==================== design 1
Figure 1. Placed cells, one color a class (design 1).
Drawn at 2 px/um.
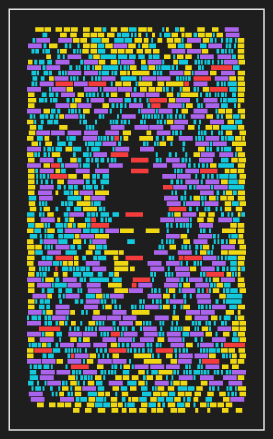
Figure 2. Zoomed window (design 1).
Region (19, 145) to (44, 170) um. Cells in gray, sequential cells in the stronger gray; small squares are vias.
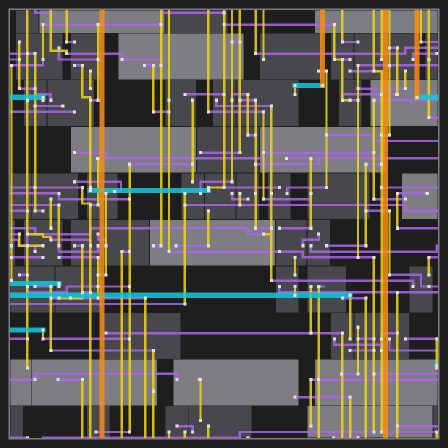
Figure 3. Signal wires on met1 (design 1).
Drawn at 3 px/um.
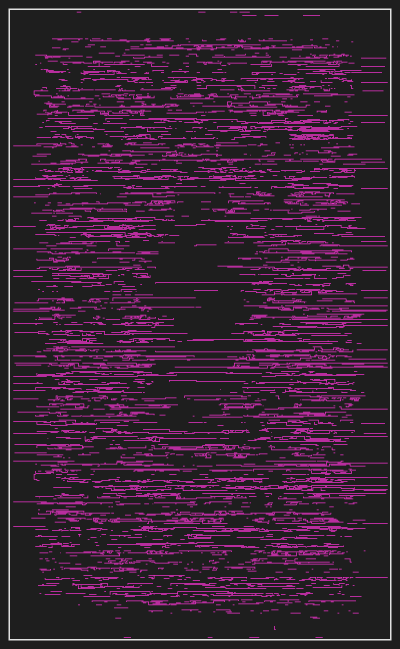
## config.mk

```make
export PLATFORM = sky130hd
export DESIGN_NAME = acc_task_launcher
export DESIGN_NICKNAME = d
export VERILOG_FILES = /design/src/rtl/acc_df_pkg.sv /design/src/rtl/acc_task_launcher.sv
export SDC_FILE = /design/constraint.sdc
export NUM_CORES = 1
export LEC_CHECK = 0
export CAP_MARGIN = 20
export CORE_ASPECT_RATIO = 1.75
export CORE_MARGIN = 8
export CORE_UTILIZATION = 45
export CTS_CLUSTER_DIAMETER = 120
export DETAILED_ROUTE_END_ITERATION = 16
export GPL_TIMING_DRIVEN = 1
export PLACE_DENSITY_LB_ADDON = 0.12
export SKIP_CTS_REPAIR_TIMING = 1
export SLEW_MARGIN = 20
export SYNTH_ARGS = -nofsm -noshare
export SYNTH_HDL_FRONTEND = slang
export SYNTH_SLANG_ARGS = --single-unit
```

## constraint.sdc

```tcl
create_clock -name clk -period 2.45 [get_ports clk]
set_clock_uncertainty 0.1 [all_clocks]
set_input_delay 0.735 -clock clk [delete_from_list [all_inputs] [get_ports clk]]
set_output_delay 0.735 -clock clk [all_outputs]
set_load 0.02 [all_outputs]
```

## src/rtl/acc_df_pkg.sv

```systemverilog
// Shared dataflow definitions for the ready queue and the task launcher:
// data width, task slot geometry and the launcher state encoding.
package acc_df_pkg;

    localparam int DATA_W    = 64;
    localparam int TID_OFS   = 0;
    localparam int TWID_OFS  = 1;
    localparam int ARG_OFS   = 2;
    localparam int MAX_NARGS = 14;

    // A slot is tid, twid, then the argument words.
    function automatic int slot_size(input int nargs);
        return nargs + 2;
    endfunction

    typedef enum logic [2:0] {
        ST_IDLE,
        ST_FETCH,
        ST_LAUNCH,
        ST_RUN,
        ST_REPORT_TID,
        ST_REPORT_TWID
    } launch_state_t;

endpackage

```

## src/rtl/acc_task_launcher.sv

```systemverilog
// Pops one task slot from the ready queue, launches it on the accelerator (valid/ready),
// waits for done and reports tid/twid to the finish queue; stalls on start_ready and fq_full.
module acc_task_launcher
    import acc_df_pkg::*;
#(
    parameter int NARGS = 1,
    parameter int CNT_W = 32
) (
    input  logic                    clk,
    input  logic                    rst,
    input  logic                    rq_empty,
    output logic                    rq_read,
    input  logic [DATA_W-1:0]       rq_dout,
    output logic                    acc_start_valid,
    input  logic                    acc_start_ready,
    output logic [DATA_W-1:0]       acc_tid,
    output logic [DATA_W-1:0]       acc_twid,
    output logic [NARGS*DATA_W-1:0] acc_args,
    input  logic                    acc_done,
    input  logic                    fq_full,
    output logic                    fq_write,
    output logic [DATA_W-1:0]       fq_din,
    output logic [CNT_W-1:0]        task_count
);

    localparam int SLOT  = slot_size(NARGS);
    localparam int IDX_W = $clog2(SLOT) + 1;

    launch_state_t           r_state;
    launch_state_t           w_next;
    logic                    r_run;
    logic [IDX_W-1:0]        r_rd_cnt;
    logic                    r_cap_vld;
    logic [IDX_W-1:0]        r_cap_idx;
    logic [DATA_W-1:0]       r_tid;
    logic [DATA_W-1:0]       r_twid;
    logic [NARGS*DATA_W-1:0] r_args;
    logic [CNT_W-1:0]        r_task_count;

    logic                    w_rq_read;
    logic [IDX_W-1:0]        w_rd_idx;
    logic                    w_start_vld;
    logic                    w_fq_write;
    logic [DATA_W-1:0]       w_fq_din;

    always_comb begin
        w_next      = r_state;
        w_rq_read   = 1'b0;
        w_rd_idx    = r_rd_cnt;
        w_start_vld = 1'b0;
        w_fq_write  = 1'b0;
        w_fq_din    = '0;
        case (r_state)
            ST_IDLE: begin
                w_rd_idx = '0;
                if (r_run && !rq_empty) begin
                    w_rq_read = 1'b1;
                    w_next    = ST_FETCH;
                end
            end
            ST_FETCH: begin
                // rq_empty is deliberately ignored: a partly drained slot reads as empty.
                w_rq_read = (r_rd_cnt < IDX_W'(SLOT));
                if (r_cap_vld && (r_cap_idx == IDX_W'(SLOT - 1)))
                    w_next = ST_LAUNCH;
            end
            ST_LAUNCH: begin
                w_start_vld = 1'b1;
                if (acc_start_ready)
                    w_next = ST_RUN;
            end
            ST_RUN: begin
                if (acc_done)
                    w_next = ST_REPORT_TID;
            end
            ST_REPORT_TID: begin
                if (!fq_full) begin
                    w_fq_write = 1'b1;
                    w_fq_din   = r_tid;
                    w_next     = ST_REPORT_TWID;
                end
            end
            ST_REPORT_TWID: begin
                if (!fq_full) begin
                    w_fq_write = 1'b1;
                    w_fq_din   = r_twid;
                    w_next     = ST_IDLE;
                end
            end
            default: w_next = ST_IDLE;
        endcase
    end

    always_ff @(posedge clk) begin
        if (!rst) begin
            r_state <= ST_IDLE;
        end else begin
            r_state <= w_next;
        end
    end

    // Read data arrives one cycle after the read, so the word index is delayed with it.
    always_ff @(posedge clk) begin
        if (!rst) begin
            r_run        <= 1'b0;
            r_rd_cnt     <= '0;
            r_cap_vld    <= 1'b0;
            r_cap_idx    <= '0;
            r_tid        <= '0;
            r_twid       <= '0;
            r_args       <= '0;
            r_task_count <= '0;
        end else begin
            r_run     <= 1'b1;
            r_cap_vld <= w_rq_read;
            r_cap_idx <= w_rd_idx;
            if (w_rq_read)
                r_rd_cnt <= w_rd_idx + IDX_W'(1);
            if (r_cap_vld) begin
                if (r_cap_idx == IDX_W'(TID_OFS))
                    r_tid <= rq_dout;
                if (r_cap_idx == IDX_W'(TWID_OFS))
                    r_twid <= rq_dout;
                for (int i = 0; i < NARGS; i++) begin
                    if (r_cap_idx == IDX_W'(ARG_OFS + i))
                        r_args[DATA_W*i +: DATA_W] <= rq_dout;
                end
            end
            if (r_state == ST_REPORT_TWID && w_fq_write)
                r_task_count <= r_task_count + CNT_W'(1);
        end
    end

    assign rq_read         = w_rq_read;
    assign acc_start_valid = w_start_vld;
    assign acc_tid         = r_tid;
    assign acc_twid        = r_twid;
    assign acc_args        = r_args;
    assign fq_write        = w_fq_write;
    assign fq_din          = w_fq_din;
    assign task_count      = r_task_count;

endmodule

```

==> run notes <==
fresh numbers from the pnr run: RSZ-0062 raised after global routing yes, Worst path most repeated cell clkbuf_2, antenna violations before repair 2, Layout area overhead 56.86%, Root Driver clkbuf_16, failing checks setup timing, Pleak 5.362 nW, Clock Power Share 43.2%, Sequential Power Share 47.1%, actual slew at the worst max-slew pin 0.5937 ns, Worst Hold Slack 0.3529 ns, Post-Syn Area 0.009646 mm2, Simple-Gate Fraction of Synth Area 25.75%, fin worst setup slack -0.1742 ns, Avg Cell Area, Syn 7.893 um2, drt initial violations 642, grt peak-use layer met2, Setup-failing EPs final 65, Buf+Inv Stages, Crit Path 3, fin cells 1,841, status finished with violations, total CTS buffers 22
About Figure 1:
| color | class | cells | share of their area |
|---|---|---|---|
| cyan | all other logic | 897 | 34% |
| red | clock drivers and dummy loads | 38 | 5.2% |
| purple | flops | 235 | 32% |
| yellow | other buffers and delay cells | 414 | 29% |

About Figure 2:
| color | layer |
|---|---|
| yellow | met2 |
| orange | met4 |
| cyan | met3 |
| purple | met1 |
most frequent: nand2_1 (14), dfxtp_1 (9), a21oi_1 (8)
sequential cells in the window: 9
cells with their middle in the window: 47
netlist names of flops here include: task_count (4), acc_args (2), acc_tid (2)

About Figure 3:
nets with wire on the layer: 1,470
longest straight run: 37.7 um
wire length on this layer: 13,200 um
main direction: horizontal
share of all routed wire: 36%


==================== design 2
File: src/rtl/dual_port_memory_if.sv
// ============================================================================
// Module      : dual_port_memory_if
// Description : Write/read port bundle for dual_port_memory.
// Revision    : 1.0 - initial release
// ============================================================================
`default_nettype none

interface dual_port_memory_if #(
    parameter int AWIDTH = 5,
    parameter int DWIDTH = 32
);
    localparam int NBYTE = DWIDTH / 8;

    logic              wr_en;
    logic [AWIDTH-1:0] wr_addr;
    logic [DWIDTH-1:0] wr_data;
    logic [NBYTE-1:0]  wr_be;
    logic              rd_en;
    logic [AWIDTH-1:0] rd_addr;
    logic [DWIDTH-1:0] rd_data;
    logic              rd_valid;
    logic              busy;

    modport master (
        output wr_en, wr_addr, wr_data, wr_be, rd_en, rd_addr,
        input  rd_data, rd_valid, busy
    );

    modport slave (
        input  wr_en, wr_addr, wr_data, wr_be, rd_en, rd_addr,
        output rd_data, rd_valid, busy
    );
endinterface

`default_nettype wire

File: src/rtl/dual_port_memory.sv
// ============================================================================
// Module      : dual_port_memory
// Description : Simple-dual-port RAM with byte-lane writes, registered read
//               and a post-reset clear sequencer. Define MEM_BYPASS_EN for
//               write-to-read forwarding on same-address collisions.
// Revision    : 1.0 - initial release
// ============================================================================
`default_nettype none

module dual_port_memory #(
    parameter int AWIDTH = 5,
    parameter int DWIDTH = 32
) (
    input  wire logic          clk,
    input  wire logic          rst,
    dual_port_memory_if.slave  bus
);
    localparam int NBYTE = DWIDTH / 8;
    localparam int DEPTH = 1 << AWIDTH;

    typedef enum logic [0:0] {
        ST_CLEAR = 1'b0,
        ST_READY = 1'b1
    } state_t;

    logic [DWIDTH-1:0] mem_q [DEPTH];
    state_t            state_q;
    logic [AWIDTH-1:0] cnt_q;
    logic [AWIDTH-1:0] cnt_d;
    logic              busy_q;
    logic              rd_valid_q;
    logic [DWIDTH-1:0] rd_data_q;

    logic              mem_we;
    logic [AWIDTH-1:0] mem_waddr;
    logic [DWIDTH-1:0] mem_wdata;
    logic [NBYTE-1:0]  mem_wbe;
    logic [DWIDTH-1:0] rd_word;

    // The clear sequencer takes over the write port while busy.
    always_comb begin
        cnt_d     = cnt_q + 1'b1;
        mem_we    = bus.wr_en;
        mem_waddr = bus.wr_addr;
        mem_wdata = bus.wr_data;
        mem_wbe   = bus.wr_be;
        if (state_q == ST_CLEAR) begin
            mem_we    = 1'b1;
            mem_waddr = cnt_q;
            mem_wdata = '0;
            mem_wbe   = '1;
        end
    end

    always_ff @(posedge clk) begin
        if (mem_we) begin
            for (int b = 0; b < NBYTE; b++) begin
                if (mem_wbe[b]) begin
                    mem_q[mem_waddr][8*b +: 8] <= mem_wdata[8*b +: 8];
                end
            end
        end
    end

`ifdef MEM_BYPASS_EN
    logic fwd_hit;
    assign fwd_hit = bus.wr_en && (bus.wr_addr == bus.rd_addr);

    for (genvar b = 0; b < NBYTE; b++) begin : g_byp
        assign rd_word[8*b +: 8] = (fwd_hit && bus.wr_be[b]) ? bus.wr_data[8*b +: 8]
                                                             : mem_q[bus.rd_addr][8*b +: 8];
    end
`else
    assign rd_word = mem_q[bus.rd_addr];
`endif

    always_ff @(posedge clk or posedge rst) begin
        if (rst) begin
            state_q    <= ST_CLEAR;
            cnt_q      <= '0;
            busy_q     <= 1'b1;
            rd_valid_q <= 1'b0;
            rd_data_q  <= '0;
        end else begin
            case (state_q)
                ST_CLEAR: begin
                    rd_valid_q <= 1'b0;
                    cnt_q      <= cnt_d;
                    if (cnt_q == {AWIDTH{1'b1}}) begin
                        state_q <= ST_READY;
                        busy_q  <= 1'b0;
                    end
                end
                ST_READY: begin
                    rd_valid_q <= bus.rd_en;
                    if (bus.rd_en) begin
                        rd_data_q <= rd_word;
                    end
                end
                default: begin
                    state_q <= ST_CLEAR;
                    busy_q  <= 1'b1;
                end
            endcase
        end
    end

    assign bus.rd_data  = rd_data_q;
    assign bus.rd_valid = rd_valid_q;
    assign bus.busy     = busy_q;

endmodule

`default_nettype wire

File: src/flat_wrapper.sv
// flat-port wrapper written by rule: the top's interface ports become plain ports
module dual_port_memory_flat 
#(
    parameter int AWIDTH = 5,
    parameter int DWIDTH = 32
)
  (clk, rst, bus_wr_en, bus_wr_addr, bus_wr_data, bus_wr_be, bus_rd_en, bus_rd_addr, bus_rd_data, bus_rd_valid, bus_busy);
  dual_port_memory_if #(.AWIDTH(AWIDTH), .DWIDTH(DWIDTH)) bus_i ();
  input  wire logic clk;
  input  wire logic rst;
  input wire logic [$bits(bus_i.wr_en)-1:0] bus_wr_en;
  input wire logic [$bits(bus_i.wr_addr)-1:0] bus_wr_addr;
  input wire logic [$bits(bus_i.wr_data)-1:0] bus_wr_data;
  input wire logic [$bits(bus_i.wr_be)-1:0] bus_wr_be;
  input wire logic [$bits(bus_i.rd_en)-1:0] bus_rd_en;
  input wire logic [$bits(bus_i.rd_addr)-1:0] bus_rd_addr;
  output wire logic [$bits(bus_i.rd_data)-1:0] bus_rd_data;
  output wire logic [$bits(bus_i.rd_valid)-1:0] bus_rd_valid;
  output wire logic [$bits(bus_i.busy)-1:0] bus_busy;
  assign bus_i.wr_en = bus_wr_en;
  assign bus_i.wr_addr = bus_wr_addr;
  assign bus_i.wr_data = bus_wr_data;
  assign bus_i.wr_be = bus_wr_be;
  assign bus_i.rd_en = bus_rd_en;
  assign bus_i.rd_addr = bus_rd_addr;
  assign bus_rd_data = bus_i.rd_data;
  assign bus_rd_valid = bus_i.rd_valid;
  assign bus_busy = bus_i.busy;
  dual_port_memory #(.AWIDTH(AWIDTH), .DWIDTH(DWIDTH)) u_core (.clk(clk), .rst(rst), .bus(bus_i));
endmodule
File: config.mk
export PLATFORM = sky130hd
export DESIGN_NAME = dual_port_memory_flat
export DESIGN_NICKNAME = d
export VERILOG_FILES = /design/src/rtl/dual_port_memory_if.sv /design/src/rtl/dual_port_memory.sv /design/src/flat_wrapper.sv
export SDC_FILE = /design/constraint.sdc
export NUM_CORES = 1
export LEC_CHECK = 0
export CORE_MARGIN = 4
export CORE_UTILIZATION = 45
export CTS_CLUSTER_SIZE = 24
export DETAILED_ROUTE_END_ITERATION = 16
export SYNTH_ARGS = -nofsm -noshare
export SYNTH_HDL_FRONTEND = slang
export SYNTH_SLANG_ARGS = --single-unit
export TNS_END_PERCENT = 100
File: constraint.sdc
create_clock -name clk -period 6.45 [get_ports clk]
set_input_delay 1.935 -clock clk [delete_from_list [all_inputs] [get_ports clk]]
set_output_delay 1.935 -clock clk [all_outputs]
set_load 0.01 [all_outputs]
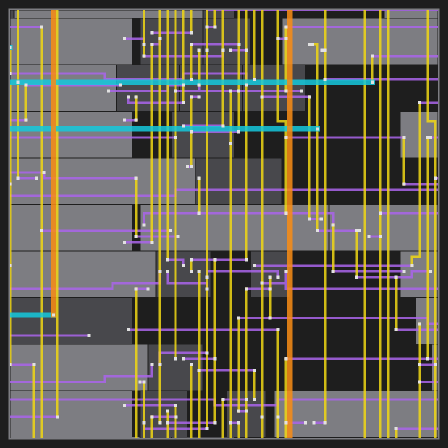
Figure 4: design 2, zoomed window.
Region (66, 223) to (91, 248) um. Cells in gray, sequential cells in the stronger gray; small squares are vias.
| color | layer |
|---|---|
| cyan | met3 |
| purple | met1 |
| orange | met4 |
| yellow | met2 |
netlist names of flops here include: u_core.mem_q (12)
cells with their middle in the window: 25
most frequent: edfxtp_1 (12), mux2i_1 (5)
sequential cells in the window: 12

==> run notes <==
fresh numbers from the pnr run: Seq/total area 66.01%, vias per cell 5.725, share of cells above drive strength 1 11.64%, prevailing post-synth register cell edfxtp_1, met2 WL post-DR 49,240 um, Crit path depth 5, reg-to-reg startpoint u_core.state_q$_DFF_PP0_, reg2reg end u_core.mem_q[18][3]$_DFFE_PP_, Setup-failing EPs final 0, Crit path largest cell delay 1.18 ns, xor/xnor share 0.06228%, fill count 7,448, Pwr per Cell Area 304.5 mW/mm2, NonClk Buf Share 3.345%, clock group power 6.17 mW, post-place setup slack 1.118 ns, vias in the first global route 22,560, status finished, final reports clean, Std-Cell Rows 112, actual slew at the worst max-slew pin 1.275 ns, Routed WL 102,600 um, fin crit share 72.50%, Worst Hold Path EP u_core.bus.rd_data[4]$_DFFE_PP0P_, Top logic family multiplexers, Async S/R FF share, synth 3.759%, Buffers on Ports 83

==================== design 3
===== src/rtl/obstacle_gen_if.sv =====
// ============================================================================
// obstacle_gen_if : control inputs and slot outputs of the obstacle generator
// Rev 1.0
// ============================================================================
`default_nettype none

interface obstacle_gen_if;
    logic        tick;
    logic        start;
    logic        crash;
    logic [3:0]  speed;
    logic [14:0] obstacle0;
    logic [14:0] obstacle1;
    logic        passed;
    logic        running;

    modport master (
        output tick, start, crash, speed,
        input  obstacle0, obstacle1, passed, running
    );

    modport slave (
        input  tick, start, crash, speed,
        output obstacle0, obstacle1, passed, running
    );
endinterface

`default_nettype wire


===== src/rtl/obstacle_gen.sv =====
// ============================================================================
// obstacle_gen : two-slot scrolling obstacle spawner with LFSR-picked types.
// Macro OBSTACLE_BIRD_EN enables bird types (9..11) in the type table.
// Rev 1.0
// ============================================================================
`default_nettype none

module obstacle_gen #(
    parameter int          SPAWN_COL = 720,
    parameter int          MIN_GAP   = 180,
    parameter logic [15:0] LFSR_SEED = 16'hACE1
) (
    input  wire logic      clk,
    input  wire logic      rst,
    obstacle_gen_if.slave  bus
);

    localparam logic [9:0] C_SPAWN_COL = 10'(SPAWN_COL);
    localparam logic [9:0] C_MIN_GAP   = 10'(MIN_GAP);
    localparam logic [9:0] C_DIST_MAX  = 10'd1023;

    typedef enum logic [1:0] {
        ST_IDLE = 2'd0,
        ST_RUN  = 2'd1,
        ST_HALT = 2'd2
    } state_t;

    state_t      r_state;
    logic [15:0] r_lfsr;
    logic [14:0] r_slot [2];
    logic [9:0]  r_dist;
    logic [9:0]  r_gap;
    logic        r_passed;
    logic        r_running;

    function automatic logic [3:0] type_lut(input logic [3:0] idx);
        logic [3:0] t;
        t = 4'd1;
        case (idx)
            4'd0:  t = 4'd1;
            4'd1:  t = 4'd2;
            4'd2:  t = 4'd3;
            4'd3:  t = 4'd5;
            4'd4:  t = 4'd6;
            4'd5:  t = 4'd7;
`ifdef OBSTACLE_BIRD_EN
            4'd6:  t = 4'd9;
            4'd7:  t = 4'd10;
            4'd8:  t = 4'd11;
`else
            4'd6:  t = 4'd1;
            4'd7:  t = 4'd5;
            4'd8:  t = 4'd2;
`endif
            4'd9:  t = 4'd1;
            4'd10: t = 4'd2;
            4'd11: t = 4'd3;
            4'd12: t = 4'd5;
            4'd13: t = 4'd6;
            4'd14: t = 4'd7;
            default: t = 4'd1;
        endcase
        return t;
    endfunction

    // Fibonacci LFSR, taps 16,14,13,11, shifting toward bit 0
    logic        w_lfsr_fb;
    logic [15:0] w_lfsr_next;
    assign w_lfsr_fb   = r_lfsr[0] ^ r_lfsr[2] ^ r_lfsr[3] ^ r_lfsr[5];
    assign w_lfsr_next = {w_lfsr_fb, r_lfsr[15:1]};

    logic [10:0] w_dist_sum;
    logic [9:0]  w_dist_next;
    logic [9:0]  w_gap_spawn;
    logic [3:0]  w_type;
    logic        w_move;
    logic        w_spawn;
    logic        w_spawn_idx;
    logic [1:0]  w_en;
    logic [1:0]  w_retire;
    logic [14:0] w_moved     [2];
    logic [14:0] w_next_slot [2];

    assign w_dist_sum  = {1'b0, r_dist} + {7'd0, bus.speed};
    assign w_dist_next = w_dist_sum[10] ? C_DIST_MAX : w_dist_sum[9:0];
    assign w_gap_spawn = C_MIN_GAP + {4'd0, r_lfsr[13:8]};
    assign w_type      = type_lut(r_lfsr[3:0]);

    // A zero speed step is a no-op, so it is not treated as a move at all
    assign w_move      = (r_state == ST_RUN) && !bus.crash && bus.tick && (bus.speed != 4'd0);
    assign w_spawn     = w_move && (w_dist_next >= r_gap) && !(w_en[0] && w_en[1]);
    assign w_spawn_idx = w_en[0];

    genvar i;
    generate
        for (i = 0; i < 2; i++) begin : g_slot
            assign w_en[i]     = r_slot[i][14];
            assign w_retire[i] = w_en[i] && (r_slot[i][9:0] <= {6'd0, bus.speed});
            assign w_moved[i]  = w_retire[i] ? 15'd0 :
                                 w_en[i]     ? {r_slot[i][14:10], r_slot[i][9:0] - {6'd0, bus.speed}} :
                                               r_slot[i];
            // Only a slot free before this tick may take the spawn
            assign w_next_slot[i] = (w_spawn && (w_spawn_idx == 1'(i))) ?
                                    {1'b1, w_type, C_SPAWN_COL} : w_moved[i];
        end
    endgenerate

    always_ff @(posedge clk) begin
        if (rst) begin
            r_state   <= ST_IDLE;
            r_lfsr    <= LFSR_SEED;
            r_slot[0] <= 15'd0;
            r_slot[1] <= 15'd0;
            r_dist    <= 10'd0;
            r_gap     <= C_MIN_GAP;
            r_passed  <= 1'b0;
            r_running <= 1'b0;
        end else begin
            r_lfsr   <= w_lfsr_next;
            r_passed <= 1'b0;
            case (r_state)
                ST_IDLE, ST_HALT: begin
                    if (r_state == ST_IDLE) begin
                        r_slot[0] <= 15'd0;
                        r_slot[1] <= 15'd0;
                    end
                    if (bus.start) begin
                        r_state   <= ST_RUN;
                        r_running <= 1'b1;
                        r_slot[0] <= 15'd0;
                        r_slot[1] <= 15'd0;
                        r_dist    <= 10'd0;
                        r_gap     <= C_MIN_GAP;
                    end
                end
                ST_RUN: begin
                    if (bus.crash) begin
                        r_state   <= ST_HALT;
                        r_running <= 1'b0;
                    end else if (w_move) begin
                        r_slot[0] <= w_next_slot[0];
                        r_slot[1] <= w_next_slot[1];
                        r_passed  <= |w_retire;
                        r_dist    <= w_spawn ? 10'd0 : w_dist_next;
                        r_gap     <= w_spawn ? w_gap_spawn : r_gap;
                    end
                end
                default: begin
                    r_state   <= ST_IDLE;
                    r_running <= 1'b0;
                end
            endcase
        end
    end

    assign bus.obstacle0 = r_slot[0];
    assign bus.obstacle1 = r_slot[1];
    assign bus.passed    = r_passed;
    assign bus.running   = r_running;

endmodule

`default_nettype wire

===== src/flat_wrapper.sv =====
// flat-port wrapper written by rule: the top's interface ports become plain ports
module obstacle_gen_flat 
#(
    parameter int          SPAWN_COL = 720,
    parameter int          MIN_GAP   = 180,
    parameter logic [15:0] LFSR_SEED = 16'hACE1
)
  (clk, rst, bus_tick, bus_start, bus_crash, bus_speed, bus_obstacle0, bus_obstacle1, bus_passed, bus_running);
  obstacle_gen_if bus_i ();
  input  wire logic clk;
  input  wire logic rst;
  input wire logic [$bits(bus_i.tick)-1:0] bus_tick;
  input wire logic [$bits(bus_i.start)-1:0] bus_start;
  input wire logic [$bits(bus_i.crash)-1:0] bus_crash;
  input wire logic [$bits(bus_i.speed)-1:0] bus_speed;
  output wire logic [$bits(bus_i.obstacle0)-1:0] bus_obstacle0;
  output wire logic [$bits(bus_i.obstacle1)-1:0] bus_obstacle1;
  output wire logic [$bits(bus_i.passed)-1:0] bus_passed;
  output wire logic [$bits(bus_i.running)-1:0] bus_running;
  assign bus_i.tick = bus_tick;
  assign bus_i.start = bus_start;
  assign bus_i.crash = bus_crash;
  assign bus_i.speed = bus_speed;
  assign bus_obstacle0 = bus_i.obstacle0;
  assign bus_obstacle1 = bus_i.obstacle1;
  assign bus_passed = bus_i.passed;
  assign bus_running = bus_i.running;
  obstacle_gen #(.SPAWN_COL(SPAWN_COL), .MIN_GAP(MIN_GAP), .LFSR_SEED(LFSR_SEED)) u_core (.clk(clk), .rst(rst), .bus(bus_i));
endmodule

===== config.mk =====
export PLATFORM = sky130hd
export DESIGN_NAME = obstacle_gen_flat
export DESIGN_NICKNAME = d
export VERILOG_FILES = /design/src/rtl/obstacle_gen_if.sv /design/src/rtl/obstacle_gen.sv /design/src/flat_wrapper.sv
export SDC_FILE = /design/constraint.sdc
export NUM_CORES = 1
export LEC_CHECK = 0
export CORE_UTILIZATION = 40
export CTS_BUF_LIST = sky130_fd_sc_hd__clkbuf_8
export CTS_CLUSTER_DIAMETER = 120
export DETAILED_ROUTE_END_ITERATION = 10
export PLACE_DENSITY = 0.71
export SLEW_MARGIN = 10
export SYNTH_ARGS = -nofsm -noshare
export SYNTH_HDL_FRONTEND = slang
export SYNTH_SLANG_ARGS = --single-unit

===== constraint.sdc =====
create_clock -name clk -period 4.31 [get_ports clk]
set_input_delay 1.0775 -clock clk [delete_from_list [all_inputs] [get_ports clk]]
set_output_delay 1.0775 -clock clk [all_outputs]
set_load 0.02 [all_outputs]

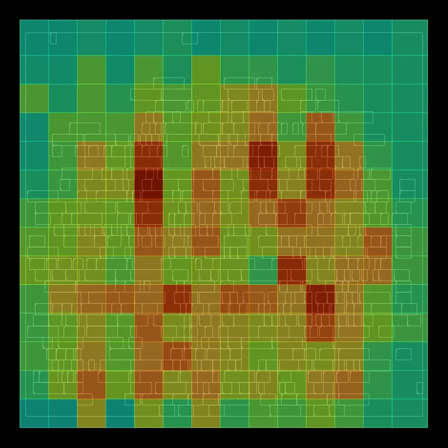
Figure 5: design 3, routing congestion.
met2 Use GR: 28.22%
grt peak-use layer: met2
routed length per instance: 14.46 um

==> run notes <==
fresh numbers from the pnr run: area leader, netlist dfxtp_1, total CTS buffers 9, critical path type input pin to flip-flop, Logic Gate Count 326, Critical Path RT 4.57 ns, yosys cell count 429, Setup Buffers After CTS 2, Seq/Total Area, Yosys 36.73%, crit path time final 4.090 ns, Yosys chip area 0.003706 mm2, inverter count 22, total track usage 18.98%, status finished, final reports clean, delay-heaviest family, CP AND-OR/OR-AND gates, fin crit share 94.89%, Clock Power Share 43.0%, global routing usage on met1 26.07%
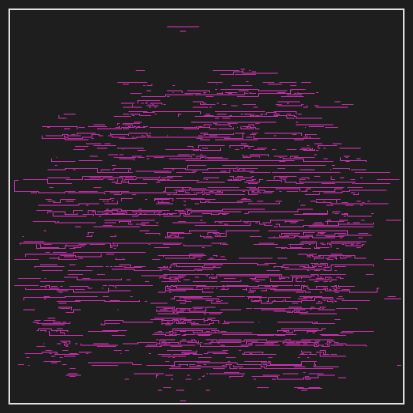
Figure 6: design 3, signal wires on met1.
Drawn at 4 px/um.
wire length on this layer: 4,270 um
nets with wire on the layer: 496
main direction: horizontal


==================== design 4
## config.mk

```make
export PLATFORM = sky130hd
export DESIGN_NAME = pc_unit
export DESIGN_NICKNAME = d
export VERILOG_FILES = /design/src/rtl/edic_pkg.sv /design/src/rtl/return_stack.sv /design/src/rtl/pc_unit.sv
export SDC_FILE = /design/constraint.sdc
export NUM_CORES = 1
export LEC_CHECK = 0
export CAP_MARGIN = 20
export CELL_PAD_IN_SITES_DETAIL_PLACEMENT = 1
export CELL_PAD_IN_SITES_GLOBAL_PLACEMENT = 2
export CORE_ASPECT_RATIO = 1.2
export CORE_MARGIN = 2
export CORE_UTILIZATION = 34
export CTS_BUF_LIST = sky130_fd_sc_hd__clkbuf_4
export CTS_CLUSTER_SIZE = 16
export DETAILED_ROUTE_END_ITERATION = 8
export PLACE_DENSITY = 0.84
export SETUP_SLACK_MARGIN = 0.2
export SLEW_MARGIN = 20
export SYNTH_ARGS = -nofsm -noshare
export SYNTH_HDL_FRONTEND = slang
export SYNTH_SLANG_ARGS = --single-unit
```

## constraint.sdc

```tcl
create_clock -name i_clk -period 3.05 [get_ports i_clk]
set_input_delay 0.4575 -clock i_clk [delete_from_list [all_inputs] [get_ports i_clk]]
set_output_delay 0.4575 -clock i_clk [all_outputs]
set_load 0.01 [all_outputs]
```

## src/rtl/edic_pkg.sv

```systemverilog
// edic_pkg: definitions shared by the PC stage and its return stack.
//   cond_t        - 3-bit branch condition encoding from the instruction register
//   DEFAULT_WIDTH - default PC / data bus width
//   cond_taken()  - evaluates a condition against latched N/Z flags
package edic_pkg;

   localparam int DEFAULT_WIDTH = 8;

   typedef enum logic [2:0] {
      COND_ALWAYS = 3'b000,
      COND_Z      = 3'b001,
      COND_NZ     = 3'b010,
      COND_N      = 3'b011,
      COND_NN     = 3'b100,
      COND_N_OR_Z = 3'b101,
      COND_POS    = 3'b110,  // !N & !Z
      COND_NEVER  = 3'b111
   } cond_t;

   function automatic logic cond_taken(input cond_t c, input logic n, input logic z);
      case (c)
         COND_ALWAYS: cond_taken = 1'b1;
         COND_Z:      cond_taken = z;
         COND_NZ:     cond_taken = !z;
         COND_N:      cond_taken = n;
         COND_NN:     cond_taken = !n;
         COND_N_OR_Z: cond_taken = n | z;
         COND_POS:    cond_taken = !n & !z;
         default:     cond_taken = 1'b0;
      endcase
   endfunction

endpackage

```

## src/rtl/return_stack.sv

```systemverilog
// return_stack: small LIFO of return addresses.
//   i_clk, i_reset     - clock, synchronous active-high reset
//   i_push, i_pop      - push i_data / pop; both together swap i_data with the top
//   i_data             - value to push (current PC)
//   o_top              - top entry (meaningless while o_empty)
//   o_full, o_empty    - occupancy flags
// Push while full is dropped. Pop while empty is dropped. Push+pop on an
// empty stack degenerates into a plain push.
module return_stack #(
   parameter int WIDTH = 8,
   parameter int DEPTH = 4
) (
   input  logic             i_clk,
   input  logic             i_reset,
   input  logic             i_push,
   input  logic             i_pop,
   input  logic [WIDTH-1:0] i_data,
   output logic [WIDTH-1:0] o_top,
   output logic             o_full,
   output logic             o_empty
);

   localparam int AW = $clog2(DEPTH);
   localparam int PW = AW + 1;

   logic [PW-1:0]                 sp_q;
   logic [DEPTH-1:0][WIDTH-1:0]   mem_q;
   logic [AW-1:0]                 top_idx;
   logic [AW-1:0]                 wr_idx;

   // DEPTH is a power of two, so the low pointer bits address the slot
   // directly; when full they wrap to 0 and top_idx wraps to DEPTH-1.
   assign wr_idx  = sp_q[AW-1:0];
   assign top_idx = wr_idx - AW'(1);
   assign o_empty = (sp_q == '0);
   assign o_full  = (sp_q == PW'(DEPTH));
   assign o_top   = mem_q[top_idx];

   always_ff @(posedge i_clk) begin
      if (i_reset) begin
         sp_q  <= '0;
         mem_q <= '0;
      end else if (i_push && i_pop && !o_empty) begin
         mem_q[top_idx] <= i_data;       // swap: pointer unchanged
      end else if (i_push && !o_full) begin
         mem_q[wr_idx] <= i_data;
         sp_q          <= sp_q + PW'(1);
      end else if (i_pop && !i_push && !o_empty) begin
         sp_q <= sp_q - PW'(1);
      end
   end

endmodule

```

## src/rtl/pc_unit.sv

```systemverilog
// pc_unit: program counter stage driven by the microcoded control unit.
//   i_clk, i_reset        - clock, synchronous active-high reset
//   i_ctrlLoadPC          - load PC from i_bus when the condition is taken
//   i_ctrlIncrPC          - increment PC
//   i_ctrlPCOe            - drive PC onto the bus (o_busEn follows combinationally)
//   i_ctrlAluOE           - latch ALU N/Z flags on this edge
//   i_ctrlPush/i_ctrlPop  - return-stack push / pop (both = swap)
//   i_aluFlagN/Z          - ALU flags
//   i_condition           - branch condition field
//   i_bus                 - jump target source
//   o_bus, o_pc           - registered PC
//   o_busEn               - bus drive enable
//   o_stackOverflow/Underflow - sticky stack error flags, cleared by reset
module pc_unit
   import edic_pkg::*;
#(
   parameter int WIDTH       = DEFAULT_WIDTH,
   parameter int STACK_DEPTH = 4
) (
   input  logic             i_clk,
   input  logic             i_reset,
   input  logic             i_ctrlLoadPC,
   input  logic             i_ctrlIncrPC,
   input  logic             i_ctrlPCOe,
   input  logic             i_ctrlAluOE,
   input  logic             i_ctrlPush,
   input  logic             i_ctrlPop,
   input  logic             i_aluFlagN,
   input  logic             i_aluFlagZ,
   input  logic [2:0]       i_condition,
   input  logic [WIDTH-1:0] i_bus,
   output logic [WIDTH-1:0] o_bus,
   output logic             o_busEn,
   output logic [WIDTH-1:0] o_pc,
   output logic             o_stackOverflow,
   output logic             o_stackUnderflow
);

   logic [WIDTH-1:0] pc_q, pc_d;
   logic             flag_n_q, flag_z_q;
   logic             ovf_q, unf_q;
   logic [WIDTH-1:0] stk_top;
   logic             stk_full, stk_empty;
   logic             pop_valid, taken;

   return_stack #(.WIDTH(WIDTH), .DEPTH(STACK_DEPTH)) u_stack (
      .i_clk   (i_clk),
      .i_reset (i_reset),
      .i_push  (i_ctrlPush),
      .i_pop   (i_ctrlPop),
      .i_data  (pc_q),
      .o_top   (stk_top),
      .o_full  (stk_full),
      .o_empty (stk_empty)
   );

   // Condition sees the flags held before this edge, even if AluOE is
   // latching new ones on the same edge.
   assign taken     = cond_taken(cond_t'(i_condition), flag_n_q, flag_z_q);
   assign pop_valid = i_ctrlPop && !stk_empty;

   always_comb begin
      pc_d = pc_q;
      if (pop_valid)                   pc_d = stk_top;
      else if (i_ctrlLoadPC && taken)  pc_d = i_bus;
      else if (i_ctrlIncrPC)           pc_d = pc_q + WIDTH'(1);
   end

   always_ff @(posedge i_clk) begin
      if (i_reset) begin
         pc_q     <= '0;
         flag_n_q <= 1'b0;
         flag_z_q <= 1'b0;
         ovf_q    <= 1'b0;
         unf_q    <= 1'b0;
      end else begin
         pc_q <= pc_d;
         if (i_ctrlAluOE) begin
            flag_n_q <= i_aluFlagN;
            flag_z_q <= i_aluFlagZ;
         end
         // push+pop on a full stack is a swap, not an overflow
         if (i_ctrlPush && !i_ctrlPop && stk_full) ovf_q <= 1'b1;
         if (i_ctrlPop && stk_empty)                unf_q <= 1'b1;
      end
   end

   assign o_pc             = pc_q;
   assign o_bus            = pc_q;
   assign o_busEn          = i_ctrlPCOe;
   assign o_stackOverflow  = ovf_q;
   assign o_stackUnderflow = unf_q;

endmodule

```

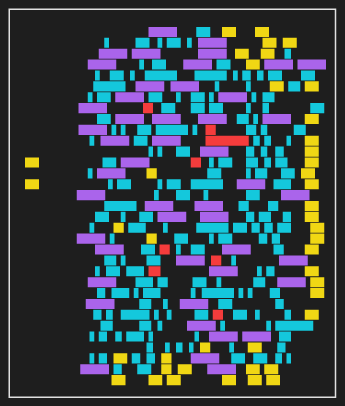
Figure 7: design 4, placed cells, one color a class.
Drawn at 4 px/um.
| color | class | cells | share of their area |
|---|---|---|---|
| red | clock drivers and dummy loads | 8 | 3.0% |
| yellow | other buffers and delay cells | 43 | 15% |
| purple | flops | 47 | 34% |
| cyan | all other logic | 173 | 48% |

==> run notes <==
fresh numbers from the pnr run: status finished, final reports clean, total CTS buffers 5, crit-path cells inv_1 -> ha_1 -> a21bo_2 -> fa_1 -> or3b_2 -> o22ai_1 -> a31oi_1 -> a21oi_1, Hold Crit Start o_stackOverflow$_SDFFE_PP0P_, clock buffer count in the final layout 5, # H-tree levels 2, vias per cell 5.058, Clock Power Share 19.8%, actual slew at the worst max-slew pin 0.7193 ns, Simple-Gate Fraction of Synth Area 14.11%, n_diodes 1, Hold Crit Depth 2, DRC violations left 0, chip area 0.007841 mm2, CTS tree done, Post-Syn Area 0.002430 mm2
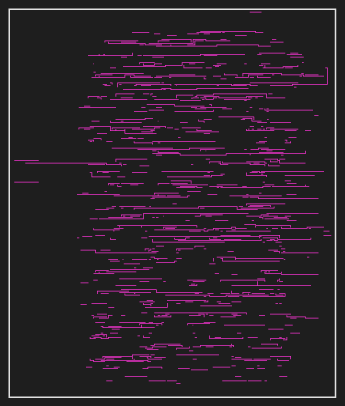
Figure 8: design 4, signal wires on met1.
Drawn at 4 px/um.
wire length on this layer: 2,470 um
longest straight run: 28.1 um
share of all routed wire: 45%
nets with wire on the layer: 263
main direction: horizontal


==================== design 5
===== src/rtl/amber128_uart_tx_arb_pkg.sv =====
// amber128_uart_pkg: shared arbiter state type and limits for the amber128 UART arbiters
package amber128_uart_pkg;
  localparam int ARB_MAX_REQ = 16;
  typedef enum logic [0:0] {
    ARB_IDLE   = 1'b0,
    ARB_LOCKED = 1'b1
  } arb_state_e;
  function automatic int idx_w(input int n);
    return (n > 1) ? $clog2(n) : 1;
  endfunction
endpackage


===== src/rtl/amber128_uart_tx_arb_if.sv =====
// amber128_uart_tx_arb_if: requester byte streams plus the single UART TX byte port
interface amber128_uart_tx_arb_if #(
  parameter int NUM_REQ = 4
);
  logic [NUM_REQ-1:0][7:0] req_data_i;
  logic [NUM_REQ-1:0]      req_valid_i;
  logic [NUM_REQ-1:0]      req_last_i;
  logic [NUM_REQ-1:0]      req_ready_o;
  logic [7:0]              tx_data_o;
  logic                    tx_valid_o;
  logic                    tx_ready_i;
  logic [NUM_REQ-1:0]      grant_o;
  logic                    busy_o;
  logic                    timeout_o;
  modport slave (
    input  req_data_i, req_valid_i, req_last_i, tx_ready_i,
    output req_ready_o, tx_data_o, tx_valid_o, grant_o, busy_o, timeout_o
  );
  modport master (
    output req_data_i, req_valid_i, req_last_i, tx_ready_i,
    input  req_ready_o, tx_data_o, tx_valid_o, grant_o, busy_o, timeout_o
  );
endinterface


===== src/rtl/amber128_uart_tx_arb_rr_pick.sv =====
// amber128_rr_pick: combinational rotating-priority picker, first set bit at or above the start pointer
module amber128_rr_pick
  import amber128_uart_pkg::*;
#(
  parameter int N  = 4,
  parameter int IW = idx_w(N)
) (
  input  logic [N-1:0]  i_req,
  input  logic [IW-1:0] i_ptr,
  output logic [IW-1:0] o_idx,
  output logic          o_any
);
  // scan from farthest to nearest so the closest request after the pointer wins
  always_comb begin
    o_idx = '0;
    for (int i = N - 1; i >= 0; i--) begin
      if (i_req[(int'(i_ptr) + i) % N]) o_idx = IW'((int'(i_ptr) + i) % N);
    end
    o_any = |i_req;
  end
endmodule


===== src/rtl/amber128_uart_tx_arb.sv =====
// amber128_uart_tx_arb: round-robin packet-locking arbiter in front of the UART TX; AMBER128_UART_ARB_TIMEOUT_EN adds a stall watchdog
module amber128_uart_tx_arb
  import amber128_uart_pkg::*;
#(
  parameter int NUM_REQ        = 4,
  parameter int TIMEOUT_CYCLES = 1_000_000
) (
  input logic                  clk_i,
  input logic                  rst_ni,
  amber128_uart_tx_arb_if.slave bus
);
  localparam int IW = idx_w(NUM_REQ);
  arb_state_e    state_q;
  logic [IW-1:0] owner_q, rr_ptr_q, w_pick, w_next;
  logic          w_any, w_busy, w_xfer, w_done, w_to;
  amber128_rr_pick #(.N(NUM_REQ), .IW(IW)) u_pick (
    .i_req (bus.req_valid_i),
    .i_ptr (rr_ptr_q),
    .o_idx (w_pick),
    .o_any (w_any)
  );
  assign w_busy = state_q == ARB_LOCKED;
  assign w_xfer = w_busy && bus.req_valid_i[owner_q] && bus.tx_ready_i;
  assign w_done = w_xfer && bus.req_last_i[owner_q];
  assign w_next = (owner_q == IW'(NUM_REQ - 1)) ? '0 : owner_q + 1'b1;
`ifdef AMBER128_UART_ARB_TIMEOUT_EN
  localparam int TW = $clog2(TIMEOUT_CYCLES);
  logic [TW-1:0] to_cnt_q;
  logic          timeout_q;
  assign w_to = w_busy && !w_xfer && to_cnt_q == TW'(TIMEOUT_CYCLES - 1);
  // count transfer-free locked cycles; idle cycles hold it at zero so lock entry starts fresh
  always_ff @(posedge clk_i or negedge rst_ni) begin
    if (!rst_ni) to_cnt_q <= '0;
    else to_cnt_q <= (!w_busy || w_xfer || w_to) ? '0 : to_cnt_q + 1'b1;
  end
  // one-cycle pulse in the cycle after the forced release
  always_ff @(posedge clk_i or negedge rst_ni) begin
    if (!rst_ni) timeout_q <= 1'b0;
    else timeout_q <= w_to;
  end
  assign bus.timeout_o = timeout_q;
`else
  assign w_to          = 1'b0;
  assign bus.timeout_o = 1'b0;
`endif
  // lock on the round-robin pick, release on the owner's last byte or watchdog, advancing the pointer past the owner
  always_ff @(posedge clk_i or negedge rst_ni) begin
    if (!rst_ni) begin
      state_q  <= ARB_IDLE;
      owner_q  <= '0;
      rr_ptr_q <= '0;
    end else if (!w_busy) begin
      if (w_any) begin
        state_q <= ARB_LOCKED;
        owner_q <= w_pick;
      end
    end else if (w_done || w_to) begin
      state_q  <= ARB_IDLE;
      rr_ptr_q <= w_next;
    end
  end
  // only the owner sees tx ready, so no requester valid can reach any ready combinationally
  always_comb begin
    bus.req_ready_o = '0;
    bus.grant_o     = '0;
    if (w_busy) begin
      bus.req_ready_o[owner_q] = bus.tx_ready_i;
      bus.grant_o[owner_q]     = 1'b1;
    end
  end
  assign bus.tx_valid_o = w_busy && bus.req_valid_i[owner_q];
  assign bus.tx_data_o  = w_busy ? bus.req_data_i[owner_q] : 8'h00;
  assign bus.busy_o     = w_busy;
endmodule


===== src/flat_wrapper.sv =====
// flat-port wrapper written by rule: the top's interface ports become plain ports
module amber128_uart_tx_arb_flat import amber128_uart_pkg::*;
#(
  parameter int NUM_REQ        = 4,
  parameter int TIMEOUT_CYCLES = 1_000_000
)
  (clk_i, rst_ni, bus_req_data_i, bus_req_valid_i, bus_req_last_i, bus_tx_ready_i, bus_req_ready_o, bus_tx_data_o, bus_tx_valid_o, bus_grant_o, bus_busy_o, bus_timeout_o);
  amber128_uart_tx_arb_if #(.NUM_REQ(NUM_REQ)) bus_i ();
  input logic clk_i;
  input logic rst_ni;
  input wire logic [$bits(bus_i.req_data_i)-1:0] bus_req_data_i;
  input wire logic [$bits(bus_i.req_valid_i)-1:0] bus_req_valid_i;
  input wire logic [$bits(bus_i.req_last_i)-1:0] bus_req_last_i;
  input wire logic [$bits(bus_i.tx_ready_i)-1:0] bus_tx_ready_i;
  output wire logic [$bits(bus_i.req_ready_o)-1:0] bus_req_ready_o;
  output wire logic [$bits(bus_i.tx_data_o)-1:0] bus_tx_data_o;
  output wire logic [$bits(bus_i.tx_valid_o)-1:0] bus_tx_valid_o;
  output wire logic [$bits(bus_i.grant_o)-1:0] bus_grant_o;
  output wire logic [$bits(bus_i.busy_o)-1:0] bus_busy_o;
  output wire logic [$bits(bus_i.timeout_o)-1:0] bus_timeout_o;
  assign bus_i.req_data_i = bus_req_data_i;
  assign bus_i.req_valid_i = bus_req_valid_i;
  assign bus_i.req_last_i = bus_req_last_i;
  assign bus_i.tx_ready_i = bus_tx_ready_i;
  assign bus_req_ready_o = bus_i.req_ready_o;
  assign bus_tx_data_o = bus_i.tx_data_o;
  assign bus_tx_valid_o = bus_i.tx_valid_o;
  assign bus_grant_o = bus_i.grant_o;
  assign bus_busy_o = bus_i.busy_o;
  assign bus_timeout_o = bus_i.timeout_o;
  amber128_uart_tx_arb #(.NUM_REQ(NUM_REQ), .TIMEOUT_CYCLES(TIMEOUT_CYCLES)) u_core (.clk_i(clk_i), .rst_ni(rst_ni), .bus(bus_i));
endmodule

===== config.mk =====
export PLATFORM = sky130hd
export DESIGN_NAME = amber128_uart_tx_arb_flat
export DESIGN_NICKNAME = d
export VERILOG_FILES = /design/src/rtl/amber128_uart_tx_arb_pkg.sv /design/src/rtl/amber128_uart_tx_arb_if.sv /design/src/rtl/amber128_uart_tx_arb_rr_pick.sv /design/src/rtl/amber128_uart_tx_arb.sv /design/src/flat_wrapper.sv
export SDC_FILE = /design/constraint.sdc
export NUM_CORES = 1
export LEC_CHECK = 0
export CORE_MARGIN = 1
export CORE_UTILIZATION = 32
export DETAILED_ROUTE_END_ITERATION = 8
export GPL_TIMING_DRIVEN = 0
export PLACE_DENSITY_LB_ADDON = 0.15
export SETUP_SLACK_MARGIN = 0.1
export SLEW_MARGIN = 20
export SYNTH_ARGS = -nofsm -noshare
export SYNTH_HDL_FRONTEND = slang
export SYNTH_HIERARCHICAL = 1
export SYNTH_SLANG_ARGS = --single-unit

===== constraint.sdc =====
create_clock -name clk_i -period 3.5 [get_ports clk_i]
set_input_delay 0.875 -clock clk_i [delete_from_list [all_inputs] [get_ports clk_i]]
set_output_delay 0.875 -clock clk_i [all_outputs]
set_load 0.005 [all_outputs]

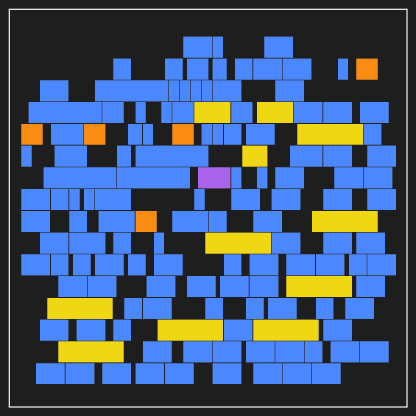
Figure 9: design 5, cell sizes after repair.
Drawn at 8 px/um.
| color | size | cells |
|---|---|---|
| purple | drive 6 and up | 1 |
| blue | drive 1 or less | 121 |
| yellow | drive 2 | 11 |
| orange | drive 3 to 4 | 5 |

==> run notes <==
fresh numbers from the pnr run: Cells after Synth 74, Crit path largest cell delay 0.46 ns, Crit path depth 4, status finished, final reports clean, skew final 0.005199 ns, Setup TNS Final 0 ns, Yosys top cell area share 24.91%, Setup Buffers After CTS 0, Die W 49.54 um, Avg Cell Area, Syn 9.773 um2, share of cells above drive strength 1 12.32%, Clock Sinks 5, final hold violations 0, logic share of the area 40.23%, fin area 0.001384 mm2, Critical Path RT 2.62 ns, Vias 820, Largest cell class buffers, hold buffers post-CTS 0, met3 GRT Util 5.247%, top cells by area mux4_2 (25%), dfrtp_1 (17%), and2_1 (10%), Top pwr grp combinational cells, max-slew violation count 0, most frequent logic cells in the routed design clkdlybuf4s50_1 (60), and2_1 (12), mux4_2 (8), met2 Use GR 33.11%, Flop Count 5, clock-cell share of area 1.899%, number of enable flip-flop cells 0, Pleak 0.5472 nW, Syn Nets 121, vias in the first global route 802, yosys cell count 74, Buf+Inv Stages, Crit Path 2, Hold Crit Start u_core/rr_ptr_q[0]$_DFFE_PN0P_, met1 wire length 1003 um, gpl congestion 0.7526, core region area 0.002042 mm2, clock buffer count in the final layout 4, clk slew on worst S/H paths 0.04 ns, R2R depth 4, HP Class flip-flop to flip-flop

==================== design 6
### src/rtl/nios2_avalon_st_adapter_pkg.sv
`default_nettype none
// ============================================================================
// Module      : nios2_avalon_st_adapter_pkg
// Description : Shared types and constants for the Avalon-ST timing adapter
//               transmit path.
//               - ST_DATA_WIDTH            default payload width
//               - st_data_t                payload type at the default width
//               - ST_TX_MAX_READY_LATENCY  largest supported sink ready latency
//               - buf_op_e                 per-edge buffer operation encoding
// Revision    : 1.0 - initial release
// ============================================================================
package nios2_avalon_st_adapter_pkg;

  localparam int ST_DATA_WIDTH           = 42;
  localparam int ST_TX_MAX_READY_LATENCY = 4;

  typedef logic [ST_DATA_WIDTH-1:0] st_data_t;

  // Encoding is {push, pop} so the buffer can cast its two strobes directly.
  typedef enum logic [1:0] {
    BUF_IDLE = 2'b00,
    BUF_POP  = 2'b01,
    BUF_PUSH = 2'b10,
    BUF_BOTH = 2'b11
  } buf_op_e;

  // True when a ready latency can be served by the transmit stage.
  function automatic bit st_tx_rl_legal(input int rl);
    return (rl >= 1) && (rl <= ST_TX_MAX_READY_LATENCY);
  endfunction

endpackage : nios2_avalon_st_adapter_pkg
`default_nettype wire

### src/rtl/nios2_avalon_st_adapter_timing_adapter_0_tx_if.sv
`default_nettype none
// ============================================================================
// Module      : nios2_avalon_st_adapter_timing_adapter_0_tx_if
// Description : One Avalon-ST link (valid / ready / data).
//               master : drives valid and data, receives ready
//               slave  : receives valid and data, drives ready
//               Parameter DATA_WIDTH sets the payload width.
// Revision    : 1.0 - initial release
// ============================================================================
interface nios2_avalon_st_adapter_timing_adapter_0_tx_if
  import nios2_avalon_st_adapter_pkg::*;
#(
  parameter int DATA_WIDTH = ST_DATA_WIDTH
);

  logic                  valid;
  logic                  ready;
  logic [DATA_WIDTH-1:0] data;

  modport master (
    output valid,
    output data,
    input  ready
  );

  modport slave (
    input  valid,
    input  data,
    output ready
  );

endinterface : nios2_avalon_st_adapter_timing_adapter_0_tx_if
`default_nettype wire

### src/rtl/nios2_avalon_st_adapter_tx_buf.sv
`default_nettype none
// ============================================================================
// Module      : nios2_avalon_st_adapter_tx_buf
// Description : Pointer/flag FIFO for the timing adapter transmit path.
//               Registered full/empty flags; the memory is read at the read
//               pointer and captured by the caller's output register.
//               Optional macro NIOS2_ST_TX_FILL_LEVEL_EN adds fill_level_o.
// Ports       : clk          clock, posedge
//               reset_n      asynchronous active-low reset
//               push_i       write wr_data_i (ignored while full)
//               pop_i        advance read pointer (ignored while empty)
//               wr_data_i    write payload
//               rd_data_o    entry at the read pointer
//               full_o       registered full flag
//               empty_o      registered empty flag
//               fill_level_o occupancy 0..BUF_DEPTH (macro only)
// Revision    : 1.0 - initial release
// ============================================================================
module nios2_avalon_st_adapter_tx_buf
  import nios2_avalon_st_adapter_pkg::*;
#(
  parameter int DATA_WIDTH = ST_DATA_WIDTH,
  parameter int BUF_DEPTH  = 8,
  parameter int ADDR_WIDTH = 3
) (
  input  logic                  clk,
  input  logic                  reset_n,
  input  logic                  push_i,
  input  logic                  pop_i,
  input  logic [DATA_WIDTH-1:0] wr_data_i,
  output logic [DATA_WIDTH-1:0] rd_data_o,
  output logic                  full_o,
  output logic                  empty_o
`ifdef NIOS2_ST_TX_FILL_LEVEL_EN
  ,
  output logic [ADDR_WIDTH:0]   fill_level_o
`endif
);

  logic [DATA_WIDTH-1:0] mem_q [BUF_DEPTH];

  logic [ADDR_WIDTH-1:0] wr_ptr_q, wr_ptr_d;
  logic [ADDR_WIDTH-1:0] rd_ptr_q, rd_ptr_d;
  logic                  full_q, full_d;
  logic                  empty_q, empty_d;

  logic                  w_push;
  logic                  w_pop;
  logic [ADDR_WIDTH-1:0] w_wr_next;
  logic [ADDR_WIDTH-1:0] w_rd_next;
  buf_op_e               w_op;

  // Local guards keep the flags consistent even if a caller strobes blindly.
  assign w_push    = push_i & ~full_q;
  assign w_pop     = pop_i & ~empty_q;
  assign w_op      = buf_op_e'({w_push, w_pop});

  // BUF_DEPTH is a power of two, so plain increment wraps the pointers.
  assign w_wr_next = wr_ptr_q + ADDR_WIDTH'(1);
  assign w_rd_next = rd_ptr_q + ADDR_WIDTH'(1);

  always_comb begin
    wr_ptr_d = wr_ptr_q;
    rd_ptr_d = rd_ptr_q;
    full_d   = full_q;
    empty_d  = empty_q;
    case (w_op)
      BUF_PUSH: begin
        wr_ptr_d = w_wr_next;
        empty_d  = 1'b0;
        full_d   = (w_wr_next == rd_ptr_q);
      end
      BUF_POP: begin
        rd_ptr_d = w_rd_next;
        full_d   = 1'b0;
        empty_d  = (w_rd_next == wr_ptr_q);
      end
      BUF_BOTH: begin
        // Occupancy unchanged, so both flags hold.
        wr_ptr_d = w_wr_next;
        rd_ptr_d = w_rd_next;
      end
      default: begin
      end
    endcase
  end

  always_ff @(posedge clk or negedge reset_n) begin
    if (!reset_n) begin
      wr_ptr_q <= '0;
      rd_ptr_q <= '0;
      full_q   <= 1'b0;
      empty_q  <= 1'b1;
    end else begin
      wr_ptr_q <= wr_ptr_d;
      rd_ptr_q <= rd_ptr_d;
      full_q   <= full_d;
      empty_q  <= empty_d;
    end
  end

  // Storage is not reset: resetting the pointers already discards contents.
  always_ff @(posedge clk) begin
    if (w_push) begin
      mem_q[wr_ptr_q] <= wr_data_i;
    end
  end

  assign rd_data_o = mem_q[rd_ptr_q];
  assign full_o    = full_q;
  assign empty_o   = empty_q;

`ifdef NIOS2_ST_TX_FILL_LEVEL_EN
  // Pointer difference is ambiguous at 0 vs BUF_DEPTH; the full flag resolves it.
  assign fill_level_o = full_q ? (ADDR_WIDTH+1)'(BUF_DEPTH)
                               : {1'b0, ADDR_WIDTH'(wr_ptr_q - rd_ptr_q)};
`endif

endmodule : nios2_avalon_st_adapter_tx_buf
`default_nettype wire

### src/rtl/nios2_avalon_st_adapter_timing_adapter_0_tx.sv
`default_nettype none
// ============================================================================
// Module      : nios2_avalon_st_adapter_timing_adapter_0_tx
// Description : Transmit side of the Avalon-ST timing adapter. Accepts a
//               ready-latency-0 stream, buffers it, and drives a sink that
//               grants a beat slot READY_LATENCY cycles after out_ready.
//               Optional macro NIOS2_ST_TX_FILL_LEVEL_EN adds fill_level_o.
// Ports       : clk          clock, posedge
//               reset_n      asynchronous active-low reset
//               in_st        slave link  (upstream valid/data in, ready out)
//               out_st       master link (valid/data out, sink ready in)
//               fill_level_o buffer occupancy 0..BUF_DEPTH (macro only)
// Revision    : 1.0 - initial release
// ============================================================================
module nios2_avalon_st_adapter_timing_adapter_0_tx
  import nios2_avalon_st_adapter_pkg::*;
#(
  parameter int DATA_WIDTH    = ST_DATA_WIDTH,
  parameter int BUF_DEPTH     = 8,
  parameter int ADDR_WIDTH    = 3,
  parameter int READY_LATENCY = 1
) (
  input  logic                                           clk,
  input  logic                                           reset_n,
  nios2_avalon_st_adapter_timing_adapter_0_tx_if.slave   in_st,
  nios2_avalon_st_adapter_timing_adapter_0_tx_if.master  out_st
`ifdef NIOS2_ST_TX_FILL_LEVEL_EN
  ,
  output logic [ADDR_WIDTH:0]                            fill_level_o
`endif
);

  localparam bit RL_LEGAL = st_tx_rl_legal(READY_LATENCY);

  logic                  w_full;
  logic                  w_empty;
  logic                  w_push;
  logic                  w_pop;
  logic                  w_slot_next;
  logic [DATA_WIDTH-1:0] w_rd_data;

  logic                  out_valid_q, out_valid_d;
  logic [DATA_WIDTH-1:0] out_data_q,  out_data_d;

  // Upstream side: ready depends only on the registered full flag.
  assign in_st.ready = ~w_full;
  assign w_push      = in_st.valid & ~w_full;

  // --------------------------------------------------------------------------
  // Ready history. slot_next is out_ready as seen READY_LATENCY-1 cycles
  // before the upcoming edge; a beat launched on that edge lands exactly in
  // the cycle the sink granted.
  // --------------------------------------------------------------------------
  generate
    if (READY_LATENCY <= 1) begin : g_rl_direct
      assign w_slot_next = out_st.ready;
    end else begin : g_rl_hist
      logic [READY_LATENCY-2:0] hist_q;

      always_ff @(posedge clk or negedge reset_n) begin
        if (!reset_n) begin
          hist_q <= '0;
        end else begin
          hist_q[0] <= out_st.ready;
          for (int k = 1; k < READY_LATENCY - 1; k++) begin
            hist_q[k] <= hist_q[k-1];
          end
        end
      end

      assign w_slot_next = hist_q[READY_LATENCY-2];
    end
  endgenerate

  // Illegal latencies never grant a slot rather than misplacing beats.
  assign w_pop = RL_LEGAL & w_slot_next & ~w_empty;

  nios2_avalon_st_adapter_tx_buf #(
    .DATA_WIDTH (DATA_WIDTH),
    .BUF_DEPTH  (BUF_DEPTH),
    .ADDR_WIDTH (ADDR_WIDTH)
  ) u_tx_buf (
    .clk          (clk),
    .reset_n      (reset_n),
    .push_i       (w_push),
    .pop_i        (w_pop),
    .wr_data_i    (in_st.data),
    .rd_data_o    (w_rd_data),
    .full_o       (w_full),
    .empty_o      (w_empty)
`ifdef NIOS2_ST_TX_FILL_LEVEL_EN
    ,
    .fill_level_o (fill_level_o)
`endif
  );

  // --------------------------------------------------------------------------
  // Output register stage. A beat is launched only into a granted slot; the
  // sink must take it, so there is no hold/retry path. Data holds otherwise.
  // --------------------------------------------------------------------------
  always_comb begin
    out_valid_d = w_pop;
    out_data_d  = out_data_q;
    if (w_pop) begin
      out_data_d = w_rd_data;
    end
  end

  always_ff @(posedge clk or negedge reset_n) begin
    if (!reset_n) begin
      out_valid_q <= 1'b0;
      out_data_q  <= '0;
    end else begin
      out_valid_q <= out_valid_d;
      out_data_q  <= out_data_d;
    end
  end

  assign out_st.valid = out_valid_q;
  assign out_st.data  = out_data_q;

endmodule : nios2_avalon_st_adapter_timing_adapter_0_tx
`default_nettype wire

### src/flat_wrapper.sv
// flat-port wrapper written by rule: the top's interface ports become plain ports
module nios2_avalon_st_adapter_timing_adapter_0_tx_flat import nios2_avalon_st_adapter_pkg::*;
#(
  parameter int DATA_WIDTH    = ST_DATA_WIDTH,
  parameter int BUF_DEPTH     = 8,
  parameter int ADDR_WIDTH    = 3,
  parameter int READY_LATENCY = 1
)
  (clk, reset_n, in_st_valid, in_st_data, in_st_ready, out_st_valid, out_st_data, out_st_ready);
  nios2_avalon_st_adapter_timing_adapter_0_tx_if #(.DATA_WIDTH(DATA_WIDTH)) in_st_i ();
  nios2_avalon_st_adapter_timing_adapter_0_tx_if #(.DATA_WIDTH(DATA_WIDTH)) out_st_i ();
  input  logic clk;
  input  logic reset_n;
  input wire logic [$bits(in_st_i.valid)-1:0] in_st_valid;
  input wire logic [$bits(in_st_i.data)-1:0] in_st_data;
  output wire logic [$bits(in_st_i.ready)-1:0] in_st_ready;
  output wire logic [$bits(out_st_i.valid)-1:0] out_st_valid;
  output wire logic [$bits(out_st_i.data)-1:0] out_st_data;
  input wire logic [$bits(out_st_i.ready)-1:0] out_st_ready;
  assign in_st_i.valid = in_st_valid;
  assign in_st_i.data = in_st_data;
  assign in_st_ready = in_st_i.ready;
  assign out_st_valid = out_st_i.valid;
  assign out_st_data = out_st_i.data;
  assign out_st_i.ready = out_st_ready;
  nios2_avalon_st_adapter_timing_adapter_0_tx #(.DATA_WIDTH(DATA_WIDTH), .BUF_DEPTH(BUF_DEPTH), .ADDR_WIDTH(ADDR_WIDTH), .READY_LATENCY(READY_LATENCY)) u_core (.clk(clk), .reset_n(reset_n), .in_st(in_st_i), .out_st(out_st_i));
endmodule
### config.mk
export PLATFORM = sky130hd
export DESIGN_NAME = nios2_avalon_st_adapter_timing_adapter_0_tx_flat
export DESIGN_NICKNAME = d
export VERILOG_FILES = /design/src/rtl/nios2_avalon_st_adapter_pkg.sv /design/src/rtl/nios2_avalon_st_adapter_timing_adapter_0_tx_if.sv /design/src/rtl/nios2_avalon_st_adapter_tx_buf.sv /design/src/rtl/nios2_avalon_st_adapter_timing_adapter_0_tx.sv /design/src/flat_wrapper.sv
export SDC_FILE = /design/constraint.sdc
export NUM_CORES = 1
export LEC_CHECK = 0
export CAP_MARGIN = 10
export CELL_PAD_IN_SITES_DETAIL_PLACEMENT = 0
export CELL_PAD_IN_SITES_GLOBAL_PLACEMENT = 1
export CORE_UTILIZATION = 45
export CTS_BUF_LIST = sky130_fd_sc_hd__clkbuf_2 sky130_fd_sc_hd__clkbuf_4 sky130_fd_sc_hd__clkbuf_8
export DETAILED_ROUTE_END_ITERATION = 7
export HOLD_SLACK_MARGIN = 0.1
export MAX_ROUTING_LAYER = met4
export PLACE_DENSITY = 0.69
export SYNTH_ARGS = -nofsm -noshare
export SYNTH_HDL_FRONTEND = slang
export SYNTH_SLANG_ARGS = --single-unit
### constraint.sdc
create_clock -name clk -period 5.8 [get_ports clk]
set_input_delay 0.87 -clock clk [delete_from_list [all_inputs] [get_ports clk]]
set_output_delay 0.87 -clock clk [all_outputs]
set_load 0.03 [all_outputs]
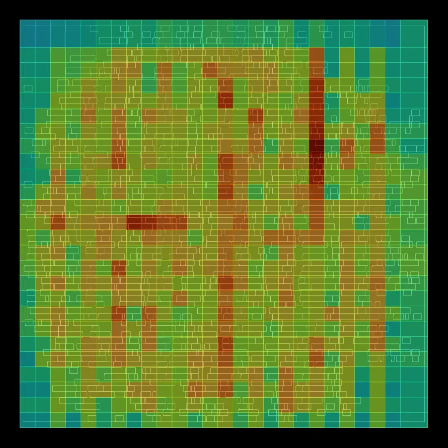
Figure 10: design 6, routing congestion.
final core utilization: 53.94%
total track usage: 18.42%
grt peak-use layer: met2
routed length per instance: 20.70 um

==> run notes <==
fresh numbers from the pnr run: Comb power frac 31.7%, vias in the first global route 7,772, # IOs 90, fin worst setup slack 2.741 ns, Setup TNS Final 0 ns, reg2reg end u_core.u_tx_buf.mem_q[5][9]$_DFFE_PP_, core region area 0.03270 mm2, RSZ-0062 raised after global routing no, clk buf depth 3, NetSw 2.955 mW, actual slew at the worst max-slew pin 1.137 ns, Tapcells 442, Flop Count 387, logic share of the area 19.62%, count leader, synth edfxtp_1, Remaining Overflow, GRT 0, Logic Gate Count 379, Seq/Total Area, Yosys 75.52%, Worst Hold Slack 0.3774 ns, yosys cell count 820, Buffers on Ports 89, drt initial violations 402, met2 WL post-DR 14,150 um, Seq/total area 64.47%, first-pass GRT wire length 45,890 um, status finished, final reports clean, Clock Power Share 25.5%, Std-Cell Rows 66, CP startpoint kind input pin, Routed WL 29,500 um, final hold violations 0, # H-tree levels 2, clk slew on worst S/H paths 0.06 ns, pin count of the biggest net entering global routing 117, Pwr per Cell Area 513.2 mW/mm2, Tool Warnings 28, reg-to-reg startpoint u_core.u_tx_buf.full_o$_DFFE_PN0P_, Netlist cell types 26, DRT Pass-1 Iters 5

==================== design 7
Figure 11. Placed cells, one color a class (design 7).
Drawn at 4 px/um.
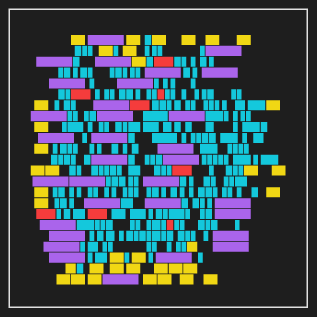
`config.mk`:
```
export PLATFORM = sky130hd
export DESIGN_NAME = sm_minmax_scheduler
export DESIGN_NICKNAME = d
export VERILOG_FILES = /design/src/rtl/sm_cmp_pkg.sv /design/src/rtl/comparator.sv /design/src/rtl/sm_minmax_scheduler.sv
export SDC_FILE = /design/constraint.sdc
export NUM_CORES = 1
export LEC_CHECK = 0
export ABC_AREA = 1
export CORE_MARGIN = 5
export CORE_UTILIZATION = 50
export CTS_CLUSTER_SIZE = 16
export DETAILED_ROUTE_END_ITERATION = 16
export PLACE_DENSITY = 0.85
export REMOVE_ABC_BUFFERS = 1
export SLEW_MARGIN = 10
export SYNTH_ARGS = -nofsm -noshare
export SYNTH_HDL_FRONTEND = slang
export SYNTH_SLANG_ARGS = --single-unit
```
`constraint.sdc`:
```
create_clock -name i_clk -period 3.75 [get_ports i_clk]
set_input_delay 0.75 -clock i_clk [delete_from_list [all_inputs] [get_ports i_clk]]
set_output_delay 0.75 -clock i_clk [all_outputs]
set_load 0.05 [all_outputs]
```
`src/rtl/sm_cmp_pkg.sv`:
```
// ---------------------------------------------------------------------------
// sm_cmp_pkg
// Shared types and constants for the sign-magnitude min/max scheduler.
//   state_t            scheduler FSM states
//   SM_N               default sample width
//   SIGN_IDX/MAG_MSB   sign bit and magnitude MSB positions for SM_N
//   POS_ZERO/NEG_ZERO  the two encodings of zero
// ---------------------------------------------------------------------------
package sm_cmp_pkg;

    typedef enum logic [2:0] {
        IDLE    = 3'd0,
        FIRST   = 3'd1,
        WAIT    = 3'd2,
        CMP_MAX = 3'd3,
        CMP_MIN = 3'd4,
        DONE    = 3'd5
    } state_t;

    localparam int SM_N     = 8;
    localparam int SIGN_IDX = SM_N - 1;
    localparam int MAG_MSB  = SM_N - 2;

    localparam logic [SM_N-1:0] POS_ZERO = {SM_N{1'b0}};
    localparam logic [SM_N-1:0] NEG_ZERO = {1'b1, {(SM_N-1){1'b0}}};

endpackage

```
`src/rtl/comparator.sv`:
```
// ---------------------------------------------------------------------------
// comparator
// Combinational sign-magnitude compare, o_ge = (i_a >= i_b) numerically.
//   i_a, i_b  N-bit sign-magnitude operands (bit N-1 = sign, 1 = negative)
//   o_ge      1 when i_a >= i_b
// ---------------------------------------------------------------------------
module comparator #(
    parameter int N = 8
) (
    input  logic [N-1:0] i_a,
    input  logic [N-1:0] i_b,
    output logic         o_ge
);

    logic [N-2:0] w_mag_a;
    logic [N-2:0] w_mag_b;
    logic         w_neg_a;
    logic         w_neg_b;

    assign w_mag_a = i_a[N-2:0];
    assign w_mag_b = i_b[N-2:0];

    // -0 is folded onto +0 so both zero encodings compare equal.
    assign w_neg_a = i_a[N-1] && (w_mag_a != '0);
    assign w_neg_b = i_b[N-1] && (w_mag_b != '0);

    always_comb begin
        o_ge = 1'b0;
        if (w_neg_a != w_neg_b) begin
            o_ge = w_neg_b;
        end else if (w_neg_a) begin
            // among negatives the larger magnitude is the smaller value
            o_ge = (w_mag_a <= w_mag_b);
        end else begin
            o_ge = (w_mag_a >= w_mag_b);
        end
    end

endmodule

```
`src/rtl/sm_minmax_scheduler.sv`:
```
// ---------------------------------------------------------------------------
// sm_minmax_scheduler
// Tracks max and min of a frame of L sign-magnitude samples, sharing one
// comparator between the max and min updates.
//   i_clk, i_rst_n      clock, async active-low reset
//   i_start             start a frame (only honoured in IDLE)
//   i_data, i_valid     sample stream; transfer on i_valid && o_ready
//   o_ready             block accepts a sample this cycle
//   o_busy              not in IDLE
//   o_done              one-cycle pulse, o_max/o_min final
//   o_max, o_min        frame extrema (held until next frame's first sample)
//   o_count             samples accepted in the current frame
//
// state   | meaning
// IDLE    | waiting for i_start
// FIRST   | accept first sample, seeds max and min
// WAIT    | accept next sample into r_sample
// CMP_MAX | comparator = (max >= sample); replace max if not
// CMP_MIN | comparator = (sample >= min); replace min if not; count++
// DONE    | o_done pulse, back to IDLE
// ---------------------------------------------------------------------------
module sm_minmax_scheduler
    import sm_cmp_pkg::*;
#(
    parameter int N = SM_N,
    parameter int L = 16
) (
    input  logic                   i_clk,
    input  logic                   i_rst_n,
    input  logic                   i_start,
    input  logic [N-1:0]           i_data,
    input  logic                   i_valid,
    output logic                   o_ready,
    output logic                   o_busy,
    output logic                   o_done,
    output logic [N-1:0]           o_max,
    output logic [N-1:0]           o_min,
    output logic [$clog2(L+1)-1:0] o_count
);

    localparam int            CW    = $clog2(L + 1);
    localparam logic [CW-1:0] L_CNT = CW'(L);

    state_t        r_state;
    logic [N-1:0]  r_max;
    logic [N-1:0]  r_min;
    logic [N-1:0]  r_sample;
    logic [CW-1:0] r_count;

    logic [N-1:0]  w_cmp_a;
    logic [N-1:0]  w_cmp_b;
    logic          w_ge;
    logic          w_xfer;
    logic [CW-1:0] w_count_inc;

    assign w_xfer      = i_valid && o_ready;
    assign w_count_inc = r_count + 1'b1;

    // Operand order swaps in CMP_MIN so "not ge" always means "replace".
    always_comb begin
        w_cmp_a = r_max;
        w_cmp_b = r_sample;
        if (r_state == CMP_MIN) begin
            w_cmp_a = r_sample;
            w_cmp_b = r_min;
        end
    end

    comparator #(.N(N)) u_cmp (
        .i_a  (w_cmp_a),
        .i_b  (w_cmp_b),
        .o_ge (w_ge)
    );

    always_ff @(posedge i_clk or negedge i_rst_n) begin
        if (!i_rst_n) begin
            r_state  <= IDLE;
            r_max    <= '0;
            r_min    <= '0;
            r_sample <= '0;
            r_count  <= '0;
        end else begin
            case (r_state)
                IDLE: begin
                    if (i_start) begin
                        r_count <= '0;
                        r_state <= FIRST;
                    end
                end
                FIRST: begin
                    if (w_xfer) begin
                        r_max   <= i_data;
                        r_min   <= i_data;
                        r_count <= CW'(1);
                        r_state <= (L == 1) ? DONE : WAIT;
                    end
                end
                WAIT: begin
                    if (w_xfer) begin
                        r_sample <= i_data;
                        r_state  <= CMP_MAX;
                    end
                end
                CMP_MAX: begin
                    if (!w_ge) r_max <= r_sample;
                    r_state <= CMP_MIN;
                end
                CMP_MIN: begin
                    if (!w_ge) r_min <= r_sample;
                    r_count <= w_count_inc;
                    r_state <= (w_count_inc == L_CNT) ? DONE : WAIT;
                end
                DONE: begin
                    r_state <= IDLE;
                end
                default: begin
                    r_state <= IDLE;
                end
            endcase
        end
    end

    assign o_ready = (r_state == FIRST) || (r_state == WAIT);
    assign o_busy  = (r_state != IDLE);
    assign o_done  = (r_state == DONE);
    assign o_max   = r_max;
    assign o_min   = r_min;
    assign o_count = r_count;

endmodule

```
==> run notes <==
fresh numbers from the pnr run: Pleak 1.309 nW, # IOs 36, Comb power frac 63.8%, R2R depth 16, MUX share of area 0%, status finished, final reports clean, Post-Syn Area 0.002057 mm2, Crit path largest cell delay 0.45 ns, count leader, synth nand2_1, n_diodes 0, Worst Setup SP r_state[1]$_DFFE_PN0P_, Hold Crit Depth 2, worst vdd ir 0.5071 mV, post-place setup slack 0.9070 ns, HP Class flip-flop to flip-flop, maximum net fanout on the critical path 35, sequential power 0.655 mW, Seq/total area 31.68%, Crit path depth 16
Notes on Figure 11 above:
| color | class | cells | share of their area |
|---|---|---|---|
| red | clock drivers and dummy loads | 8 | 3.8% |
| purple | flops | 32 | 32% |
| cyan | all other logic | 250 | 49% |
| yellow | other buffers and delay cells | 37 | 15% |


==================== design 8
Figure 12. Cell sizes after repair (design 8).
Drawn at 6 px/um.
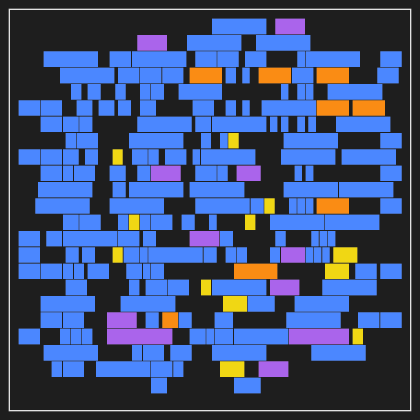
Figure 13. Placed cells, one color a class (design 8).
Drawn at 6 px/um.
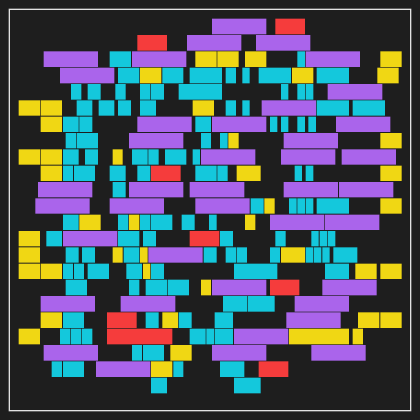
Figure 14. Zoomed window (design 8).
Region (4, 37) to (29, 62) um. Cells in gray, sequential cells in the stronger gray; small squares are vias.
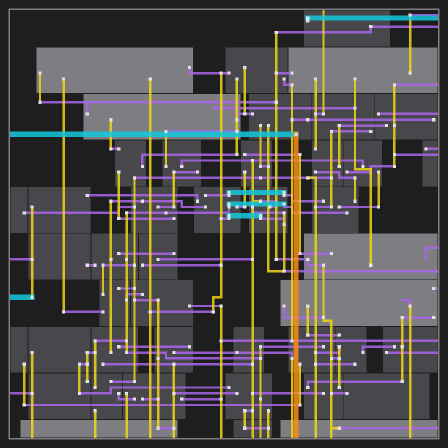
`config.mk`:
```
export PLATFORM = sky130hd
export DESIGN_NAME = serial_sub
export DESIGN_NICKNAME = d
export VERILOG_FILES = /design/src/rtl/serial_sub.sv
export SDC_FILE = /design/constraint.sdc
export NUM_CORES = 1
export LEC_CHECK = 0
export CORE_UTILIZATION = 45
export DETAILED_ROUTE_END_ITERATION = 7
export GPL_TIMING_DRIVEN = 0
export PLACE_DENSITY = 0.69
export SLEW_MARGIN = 20
export SYNTH_ARGS = -nofsm -noshare
export SYNTH_HDL_FRONTEND = slang
export SYNTH_SLANG_ARGS = --single-unit
```
`constraint.sdc`:
```
create_clock -name clk -period 3.21 [get_ports clk]
set_input_delay 0.321 -clock clk [delete_from_list [all_inputs] [get_ports clk]]
set_output_delay 0.321 -clock clk [all_outputs]
set_load 0.02 [all_outputs]
```
`src/rtl/serial_sub.sv`:
```
// Multi-cycle subtractor: diff = a - b - bin, BITS_PER_CYCLE bits per clock with a registered borrow.
// Optional macro SERIAL_SUB_SAT_EN: saturate diff to 0 when the final borrow is set.
module serial_sub #(
  parameter int unsigned WIDTH          = 8,
  parameter int unsigned BITS_PER_CYCLE = 1
) (
  input  logic             clk,
  input  logic             rst_n,
  input  logic             start,
  input  logic [WIDTH-1:0] a,
  input  logic [WIDTH-1:0] b,
  input  logic             bin,
  output logic             busy,
  output logic             done,
  output logic [WIDTH-1:0] diff,
  output logic             bor
);

  localparam int unsigned N     = WIDTH / BITS_PER_CYCLE;
  localparam int unsigned CNT_W = (N > 1) ? $clog2(N) : 1;

  typedef enum logic [1:0] {S_IDLE, S_RUN, S_DONE} state_e;

  state_e                    state_q, state_d;
  logic [WIDTH-1:0]          a_sh_q, a_sh_d;
  logic [WIDTH-1:0]          b_sh_q, b_sh_d;
  logic                      br_q, br_d;
  logic [CNT_W-1:0]          cnt_q, cnt_d;
  logic [WIDTH-1:0]          work_q, work_d;
  logic [WIDTH-1:0]          diff_q, diff_d;
  logic                      bor_q, bor_d;
  logic                      busy_q, busy_d;
  logic                      done_q, done_d;
  logic [BITS_PER_CYCLE-1:0] slice_diff;
  logic                      br_chain;

  // Chain of full-subtractor cells over the low slice of the operand registers
  always_comb begin
    br_chain   = br_q;
    slice_diff = '0;
    for (int i = 0; i < int'(BITS_PER_CYCLE); i++) begin
      slice_diff[i] = a_sh_q[i] ^ b_sh_q[i] ^ br_chain;
      br_chain      = (~a_sh_q[i] & br_chain) | (b_sh_q[i] & br_chain) | (~a_sh_q[i] & b_sh_q[i]);
    end
  end

  // Next-state and datapath updates
  always_comb begin
    state_d = state_q;
    a_sh_d  = a_sh_q;
    b_sh_d  = b_sh_q;
    br_d    = br_q;
    cnt_d   = cnt_q;
    work_d  = work_q;
    diff_d  = diff_q;
    bor_d   = bor_q;
    unique case (state_q)
      S_IDLE, S_DONE: begin
        if (start) begin
          a_sh_d  = a;
          b_sh_d  = b;
          br_d    = bin;
          cnt_d   = '0;
          state_d = S_RUN;
        end else if (state_q == S_DONE) begin
          state_d = S_IDLE;
        end
      end
      S_RUN: begin
        a_sh_d = a_sh_q >> BITS_PER_CYCLE;
        b_sh_d = b_sh_q >> BITS_PER_CYCLE;
        br_d   = br_chain;
        work_d = WIDTH'({slice_diff, work_q} >> BITS_PER_CYCLE);
        cnt_d  = cnt_q + CNT_W'(1);
        if (cnt_q == CNT_W'(N - 1)) begin
`ifdef SERIAL_SUB_SAT_EN
          diff_d = br_chain ? '0 : work_d;
`else
          diff_d = work_d;
`endif
          bor_d   = br_chain;
          state_d = S_DONE;
        end
      end
      default: state_d = S_IDLE;
    endcase
    busy_d = (state_d == S_RUN);
    done_d = (state_d == S_DONE);
  end

  always_ff @(posedge clk or negedge rst_n) begin
    if (!rst_n) begin
      state_q <= S_IDLE;
      a_sh_q  <= '0;
      b_sh_q  <= '0;
      br_q    <= 1'b0;
      cnt_q   <= '0;
      work_q  <= '0;
      diff_q  <= '0;
      bor_q   <= 1'b0;
      busy_q  <= 1'b0;
      done_q  <= 1'b0;
    end else begin
      state_q <= state_d;
      a_sh_q  <= a_sh_d;
      b_sh_q  <= b_sh_d;
      br_q    <= br_d;
      cnt_q   <= cnt_d;
      work_q  <= work_d;
      diff_q  <= diff_d;
      bor_q   <= bor_d;
      busy_q  <= busy_d;
      done_q  <= done_d;
    end
  end

  assign busy = busy_q;
  assign done = done_q;
  assign diff = diff_q;
  assign bor  = bor_q;

endmodule

```
==> run notes <==
fresh numbers from the pnr run: Yosys chip area 0.001882 mm2, grt peak-use layer met2, total track usage 19.53%, status finished, final reports clean, core region area 0.004000 mm2, # nets final 227, Non-Clock Buffer Count 44, DRT Pass-1 Iters 4, DRC violations left 0, most frequent logic cells in the routed design dfrtp_1 (40), clkdlybuf4s50_1 (29), nand2_1 (21), Final HPWL DP 2684 um, chip area 0.004444 mm2, Die W 66.67 um, Setup Buffers After CTS 0, logic share of the area 33.16%, Comb power frac 40.7%, Adder Area Share 2.394%, met2 WL post-DR 1888 um, Flop Count 40, crit path time final 1.579 ns, Core Util at FP 47.04%, Worst Hold Path EP diff[7]$_DFFE_PN0P_, placed instance area 0.002267 mm2, Crit path largest cell delay 0.60 ns, yosys cell count 165
Notes on Figure 12 above:
| color | size | cells |
|---|---|---|
| orange | drive 3 to 4 | 8 |
| blue | drive 1 or less | 174 |
| purple | drive 6 and up | 11 |
| yellow | drive 2 | 12 |

Notes on Figure 13 above:
| color | class | cells | share of their area |
|---|---|---|---|
| red | clock drivers and dummy loads | 8 | 5.4% |
| cyan | all other logic | 113 | 35% |
| yellow | other buffers and delay cells | 44 | 17% |
| purple | flops | 40 | 43% |

Notes on Figure 14 above:
| color | layer |
|---|---|
| orange | met4 |
| cyan | met3 |
| yellow | met2 |
| purple | met1 |
most frequent: a211oi_1 (7)
sequential cells in the window: 5
cells with their middle in the window: 38
netlist names of flops here include: b_sh_q (4), br_q (1)


==================== design 9
Figure 15. Placed cells, one color a class (design 9).
Drawn at 4 px/um.
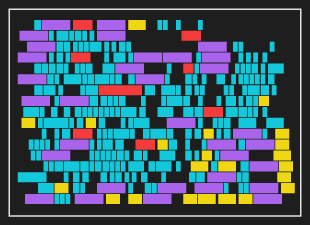
Figure 16. Cell sizes after repair (design 9).
Drawn at 4 px/um.
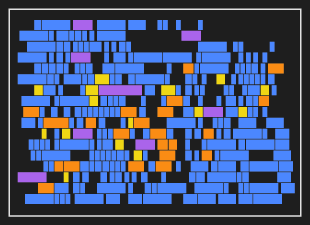
<file path="src/rtl/ddr2_pkg.sv">
// Shared DDR2 definitions: command encodings, init sequencer states and the
// default timing constants also used by the refresh and command schedulers.
package ddr2_pkg;

    // {csbar, rasbar, casbar, webar}
    localparam logic [3:0] CMD_NOP      = 4'b0111;
    localparam logic [3:0] CMD_PRE      = 4'b0010;
    localparam logic [3:0] CMD_MRS      = 4'b0000;
    localparam logic [3:0] CMD_REF      = 4'b0001;
    localparam logic [3:0] CMD_DESELECT = 4'b1111;

    localparam int T_CKE_WAIT_DEF = 200;
    localparam int T_NOP400_DEF   = 154;
    localparam int T_RP_DEF       = 6;
    localparam int T_MRD_DEF      = 2;
    localparam int T_RFC_DEF      = 50;
    localparam int T_DLL_DEF      = 200;

    localparam logic [12:0] MR_VAL_DEF      = 13'h0442;
    localparam logic [12:0] EMR_VAL_DEF     = 13'h0004;
    localparam logic [12:0] A_PRE_ALL       = 13'h0400;
    localparam logic [12:0] MR_DLL_RESET    = 13'h0100;
    localparam logic [12:0] EMR_OCD_DEFAULT = 13'h0380;

    typedef enum logic [3:0] {
        ST_IDLE,
        ST_CKE_LOW,
        ST_NOP400,
        ST_PRE1,
        ST_EMRS2,
        ST_EMRS3,
        ST_EMRS1_EN,
        ST_MRS_DLLRST,
        ST_PRE2,
        ST_REF1,
        ST_REF2,
        ST_MRS,
        ST_OCD_DEF,
        ST_OCD_EXIT,
        ST_WAIT_DLL,
        ST_DONE
    } init_state_t;

    function automatic int max_of(input int x, input int y);
        return (x > y) ? x : y;
    endfunction

endpackage

</file>
<file path="src/rtl/ddr2_wait_counter.sv">
// Loadable down-counter; o_done is high while the count sits at zero.
module ddr2_wait_counter #(
    parameter int WIDTH = 8
) (
    input  logic             clk,
    input  logic             reset,
    input  logic             i_load,
    input  logic [WIDTH-1:0] i_value,
    output logic             o_done
);

    logic [WIDTH-1:0] r_count;

    // NOTE: non-blocking assignment so every register samples pre-edge values.
    always_ff @(posedge clk) begin
        if (reset) begin
            r_count <= '0;
        end else if (i_load) begin
            r_count <= i_value;
        end else if (r_count != '0) begin
            r_count <= r_count - WIDTH'(1);
        end
    end

    assign o_done = (r_count == '0);

endmodule

</file>
<file path="src/rtl/ddr2_init_engine.sv">
// DDR2 power-up / initialization sequencer; each step issues its command on the
// entering edge and holds NOP until its wait expires.
module ddr2_init_engine
    import ddr2_pkg::*;
#(
    parameter int          T_CKE_WAIT = T_CKE_WAIT_DEF,
    parameter int          T_NOP400   = T_NOP400_DEF,
    parameter int          T_RP       = T_RP_DEF,
    parameter int          T_MRD      = T_MRD_DEF,
    parameter int          T_RFC      = T_RFC_DEF,
    parameter int          T_DLL      = T_DLL_DEF,
    parameter logic [12:0] MR_VAL     = MR_VAL_DEF,
    parameter logic [12:0] EMR_VAL    = EMR_VAL_DEF
) (
    input  logic        clk,
    input  logic        reset,
    input  logic        initddr,
    output logic        ready,
    output logic        cke,
    output logic        csbar,
    output logic        rasbar,
    output logic        casbar,
    output logic        webar,
    output logic [1:0]  ba,
    output logic [12:0] a,
    output logic        odt
);

    localparam int MAX_WAIT = max_of(max_of(max_of(T_CKE_WAIT, T_NOP400), max_of(T_RP, T_MRD)),
                                     max_of(T_RFC, T_DLL));
    localparam int CNT_W = $clog2(MAX_WAIT + 1);

    init_state_t r_state;
    logic        r_ready;
    logic        r_cke;
    logic [3:0]  r_cmd;
    logic [1:0]  r_ba;
    logic [12:0] r_a;

    init_state_t      w_next_state;
    logic [3:0]       w_next_cmd;
    logic [1:0]       w_next_ba;
    logic [12:0]      w_next_a;
    logic [CNT_W-1:0] w_next_wait;
    logic [CNT_W-1:0] w_step_value;
    logic             w_step_done;
    logic             w_dll_done;
    logic             w_in_sequence;
    logic             w_step_advance;
    logic             w_step_load;
    logic             w_dll_load;

    // A step with wait T is loaded with T-1 on its issuing edge; CKE_LOW gets the
    // full count because its start edge still shows idle outputs.
    // NOTE: every always_comb output gets a default first so no latch is inferred.
    always_comb begin
        w_next_state = r_state;
        w_next_cmd   = CMD_NOP;
        w_next_ba    = 2'd0;
        w_next_a     = 13'h0000;
        w_next_wait  = '0;
        case (r_state)
            ST_CKE_LOW:    begin w_next_state = ST_NOP400;     w_next_wait = CNT_W'(T_NOP400 - 1); end
            ST_NOP400:     begin w_next_state = ST_PRE1;       w_next_cmd = CMD_PRE; w_next_a = A_PRE_ALL;
                                 w_next_wait = CNT_W'(T_RP - 1); end
            ST_PRE1:       begin w_next_state = ST_EMRS2;      w_next_cmd = CMD_MRS; w_next_ba = 2'd2;
                                 w_next_wait = CNT_W'(T_MRD - 1); end
            ST_EMRS2:      begin w_next_state = ST_EMRS3;      w_next_cmd = CMD_MRS; w_next_ba = 2'd3;
                                 w_next_wait = CNT_W'(T_MRD - 1); end
            ST_EMRS3:      begin w_next_state = ST_EMRS1_EN;   w_next_cmd = CMD_MRS; w_next_ba = 2'd1;
                                 w_next_a = EMR_VAL; w_next_wait = CNT_W'(T_MRD - 1); end
            ST_EMRS1_EN:   begin w_next_state = ST_MRS_DLLRST; w_next_cmd = CMD_MRS;
                                 w_next_a = MR_VAL | MR_DLL_RESET; w_next_wait = CNT_W'(T_MRD - 1); end
            ST_MRS_DLLRST: begin w_next_state = ST_PRE2;       w_next_cmd = CMD_PRE; w_next_a = A_PRE_ALL;
                                 w_next_wait = CNT_W'(T_RP - 1); end
            ST_PRE2:       begin w_next_state = ST_REF1;       w_next_cmd = CMD_REF;
                                 w_next_wait = CNT_W'(T_RFC - 1); end
            ST_REF1:       begin w_next_state = ST_REF2;       w_next_cmd = CMD_REF;
                                 w_next_wait = CNT_W'(T_RFC - 1); end
            ST_REF2:       begin w_next_state = ST_MRS;        w_next_cmd = CMD_MRS; w_next_a = MR_VAL;
                                 w_next_wait = CNT_W'(T_MRD - 1); end
            ST_MRS:        begin w_next_state = ST_OCD_DEF;    w_next_cmd = CMD_MRS; w_next_ba = 2'd1;
                                 w_next_a = EMR_VAL | EMR_OCD_DEFAULT; w_next_wait = CNT_W'(T_MRD - 1); end
            ST_OCD_DEF:    begin w_next_state = ST_OCD_EXIT;   w_next_cmd = CMD_MRS; w_next_ba = 2'd1;
                                 w_next_a = EMR_VAL; w_next_wait = CNT_W'(T_MRD - 1); end
            ST_OCD_EXIT:   begin w_next_state = ST_WAIT_DLL; end
            default:       ;
        endcase
    end

    assign w_in_sequence  = (r_state inside {[ST_CKE_LOW:ST_OCD_EXIT]});
    assign w_step_advance = w_in_sequence && w_step_done;
    assign w_step_load    = ((r_state == ST_IDLE) && initddr) || w_step_advance;
    assign w_step_value   = (r_state == ST_IDLE) ? CNT_W'(T_CKE_WAIT) : w_next_wait;
    assign w_dll_load     = w_step_advance && (r_state == ST_EMRS1_EN);

    ddr2_wait_counter #(.WIDTH(CNT_W)) u_step_cnt (
        .clk     (clk),
        .reset   (reset),
        .i_load  (w_step_load),
        .i_value (w_step_value),
        .o_done  (w_step_done)
    );

    ddr2_wait_counter #(.WIDTH(CNT_W)) u_dll_cnt (
        .clk     (clk),
        .reset   (reset),
        .i_load  (w_dll_load),
        .i_value (CNT_W'(T_DLL - 1)),
        .o_done  (w_dll_done)
    );

    always_ff @(posedge clk) begin
        if (reset) begin
            r_state <= ST_IDLE;
            r_ready <= 1'b0;
            r_cke   <= 1'b0;
            r_cmd   <= CMD_DESELECT;
            r_ba    <= 2'd0;
            r_a     <= 13'h0000;
        end else begin
            r_cmd <= (r_state == ST_IDLE) ? CMD_DESELECT : CMD_NOP;
            r_ba  <= 2'd0;
            r_a   <= 13'h0000;
            case (r_state)
                ST_IDLE: begin
                    if (initddr) r_state <= ST_CKE_LOW;
                end
                ST_WAIT_DLL: begin
                    if (w_dll_done) begin
                        r_state <= ST_DONE;
                        r_ready <= 1'b1;
                    end
                end
                ST_DONE: ;
                default: begin
                    if (w_step_done) begin
                        if (r_state == ST_CKE_LOW) r_cke <= 1'b1;
                        r_cmd <= w_next_cmd;
                        r_ba  <= w_next_ba;
                        r_a   <= w_next_a;
                        // Skip WAIT_DLL when the DLL lock time has already elapsed.
                        if ((r_state == ST_OCD_EXIT) && w_dll_done) begin
                            r_state <= ST_DONE;
                            r_ready <= 1'b1;
                        end else begin
                            r_state <= w_next_state;
                        end
                    end
                end
            endcase
        end
    end

    assign ready  = r_ready;
    assign cke    = r_cke;
    assign csbar  = r_cmd[3];
    assign rasbar = r_cmd[2];
    assign casbar = r_cmd[1];
    assign webar  = r_cmd[0];
    assign ba     = r_ba;
    assign a      = r_a;
    assign odt    = 1'b0;

endmodule

</file>
<file path="config.mk">
export PLATFORM = sky130hd
export DESIGN_NAME = ddr2_init_engine
export DESIGN_NICKNAME = d
export VERILOG_FILES = /design/src/rtl/ddr2_pkg.sv /design/src/rtl/ddr2_wait_counter.sv /design/src/rtl/ddr2_init_engine.sv
export SDC_FILE = /design/constraint.sdc
export NUM_CORES = 1
export LEC_CHECK = 0
export ABC_AREA = 1
export CAP_MARGIN = 20
export CORE_ASPECT_RATIO = 0.7
export CORE_UTILIZATION = 55
export DETAILED_ROUTE_END_ITERATION = 8
export PLACE_DENSITY = 0.79
export SLEW_MARGIN = 20
export SYNTH_ARGS = -nofsm -noshare
export SYNTH_HDL_FRONTEND = slang
export SYNTH_SLANG_ARGS = --single-unit
</file>
<file path="constraint.sdc">
create_clock -name clk -period 1.9 [get_ports clk]
set_clock_uncertainty 0.15 [all_clocks]
set_input_delay 0.57 -clock clk [delete_from_list [all_inputs] [get_ports clk]]
set_output_delay 0.57 -clock clk [all_outputs]
set_load 0.01 [all_outputs]
</file>
==> run notes <==
fresh numbers from the pnr run: Non-Clock Buffer Count 22, inverter count 27, Std-Cell Rows 17, crit path time final 1.855 ns, total CTS buffers 5, logic share of the area 47.97%, Simple-Gate Fraction of Synth Area 39.40%, clock group power 0.693 mW, Worst Setup SP ba[0]$_SDFF_PP0_, status finished, final reports clean, sequential power 1.04 mW, Register-to-Register Setup Slack 0.18 ns, R2R depth 7, critical path endpoint ba[0], fin worst setup slack 0.04464 ns, synth warn 0, chip area 0.003720 mm2, clock-cell share of area 5.348%, delay-heaviest family, CP buffers and inverters, Avg Cell Area, Syn 7.107 um2, final hold violations 0, Setup-failing EPs final 0, n_diodes 0, Arr. time, crit path 1.14 ns, logic area 0.001077 mm2, ao+oa area frac 10.41%, Yosys top cell area share 34.55%, Yosys chip area 0.001912 mm2, Final Power 3.887 mW, drt initial violations 125, Largest cell class logic gates
## Picture notes: Figure 15
| color | class | cells | share of their area |
|---|---|---|---|
| red | clock drivers and dummy loads | 8 | 5.5% |
| purple | flops | 33 | 30% |
| yellow | other buffers and delay cells | 22 | 10% |
| cyan | all other logic | 230 | 54% |

## Picture notes: Figure 16
| color | size | cells |
|---|---|---|
| blue | drive 1 or less | 248 |
| orange | drive 3 to 4 | 22 |
| yellow | drive 2 | 15 |
| purple | drive 6 and up | 8 |


==================== design 10
--- config.mk ---
export PLATFORM = sky130hd
export DESIGN_NAME = serial_product_collector
export DESIGN_NICKNAME = d
export VERILOG_FILES = /design/src/rtl/serial_product_collector_pkg.sv /design/src/rtl/serial_product_collector.sv
export SDC_FILE = /design/constraint.sdc
export NUM_CORES = 1
export LEC_CHECK = 0
export CAP_MARGIN = 20
export CORE_UTILIZATION = 55
export CTS_CLUSTER_DIAMETER = 40
export DETAILED_ROUTE_END_ITERATION = 8
export HOLD_SLACK_MARGIN = 0.06
export PLACE_DENSITY = 0.87
export SETUP_SLACK_MARGIN = 0.3
export SKIP_CTS_REPAIR_TIMING = 1
export SYNTH_ARGS = -nofsm -noshare
export SYNTH_HDL_FRONTEND = slang
export SYNTH_SLANG_ARGS = --single-unit
--- constraint.sdc ---
create_clock -name clk -period 2 [get_ports clk]
set_input_delay 0.4 -clock clk [delete_from_list [all_inputs] [get_ports clk]]
set_output_delay 0.4 -clock clk [all_outputs]
set_load 0.05 [all_outputs]
--- src/rtl/serial_product_collector_pkg.sv ---
// rtl/serial_product_collector_pkg.sv - shared types and helpers for the serial product collector
package serial_collector_pkg;

  typedef enum logic {
    IDLE    = 1'b0,
    COLLECT = 1'b1
  } state_t;

  // Bit counter must hold 0..FRAME_LEN, where FRAME_LEN = 2*n
  function automatic int cnt_width(input int n);
    return $clog2(2 * n + 1);
  endfunction

endpackage

--- src/rtl/serial_product_collector.sv ---
// rtl/serial_product_collector.sv - assembles an LSB-first serial product into a parallel word
module serial_product_collector
  import serial_collector_pkg::*;
#(
  parameter int N = 32
) (
  input  logic             clk,
  input  logic             rst_n,
  input  logic             frame_start,
  input  logic             bit_valid,
  input  logic             ser_in,
  input  logic             prod_ready,
  input  logic             clear_err,
  output logic [2*N-1:0]   prod_data,
  output logic             prod_valid,
  output logic             busy,
  output logic             overrun,
  output logic             sync_err
);

  localparam int FRAME_LEN = 2 * N;
  localparam int CW = cnt_width(N);
  localparam logic [CW-1:0] LAST_IDX = CW'(FRAME_LEN - 1);

  state_t               state_q, state_n;
  logic [CW-1:0]        cnt_q, cnt_n;
  logic [FRAME_LEN-1:0] sh_q, sh_n;
  logic                 complete;
  logic                 sync_set;
  logic                 overrun_set;

  // State, bit counter and shift register
  always_ff @(posedge clk or negedge rst_n) begin
    if (!rst_n) begin
      state_q <= IDLE;
      cnt_q   <= '0;
      sh_q    <= '0;
    end else begin
      state_q <= state_n;
      cnt_q   <= cnt_n;
      sh_q    <= sh_n;
    end
  end

  // Next-state: only edges with bit_valid advance anything; frame_start mid-frame restarts
  always_comb begin
    state_n  = state_q;
    cnt_n    = cnt_q;
    sh_n     = sh_q;
    complete = 1'b0;
    sync_set = 1'b0;
    if (bit_valid) begin
      case (state_q)
        IDLE: begin
          if (frame_start) begin
            sh_n    = {ser_in, sh_q[FRAME_LEN-1:1]};
            cnt_n   = CW'(1);
            state_n = COLLECT;
          end
        end
        COLLECT: begin
          sh_n = {ser_in, sh_q[FRAME_LEN-1:1]};
          if (frame_start) begin
            sync_set = 1'b1;
            cnt_n    = CW'(1);
          end else if (cnt_q == LAST_IDX) begin
            complete = 1'b1;
            cnt_n    = '0;
            state_n  = IDLE;
          end else begin
            cnt_n = cnt_q + CW'(1);
          end
        end
        default: begin
          state_n = IDLE;
          cnt_n   = '0;
        end
      endcase
    end
  end

  // A completed frame is dropped only when the held word is not being taken at the same edge
  assign overrun_set = complete && prod_valid && !prod_ready;

  // Output word register and valid/ready handshake
  always_ff @(posedge clk or negedge rst_n) begin
    if (!rst_n) begin
      prod_data  <= '0;
      prod_valid <= 1'b0;
    end else if (complete && (!prod_valid || prod_ready)) begin
      prod_data  <= sh_n;
      prod_valid <= 1'b1;
    end else if (prod_valid && prod_ready) begin
      prod_valid <= 1'b0;
    end
  end

  // busy mirrors the registered state
  always_ff @(posedge clk or negedge rst_n) begin
    if (!rst_n) begin
      busy <= 1'b0;
    end else begin
      busy <= (state_n == COLLECT);
    end
  end

  // Sticky error flags; a set at the same edge as clear_err wins
  always_ff @(posedge clk or negedge rst_n) begin
    if (!rst_n) begin
      overrun  <= 1'b0;
      sync_err <= 1'b0;
    end else begin
      if (overrun_set)    overrun <= 1'b1;
      else if (clear_err) overrun <= 1'b0;
      if (sync_set)       sync_err <= 1'b1;
      else if (clear_err) sync_err <= 1'b0;
    end
  end

endmodule

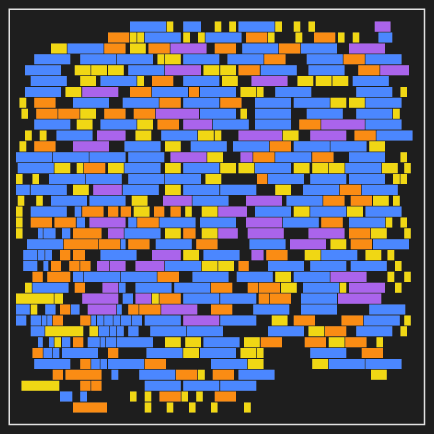
Figure 17: design 10, cell sizes after repair.
Drawn at 4 px/um.
| color | size | cells |
|---|---|---|
| orange | drive 3 to 4 | 94 |
| purple | drive 6 and up | 41 |
| blue | drive 1 or less | 186 |
| yellow | drive 2 | 139 |

==> run notes <==
fresh numbers from the pnr run: Slew HR 66.53%, final hold violations 0, Setup TNS Final 0 ns, chip area 0.01070 mm2, ao+oa area frac 2.630%, Std-Cell Rows 36, Max Fclk 527.8 MHz, Avg Cell Area, Syn 17.00 um2, placed instance area 0.006658 mm2, status finished, final reports clean, area leader, netlist dfrtp_1, Vias 3,204, logic share of the area 28.26%, Buffers on Ports 74, maximum net fanout on the critical path 10, worst vdd ir 0.6793 mV, Top pwr grp registers, Worst Setup SP cnt_q[0]$_DFFE_PN0P_, delay-heaviest family, CP simple AND/OR/NAND/NOR gates, Flop Count 139, met3 GRT Util 7.325%, DR top layer met4, reg2reg end prod_data[20]$_DFFE_PN0P_, crit path time final 1.894 ns, Register-to-Register Setup Slack 0.11 ns, Netlist cell types 33, fin area 0.007182 mm2, met1 wire length 5164 um, grt peak-use layer met2, Post-Syn Area 0.005660 mm2, met3 wire length 565 um, DRC violations left 0, Non-Clock Buffer Count 112, crit-path cells ha_4 -> nand4b_4 -> nor4b_4 -> buf_6 -> clkbuf_16 -> mux2_4, top cells by area dfrtp_1 (61%), mux2_4 (16%), mux2_2 (14%), Arr. time, crit path 2.30 ns, DRT Pass-1 Iters 4, prevailing post-synth register cell dfrtp_1, Setup-failing EPs final 0, post-place setup slack -0.2479 ns, fin crit share 94.72%, top cells by count, synth dfrtp_1 (139), mux2_2 (68), mux2_4 (60), fill count 583
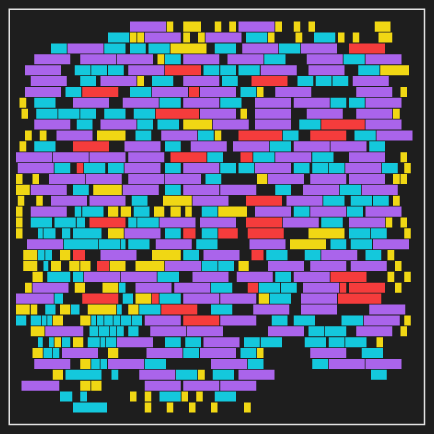
Figure 18: design 10, placed cells, one color a class.
Drawn at 4 px/um.
| color | class | cells | share of their area |
|---|---|---|---|
| yellow | other buffers and delay cells | 112 | 13% |
| red | clock drivers and dummy loads | 31 | 8.7% |
| purple | flops | 139 | 50% |
| cyan | all other logic | 178 | 29% |


==================== design 11
$ cat src/rtl/led_mode_ctrl.sv
// Multi-channel LED mode controller: synchronised, debounced buttons advance each
// channel OFF -> ON -> BLINK -> RAPID -> OFF; lit channels are PWM-dimmed and gated by a global enable.
module led_mode_ctrl #(
  parameter int N_CH      = 2,
  parameter int CNT_W     = 26,
  parameter int SLOW_BIT  = 25,
  parameter int FAST_BIT  = 24,
  parameter int PWM_W     = 8,
  parameter int DB_CYCLES = 16
) (
  input  logic                clk,
  input  logic                rst,
  input  logic [N_CH-1:0]     btn_adv,
  input  logic                btn_en,
  input  logic [PWM_W-1:0]    duty,
  output logic [N_CH-1:0]     led,
  output logic [2*N_CH-1:0]   mode,
  output logic                en
);

  // The enable button rides along as the top bit of the button vector.
  localparam int NB   = N_CH + 1;
  localparam int DB_W = (DB_CYCLES > 1) ? $clog2(DB_CYCLES) : 1;
  localparam logic [DB_W-1:0] DB_LAST = DB_W'(DB_CYCLES - 1);

  typedef enum logic [1:0] {
    ST_OFF   = 2'b00,
    ST_ON    = 2'b01,
    ST_BLINK = 2'b10,
    ST_RAPID = 2'b11
  } state_t;

  logic [NB-1:0]    w_btn;
  logic [NB-1:0]    r_sync1;
  logic [NB-1:0]    r_sync2;
  logic [NB-1:0]    r_db;
  logic [NB-1:0]    r_db_q;
  logic [NB-1:0]    w_pulse;
  logic [DB_W-1:0]  r_db_cnt [NB];

  state_t           r_state [N_CH];
  logic [CNT_W-1:0] r_blink [N_CH];
  logic [PWM_W-1:0] r_pwm;
  logic             r_en;
  logic [N_CH-1:0]  r_led;
  logic [N_CH-1:0]  w_lit;
  logic             w_pwm_on;

  assign w_btn    = {btn_en, btn_adv};
  assign w_pulse  = r_db & ~r_db_q;
  assign w_pwm_on = (duty == '1) || (r_pwm < duty);

  // NOTE: sequential state uses non-blocking assignments so every register samples pre-edge values.
  always_ff @(posedge clk) begin
    if (rst) begin
      r_sync1 <= '0;
      r_sync2 <= '0;
      r_db    <= '0;
      r_db_q  <= '0;
      // NOTE: the debounce counter array is reset explicitly so a press interrupted by reset restarts cleanly.
      for (int i = 0; i < NB; i++) r_db_cnt[i] <= '0;
    end else begin
      r_sync1 <= w_btn;
      r_sync2 <= r_sync1;
      r_db_q  <= r_db;
      for (int i = 0; i < NB; i++) begin
        if (r_sync2[i] != r_db[i]) begin
          if (r_db_cnt[i] == DB_LAST) begin
            r_db[i]     <= r_sync2[i];
            r_db_cnt[i] <= '0;
          end else begin
            r_db_cnt[i] <= r_db_cnt[i] + 1'b1;
          end
        end else begin
          r_db_cnt[i] <= '0;
        end
      end
    end
  end

  // NOTE: outputs of always_comb get a default first so no path can infer a latch.
  always_comb begin
    w_lit = '0;
    mode  = '0;
    for (int i = 0; i < N_CH; i++) begin
      mode[2*i +: 2] = r_state[i];
      case (r_state[i])
        ST_ON:    w_lit[i] = 1'b1;
        ST_BLINK: w_lit[i] = r_blink[i][SLOW_BIT];
        ST_RAPID: w_lit[i] = r_blink[i][FAST_BIT];
        default:  w_lit[i] = 1'b0;
      endcase
    end
  end

  always_ff @(posedge clk) begin
    if (rst) begin
      r_pwm <= '0;
      r_en  <= 1'b1;
      r_led <= '0;
      for (int i = 0; i < N_CH; i++) begin
        r_state[i] <= ST_OFF;
        r_blink[i] <= '0;
      end
    end else begin
      r_pwm <= r_pwm + 1'b1;
      if (w_pulse[N_CH]) r_en <= ~r_en;
      for (int i = 0; i < N_CH; i++) begin
        if (w_pulse[i]) r_state[i] <= state_t'(r_state[i] + 2'd1);
        // Restart the counter on entry to a blinking state so the first phase is dark.
        if (w_pulse[i] && (r_state[i] == ST_ON || r_state[i] == ST_BLINK))
          r_blink[i] <= '0;
        else
          r_blink[i] <= r_blink[i] + 1'b1;
      end
      r_led <= {N_CH{r_en}} & w_lit & {N_CH{w_pwm_on}};
    end
  end

  assign led = r_led;
  assign en  = r_en;

endmodule
$ cat config.mk
export PLATFORM = sky130hd
export DESIGN_NAME = led_mode_ctrl
export DESIGN_NICKNAME = d
export VERILOG_FILES = /design/src/rtl/led_mode_ctrl.sv
export SDC_FILE = /design/constraint.sdc
export NUM_CORES = 1
export LEC_CHECK = 0
export CAP_MARGIN = 20
export CORE_MARGIN = 2
export CORE_UTILIZATION = 50
export CTS_CLUSTER_DIAMETER = 40
export DETAILED_ROUTE_END_ITERATION = 16
export PLACE_DENSITY_LB_ADDON = 0.15
export SKIP_CTS_REPAIR_TIMING = 1
export SLEW_MARGIN = 40
export SYNTH_ARGS = -nofsm -noshare
export SYNTH_HDL_FRONTEND = slang
export SYNTH_SLANG_ARGS = --single-unit
$ cat constraint.sdc
create_clock -name clk -period 2.75 [get_ports clk]
set_clock_uncertainty 0.1 [all_clocks]
set_input_delay 0.4125 -clock clk [delete_from_list [all_inputs] [get_ports clk]]
set_output_delay 0.4125 -clock clk [all_outputs]
set_load 0.01 [all_outputs]
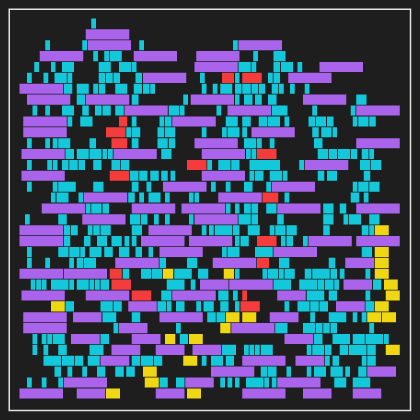
Figure 19: design 11, placed cells, one color a class.
Drawn at 4 px/um.
| color | class | cells | share of their area |
|---|---|---|---|
| cyan | all other logic | 389 | 44% |
| red | clock drivers and dummy loads | 16 | 3.5% |
| purple | flops | 91 | 48% |
| yellow | other buffers and delay cells | 23 | 4.3% |

==> run notes <==
fresh numbers from the pnr run: status finished, final reports clean, Worst Setup End Kind flip-flop, Pleak 1.952 nW, Vias 3,274, met1 wire length 3740 um, Seq/Total Area, Yosys 54.38%, Slew HR 60.11%, Core Util at FP 50.77%, Sequential Power Share 60.5%, yosys cell count 431, number of enable flip-flop cells 68, Die W 99.94 um, fin worst setup slack 0.4894 ns, share of cells above drive strength 1 4.239%, Non-Clock Buffer Count 23, met2 WL post-DR 3574 um, Hold Crit Depth 1, vias in the first global route 3,161, Comb power frac 7.0%, prevailing post-synth register cell edfxtp_1, Pwr per Cell Area 502.6 mW/mm2, worst vdd ir 0.2987 mV, logic area 0.002201 mm2, clk buf depth 2, Tool Warnings 28, top cells by area edfxtp_1 (44%), dfxtp_1 (10%), ha_1 (4.6%), CTS tree done, post-place setup slack 0.5091 ns, # nets final 544, Clock Power Share 32.5%, most numerous logic cell after layout edfxtp_1, Die Y 99.94 um, Std-Cell Rows 35, Final HPWL DP 5355 um, Tapcells 111, HP Class flip-flop to flip-flop, Largest cell class flip-flops and latches, Max Cap Viol 0, met2 Use GR 27.91%, delay-heaviest family, CP simple AND/OR/NAND/NOR gates, number of routed nets with antenna violations 0, worst skew pair latency 0.37 ns, Sw Share 25.73%, sequential power 1.62 mW
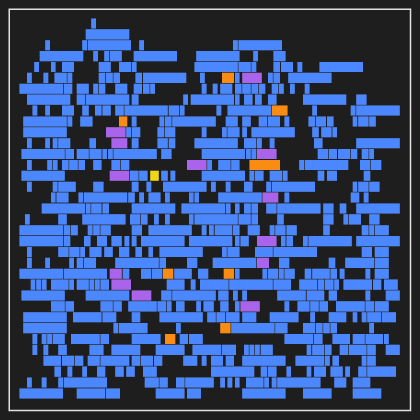
Figure 20: design 11, cell sizes after repair.
Drawn at 4 px/um.
| color | size | cells |
|---|---|---|
| yellow | drive 2 | 1 |
| orange | drive 3 to 4 | 8 |
| purple | drive 6 and up | 13 |
| blue | drive 1 or less | 497 |


==================== design 12
--- config.mk ---
export PLATFORM = sky130hd
export DESIGN_NAME = mmio_joypad_ctrl
export DESIGN_NICKNAME = d
export VERILOG_FILES = /design/src/rtl/mmio_joypad_ctrl.sv
export SDC_FILE = /design/constraint.sdc
export NUM_CORES = 1
export LEC_CHECK = 0
export ABC_AREA = 1
export CORE_UTILIZATION = 44
export CTS_CLUSTER_DIAMETER = 150
export DETAILED_ROUTE_END_ITERATION = 8
export GPL_TIMING_DRIVEN = 0
export PLACE_DENSITY_LB_ADDON = 0.08
export SYNTH_ARGS = -nofsm -noshare
export SYNTH_HDL_FRONTEND = slang
export SYNTH_SLANG_ARGS = --single-unit
--- constraint.sdc ---
create_clock -name clk -period 1.7 [get_ports clk]
set_clock_uncertainty 0.15 [all_clocks]
set_input_delay 0.17 -clock clk [delete_from_list [all_inputs] [get_ports clk]]
set_output_delay 0.17 -clock clk [all_outputs]
set_load 0.03 [all_outputs]
--- src/rtl/mmio_joypad_ctrl.sv ---
// P1 (0xFF00) joypad register: synchronised, per-button debounced inputs, group select, press interrupt.
// Read data lands one cycle after the read strobe; there is no backpressure and accesses always complete.
module mmio_joypad_ctrl #(
  parameter int unsigned DEBOUNCE_CYCLES = 16384
) (
  input  logic       clk,
  input  logic       rst,
  input  logic [7:0] btn,
  input  logic       bus_sel,
  input  logic       bus_we,
  input  logic       bus_re,
  input  logic [7:0] bus_wdata,
  output logic [7:0] bus_rdata,
  output logic       joypad_irq
);

  localparam int unsigned CW = $clog2(DEBOUNCE_CYCLES);
  localparam logic [CW-1:0] CNT_LAST = CW'(DEBOUNCE_CYCLES - 1);

  logic [7:0]          sync1_q, sync2_q;
  logic [7:0]          db_q, db_d;
  logic [7:0][CW-1:0]  cnt_q, cnt_d;
  logic [1:0]          sel_q, sel_d;
  logic [3:0]          nib, nib_q;
  logic [7:0]          p1;
  logic [7:0]          rdata_q, rdata_d;
  logic                irq_q, irq_d;
  logic                unused_wdata;

  assign unused_wdata = ^{bus_wdata[7:6], bus_wdata[3:0]};

  // A counter only advances while its button disagrees with the accepted state,
  // and is cleared on acceptance, so it tops out at CNT_LAST and never wraps.
  always_comb begin
    db_d  = db_q;
    cnt_d = cnt_q;
    for (int i = 0; i < 8; i++) begin
      if (sync2_q[i] == db_q[i]) begin
        cnt_d[i] = '0;
      end else if (cnt_q[i] >= CNT_LAST) begin
        db_d[i]  = sync2_q[i];
        cnt_d[i] = '0;
      end else begin
        cnt_d[i] = cnt_q[i] + 1'b1;
      end
    end
  end

  always_comb begin
    nib = 4'hF;
    for (int k = 0; k < 4; k++) begin
      if (!sel_q[0] && db_q[k])     nib[k] = 1'b0;
      if (!sel_q[1] && db_q[k + 4]) nib[k] = 1'b0;
    end
  end

  assign p1 = {2'b11, sel_q, nib};

  // A read in the same cycle as a write sees the old select, since p1 uses sel_q.
  always_comb begin
    sel_d   = (bus_sel && bus_we) ? bus_wdata[5:4] : sel_q;
    rdata_d = (bus_sel && bus_re) ? p1 : rdata_q;
    irq_d   = |(nib_q & ~nib);
  end

  always_ff @(posedge clk or negedge rst) begin
    if (!rst) begin
      sync1_q <= '0;
      sync2_q <= '0;
      db_q    <= '0;
      cnt_q   <= '0;
      sel_q   <= 2'b11;
      nib_q   <= 4'hF;
      rdata_q <= 8'hFF;
      irq_q   <= 1'b0;
    end else begin
      sync1_q <= btn;
      sync2_q <= sync1_q;
      db_q    <= db_d;
      cnt_q   <= cnt_d;
      sel_q   <= sel_d;
      nib_q   <= nib;
      rdata_q <= rdata_d;
      irq_q   <= irq_d;
    end
  end

  assign bus_rdata  = rdata_q;
  assign joypad_irq = irq_q;

endmodule
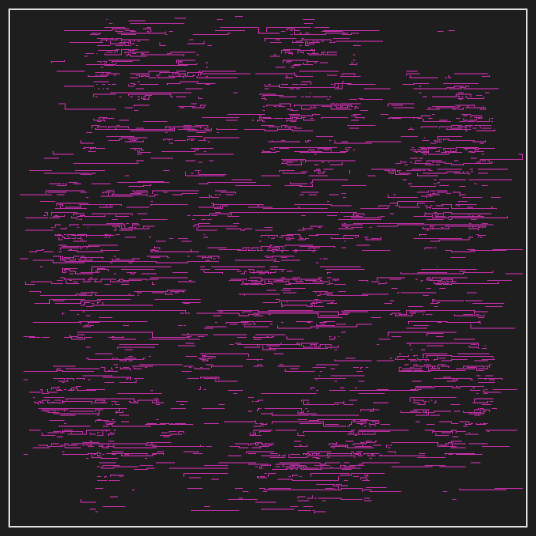
Figure 21: design 12, signal wires on met1.
Drawn at 4 px/um.
share of all routed wire: 49%
nets with wire on the layer: 851
wire length on this layer: 6,480 um
longest straight run: 29.0 um
main direction: horizontal

==> run notes <==
fresh numbers from the pnr run: status finished, final reports clean, Tapcells 216, Std-Cell Rows 46, Layout area overhead 19.09%, NetSw 1.740 mW, DP Cell Count 1,064, Arr. time, crit path 1.35 ns, vias per cell 4.767, # nets final 906, worst skew pair latency 0.42 ns, area leader, netlist dfrtp_1, DR top layer met4, met3 GRT Util 3.592%, total track usage 17.60%, most numerous logic cell after layout nand2_1, Yosys top cell area share 48.30%, critical path endpoint bus_rdata[3], hold buffers post-CTS 1, count leader, synth nand2_1, yosys cell count 825, # H-tree levels 4, fin area 0.008453 mm2, reg2reg end cnt_q[45]$_DFF_PN0_, vias in the first global route 5,126, Hold Crit Depth 1, Seq/Total Area, Yosys 52.74%, chip area 0.01664 mm2, NonClk Buf Share 3.937%, logic share of the area 37.85%, total CTS buffers 17, maximum net fanout on the critical path 2, sequential power 3.74 mW, Root Driver clkbuf_16, pin count of the biggest net entering global routing 91, Sequential Power Share 47.6%, Flop Count 149, drt initial violations 262, Vias 5,272, fin cells 1,106, Worst Hold Slack 0.03594 ns, Post-Syn Area 0.007098 mm2
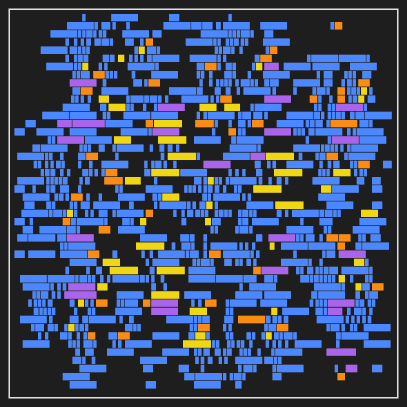
Figure 22: design 12, cell sizes after repair.
Drawn at 3 px/um.
| color | size | cells |
|---|---|---|
| orange | drive 3 to 4 | 43 |
| yellow | drive 2 | 46 |
| blue | drive 1 or less | 776 |
| purple | drive 6 and up | 25 |


==================== design 13
Figure 23. Cell sizes after repair (design 13).
Drawn at 10 px/um.
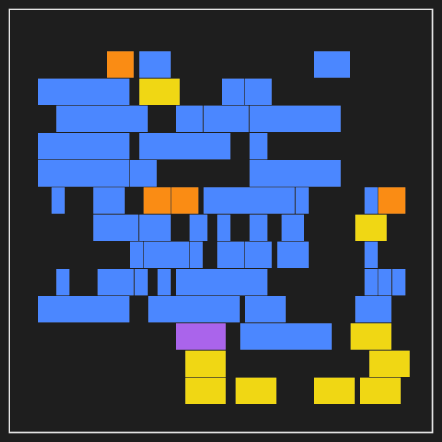
Figure 24. Placed cells, one color a class (design 13).
Drawn at 10 px/um.
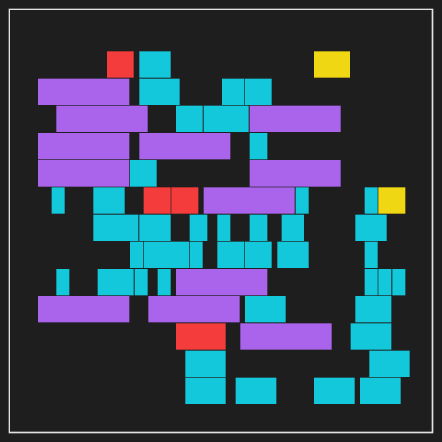
`src/rtl/qtcore_multi_scan_bridge_if.sv`:
```
// qtcore_multi_scan_bridge_if: pin-side and core-side signals of the scan bridge
interface qtcore_multi_scan_bridge_if #(
  parameter int NUM_CORES = 2,
  parameter int LED_W = 7
);
  logic scan_cs_n, proc_en_n, scan_in, btn_in, miso, core_scan_in, core_btn;
  logic [NUM_CORES-1:0] core_scan_out, core_halt, core_scan_en, core_proc_en;
  logic [NUM_CORES*LED_W-1:0] core_led;
  logic [LED_W-1:0] led_out;
  modport master (
    output scan_cs_n, proc_en_n, scan_in, btn_in, core_scan_out, core_halt, core_led,
    input miso, led_out, core_scan_en, core_scan_in, core_proc_en, core_btn
  );
  modport slave (
    input scan_cs_n, proc_en_n, scan_in, btn_in, core_scan_out, core_halt, core_led,
    output miso, led_out, core_scan_en, core_scan_in, core_proc_en, core_btn
  );
endinterface

```
`src/rtl/qtcore_multi_scan_bridge.sv`:
```
// qtcore_multi_scan_bridge: routes one SPI-style pin set to NUM_CORES scan chains,
// arbitrates proc enable, debounces the button and muxes the addressed core's LEDs.
module qtcore_multi_scan_bridge #(
  parameter int NUM_CORES = 2,
  parameter int LED_W = 7,
  parameter int DEBOUNCE_CYCLES = 4
) (
  input logic clk,
  input logic rst,
  qtcore_multi_scan_bridge_if.slave bus
);
  localparam int ADDR_W = NUM_CORES > 1 ? $clog2(NUM_CORES) : 1;
  localparam int DB_W = $clog2(DEBOUNCE_CYCLES + 1);
  typedef enum logic [1:0] {IDLE, ADDR, STREAM, NUL} state_e;
  state_e state;
  logic [2:0] bit_cnt;
  logic [ADDR_W-1:0] addr_sr, sel, led_sel, addr_nxt;
  logic addr_ok, stream, proc, btn_s1, btn_s2;
  logic [DB_W-1:0] db_cnt;
  always_comb begin
    addr_nxt = ADDR_W'({addr_sr, bus.scan_in});
    addr_ok = {1'b0, addr_nxt} < (ADDR_W+1)'(NUM_CORES);
  end
  // Header bits are consumed in IDLE too, so a 1-bit address completes on the first edge
  always_ff @(posedge clk or negedge rst) begin
    if (!rst) begin
      state <= IDLE;
      bit_cnt <= '0;
      addr_sr <= '0;
      sel <= '0;
      led_sel <= '0;
    end else if (bus.scan_cs_n) begin
      state <= IDLE;
      bit_cnt <= '0;
    end else if (state == IDLE || state == ADDR) begin
      addr_sr <= addr_nxt;
      bit_cnt <= bit_cnt + 3'd1;
      if (bit_cnt == 3'(ADDR_W - 1)) begin
        sel <= addr_nxt;
        state <= addr_ok ? STREAM : NUL;
        if (addr_ok) led_sel <= addr_nxt;
      end else begin
        state <= ADDR;
      end
    end
  end
  always_ff @(posedge clk or negedge rst) begin
    if (!rst) begin
      btn_s1 <= 1'b0;
      btn_s2 <= 1'b0;
      db_cnt <= '0;
      bus.core_btn <= 1'b0;
    end else begin
      btn_s1 <= bus.btn_in;
      btn_s2 <= btn_s1;
      if (btn_s2 == bus.core_btn) db_cnt <= '0;
      else if (db_cnt == DB_W'(DEBOUNCE_CYCLES - 1)) begin
        bus.core_btn <= btn_s2;
        db_cnt <= '0;
      end else db_cnt <= db_cnt + DB_W'(1);
    end
  end
  // Scan wins over proc; proc is also held off while reset is asserted
  always_comb begin
    stream = state == STREAM && !bus.scan_cs_n;
    proc = rst && bus.scan_cs_n && !bus.proc_en_n;
    bus.core_scan_en = stream ? NUM_CORES'(1) << sel : '0;
    bus.core_proc_en = {NUM_CORES{proc}};
    bus.miso = stream ? bus.core_scan_out[sel] : proc & (&bus.core_halt);
    bus.core_scan_in = bus.scan_in;
    bus.led_out = bus.core_led[LED_W*int'(led_sel) +: LED_W];
  end
endmodule
```
`src/flat_wrapper.sv`:
```
// flat-port wrapper written by rule: the top's interface ports become plain ports
module qtcore_multi_scan_bridge_flat 
#(
  parameter int NUM_CORES = 2,
  parameter int LED_W = 7,
  parameter int DEBOUNCE_CYCLES = 4
)
  (clk, rst, bus_scan_cs_n, bus_proc_en_n, bus_scan_in, bus_btn_in, bus_core_scan_out, bus_core_halt, bus_core_led, bus_miso, bus_led_out, bus_core_scan_en, bus_core_scan_in, bus_core_proc_en, bus_core_btn);
  qtcore_multi_scan_bridge_if #(.NUM_CORES(NUM_CORES), .LED_W(LED_W)) bus_i ();
  input logic clk;
  input logic rst;
  input wire logic [$bits(bus_i.scan_cs_n)-1:0] bus_scan_cs_n;
  input wire logic [$bits(bus_i.proc_en_n)-1:0] bus_proc_en_n;
  input wire logic [$bits(bus_i.scan_in)-1:0] bus_scan_in;
  input wire logic [$bits(bus_i.btn_in)-1:0] bus_btn_in;
  input wire logic [$bits(bus_i.core_scan_out)-1:0] bus_core_scan_out;
  input wire logic [$bits(bus_i.core_halt)-1:0] bus_core_halt;
  input wire logic [$bits(bus_i.core_led)-1:0] bus_core_led;
  output wire logic [$bits(bus_i.miso)-1:0] bus_miso;
  output wire logic [$bits(bus_i.led_out)-1:0] bus_led_out;
  output wire logic [$bits(bus_i.core_scan_en)-1:0] bus_core_scan_en;
  output wire logic [$bits(bus_i.core_scan_in)-1:0] bus_core_scan_in;
  output wire logic [$bits(bus_i.core_proc_en)-1:0] bus_core_proc_en;
  output wire logic [$bits(bus_i.core_btn)-1:0] bus_core_btn;
  assign bus_i.scan_cs_n = bus_scan_cs_n;
  assign bus_i.proc_en_n = bus_proc_en_n;
  assign bus_i.scan_in = bus_scan_in;
  assign bus_i.btn_in = bus_btn_in;
  assign bus_i.core_scan_out = bus_core_scan_out;
  assign bus_i.core_halt = bus_core_halt;
  assign bus_i.core_led = bus_core_led;
  assign bus_miso = bus_i.miso;
  assign bus_led_out = bus_i.led_out;
  assign bus_core_scan_en = bus_i.core_scan_en;
  assign bus_core_scan_in = bus_i.core_scan_in;
  assign bus_core_proc_en = bus_i.core_proc_en;
  assign bus_core_btn = bus_i.core_btn;
  qtcore_multi_scan_bridge #(.NUM_CORES(NUM_CORES), .LED_W(LED_W), .DEBOUNCE_CYCLES(DEBOUNCE_CYCLES)) u_core (.clk(clk), .rst(rst), .bus(bus_i));
endmodule
```
`config.mk`:
```
export PLATFORM = sky130hd
export DESIGN_NAME = qtcore_multi_scan_bridge_flat
export DESIGN_NICKNAME = d
export VERILOG_FILES = /design/src/rtl/qtcore_multi_scan_bridge_if.sv /design/src/rtl/qtcore_multi_scan_bridge.sv /design/src/flat_wrapper.sv
export SDC_FILE = /design/constraint.sdc
export NUM_CORES = 1
export LEC_CHECK = 0
export CELL_PAD_IN_SITES_DETAIL_PLACEMENT = 0
export CELL_PAD_IN_SITES_GLOBAL_PLACEMENT = 1
export CORE_MARGIN = 2
export CORE_UTILIZATION = 45
export CTS_CLUSTER_SIZE = 24
export DETAILED_ROUTE_END_ITERATION = 16
export DONT_BUFFER_PORTS = 1
export PLACE_DENSITY = 0.75
export RECOVER_POWER = 50
export SLEW_MARGIN = 15
export SYNTH_ARGS = -nofsm -noshare
export SYNTH_HDL_FRONTEND = slang
export SYNTH_SLANG_ARGS = --single-unit
```
`constraint.sdc`:
```
create_clock -name clk -period 2.8 [get_ports clk]
set_input_delay 0.56 -clock clk [delete_from_list [all_inputs] [get_ports clk]]
set_output_delay 0.56 -clock clk [all_outputs]
set_load 0.02 [all_outputs]
```
==> run notes <==
fresh numbers from the pnr run: share of cells above drive strength 1 23.33%, MUX share of area 18.51%, CTS tree done, n_diodes 0, Seq/Total Area, Yosys 45.80%, Register-to-Register Setup Slack 1.35 ns, post-place setup slack 0.9458 ns, synth warn 0, Vias 390, Setup TNS Final 0 ns, NetSw 0.2281 mW, top cells by count, synth dfrtp_1 (12), mux2_2 (8), nor2_1 (8), logic area 301.5 um2, fin worst setup slack 0.7705 ns, Logic Gate Count 38, hold buffers post-CTS 1, core region area 0.001334 mm2, DR top layer met4, grt peak-use layer met2, Slew HR 65.45%, worst skew pair latency 0.26 ns, status finished, final reports clean, DP Cell Count 70, met1 wire length 407 um, Clock Power Share 20.6%, Core Util at FP 49.16%, Syn Nets 86, R2R depth 5, total CTS buffers 3, final hold violations 0, Clock Sinks 12, Non-Clock Buffer Count 2, skew final 0.003121 ns, clock-cell share of area 5.263%, Comb power frac 34.9%, Internal 0.4044 mW, Std-Cell Rows 13, Crit path depth 2, fin cells 75
About Figure 23:
| color | size | cells |
|---|---|---|
| orange | drive 3 to 4 | 4 |
| yellow | drive 2 | 9 |
| blue | drive 1 or less | 46 |
| purple | drive 6 and up | 1 |

About Figure 24:
| color | class | cells | share of their area |
|---|---|---|---|
| purple | flops | 12 | 45% |
| cyan | all other logic | 42 | 47% |
| yellow | other buffers and delay cells | 2 | 2.6% |
| red | clock drivers and dummy loads | 4 | 5.4% |



==> notes/layouts.md <==
Pictures saved along the way, in no particular order.

Routing congestion.
Plate I
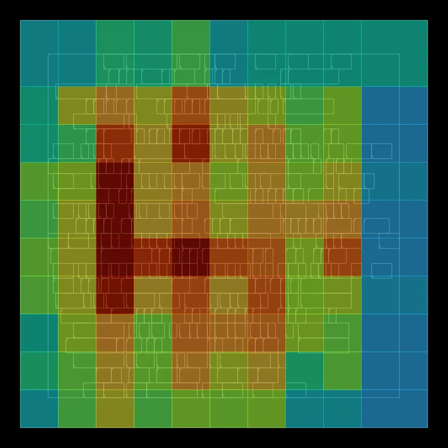
Plate II
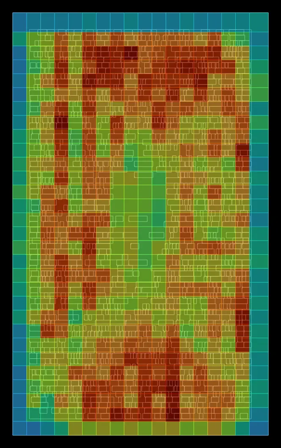
Plate III
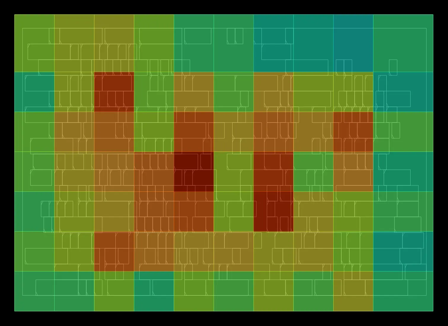
Plate IV
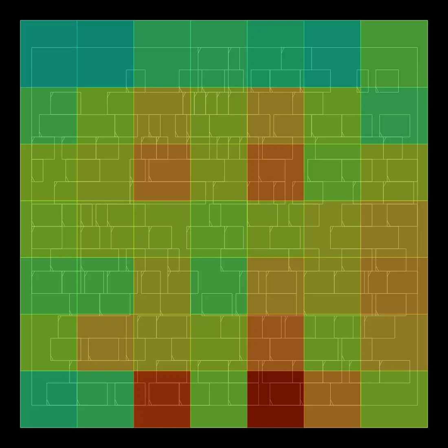
Plate V
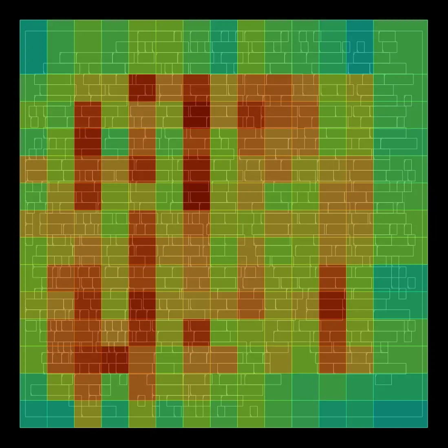
Plate VI
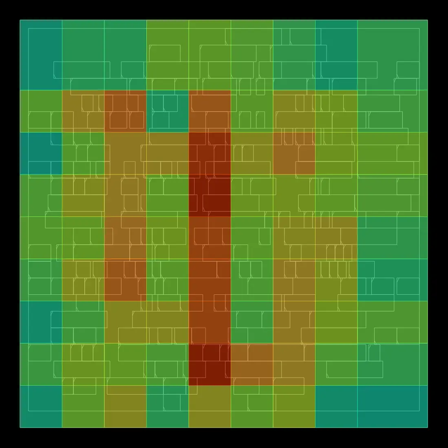
- design 5 = Plate IV
- design 1 = Plate II
- design 8 = Plate VI
- design 7 = Plate I
- design 10 = Plate V
- design 9 = Plate III


==> notes/layouts.md <==
Pictures saved along the way, in no particular order.

Routing congestion.
shot_01.png
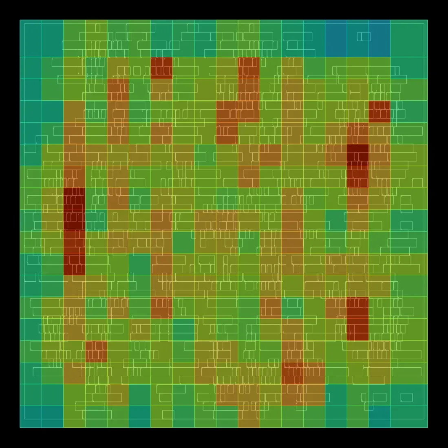
shot_02.png
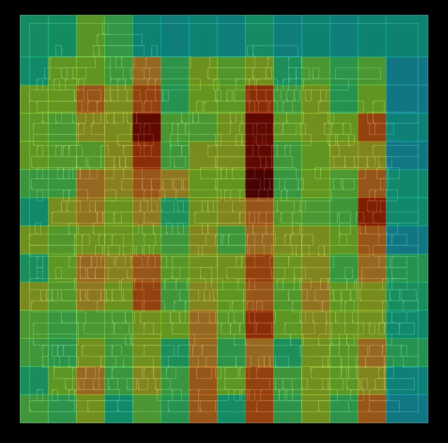
shot_03.png
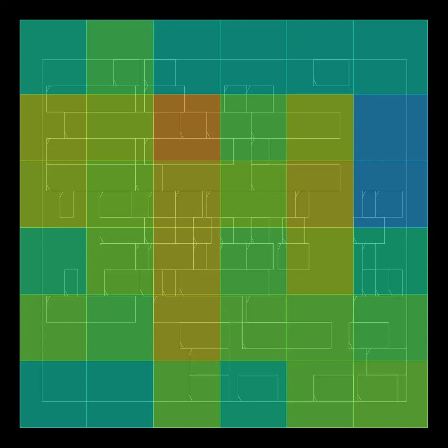
shot_04.png
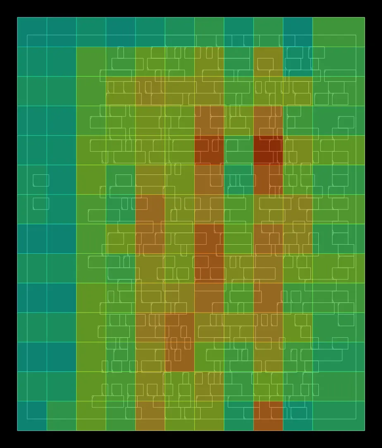
shot_05.png
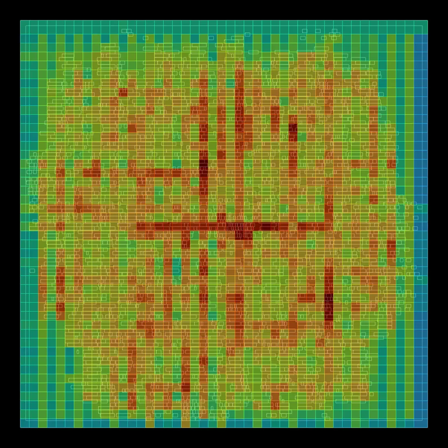
The one with the most wire per cell is shot_05.png.
- shot_02.png = design 11
- shot_05.png = design 2
- shot_01.png = design 12
- shot_04.png = design 4
- shot_03.png = design 13

Power is estimated from default activity; no workload was simulated.
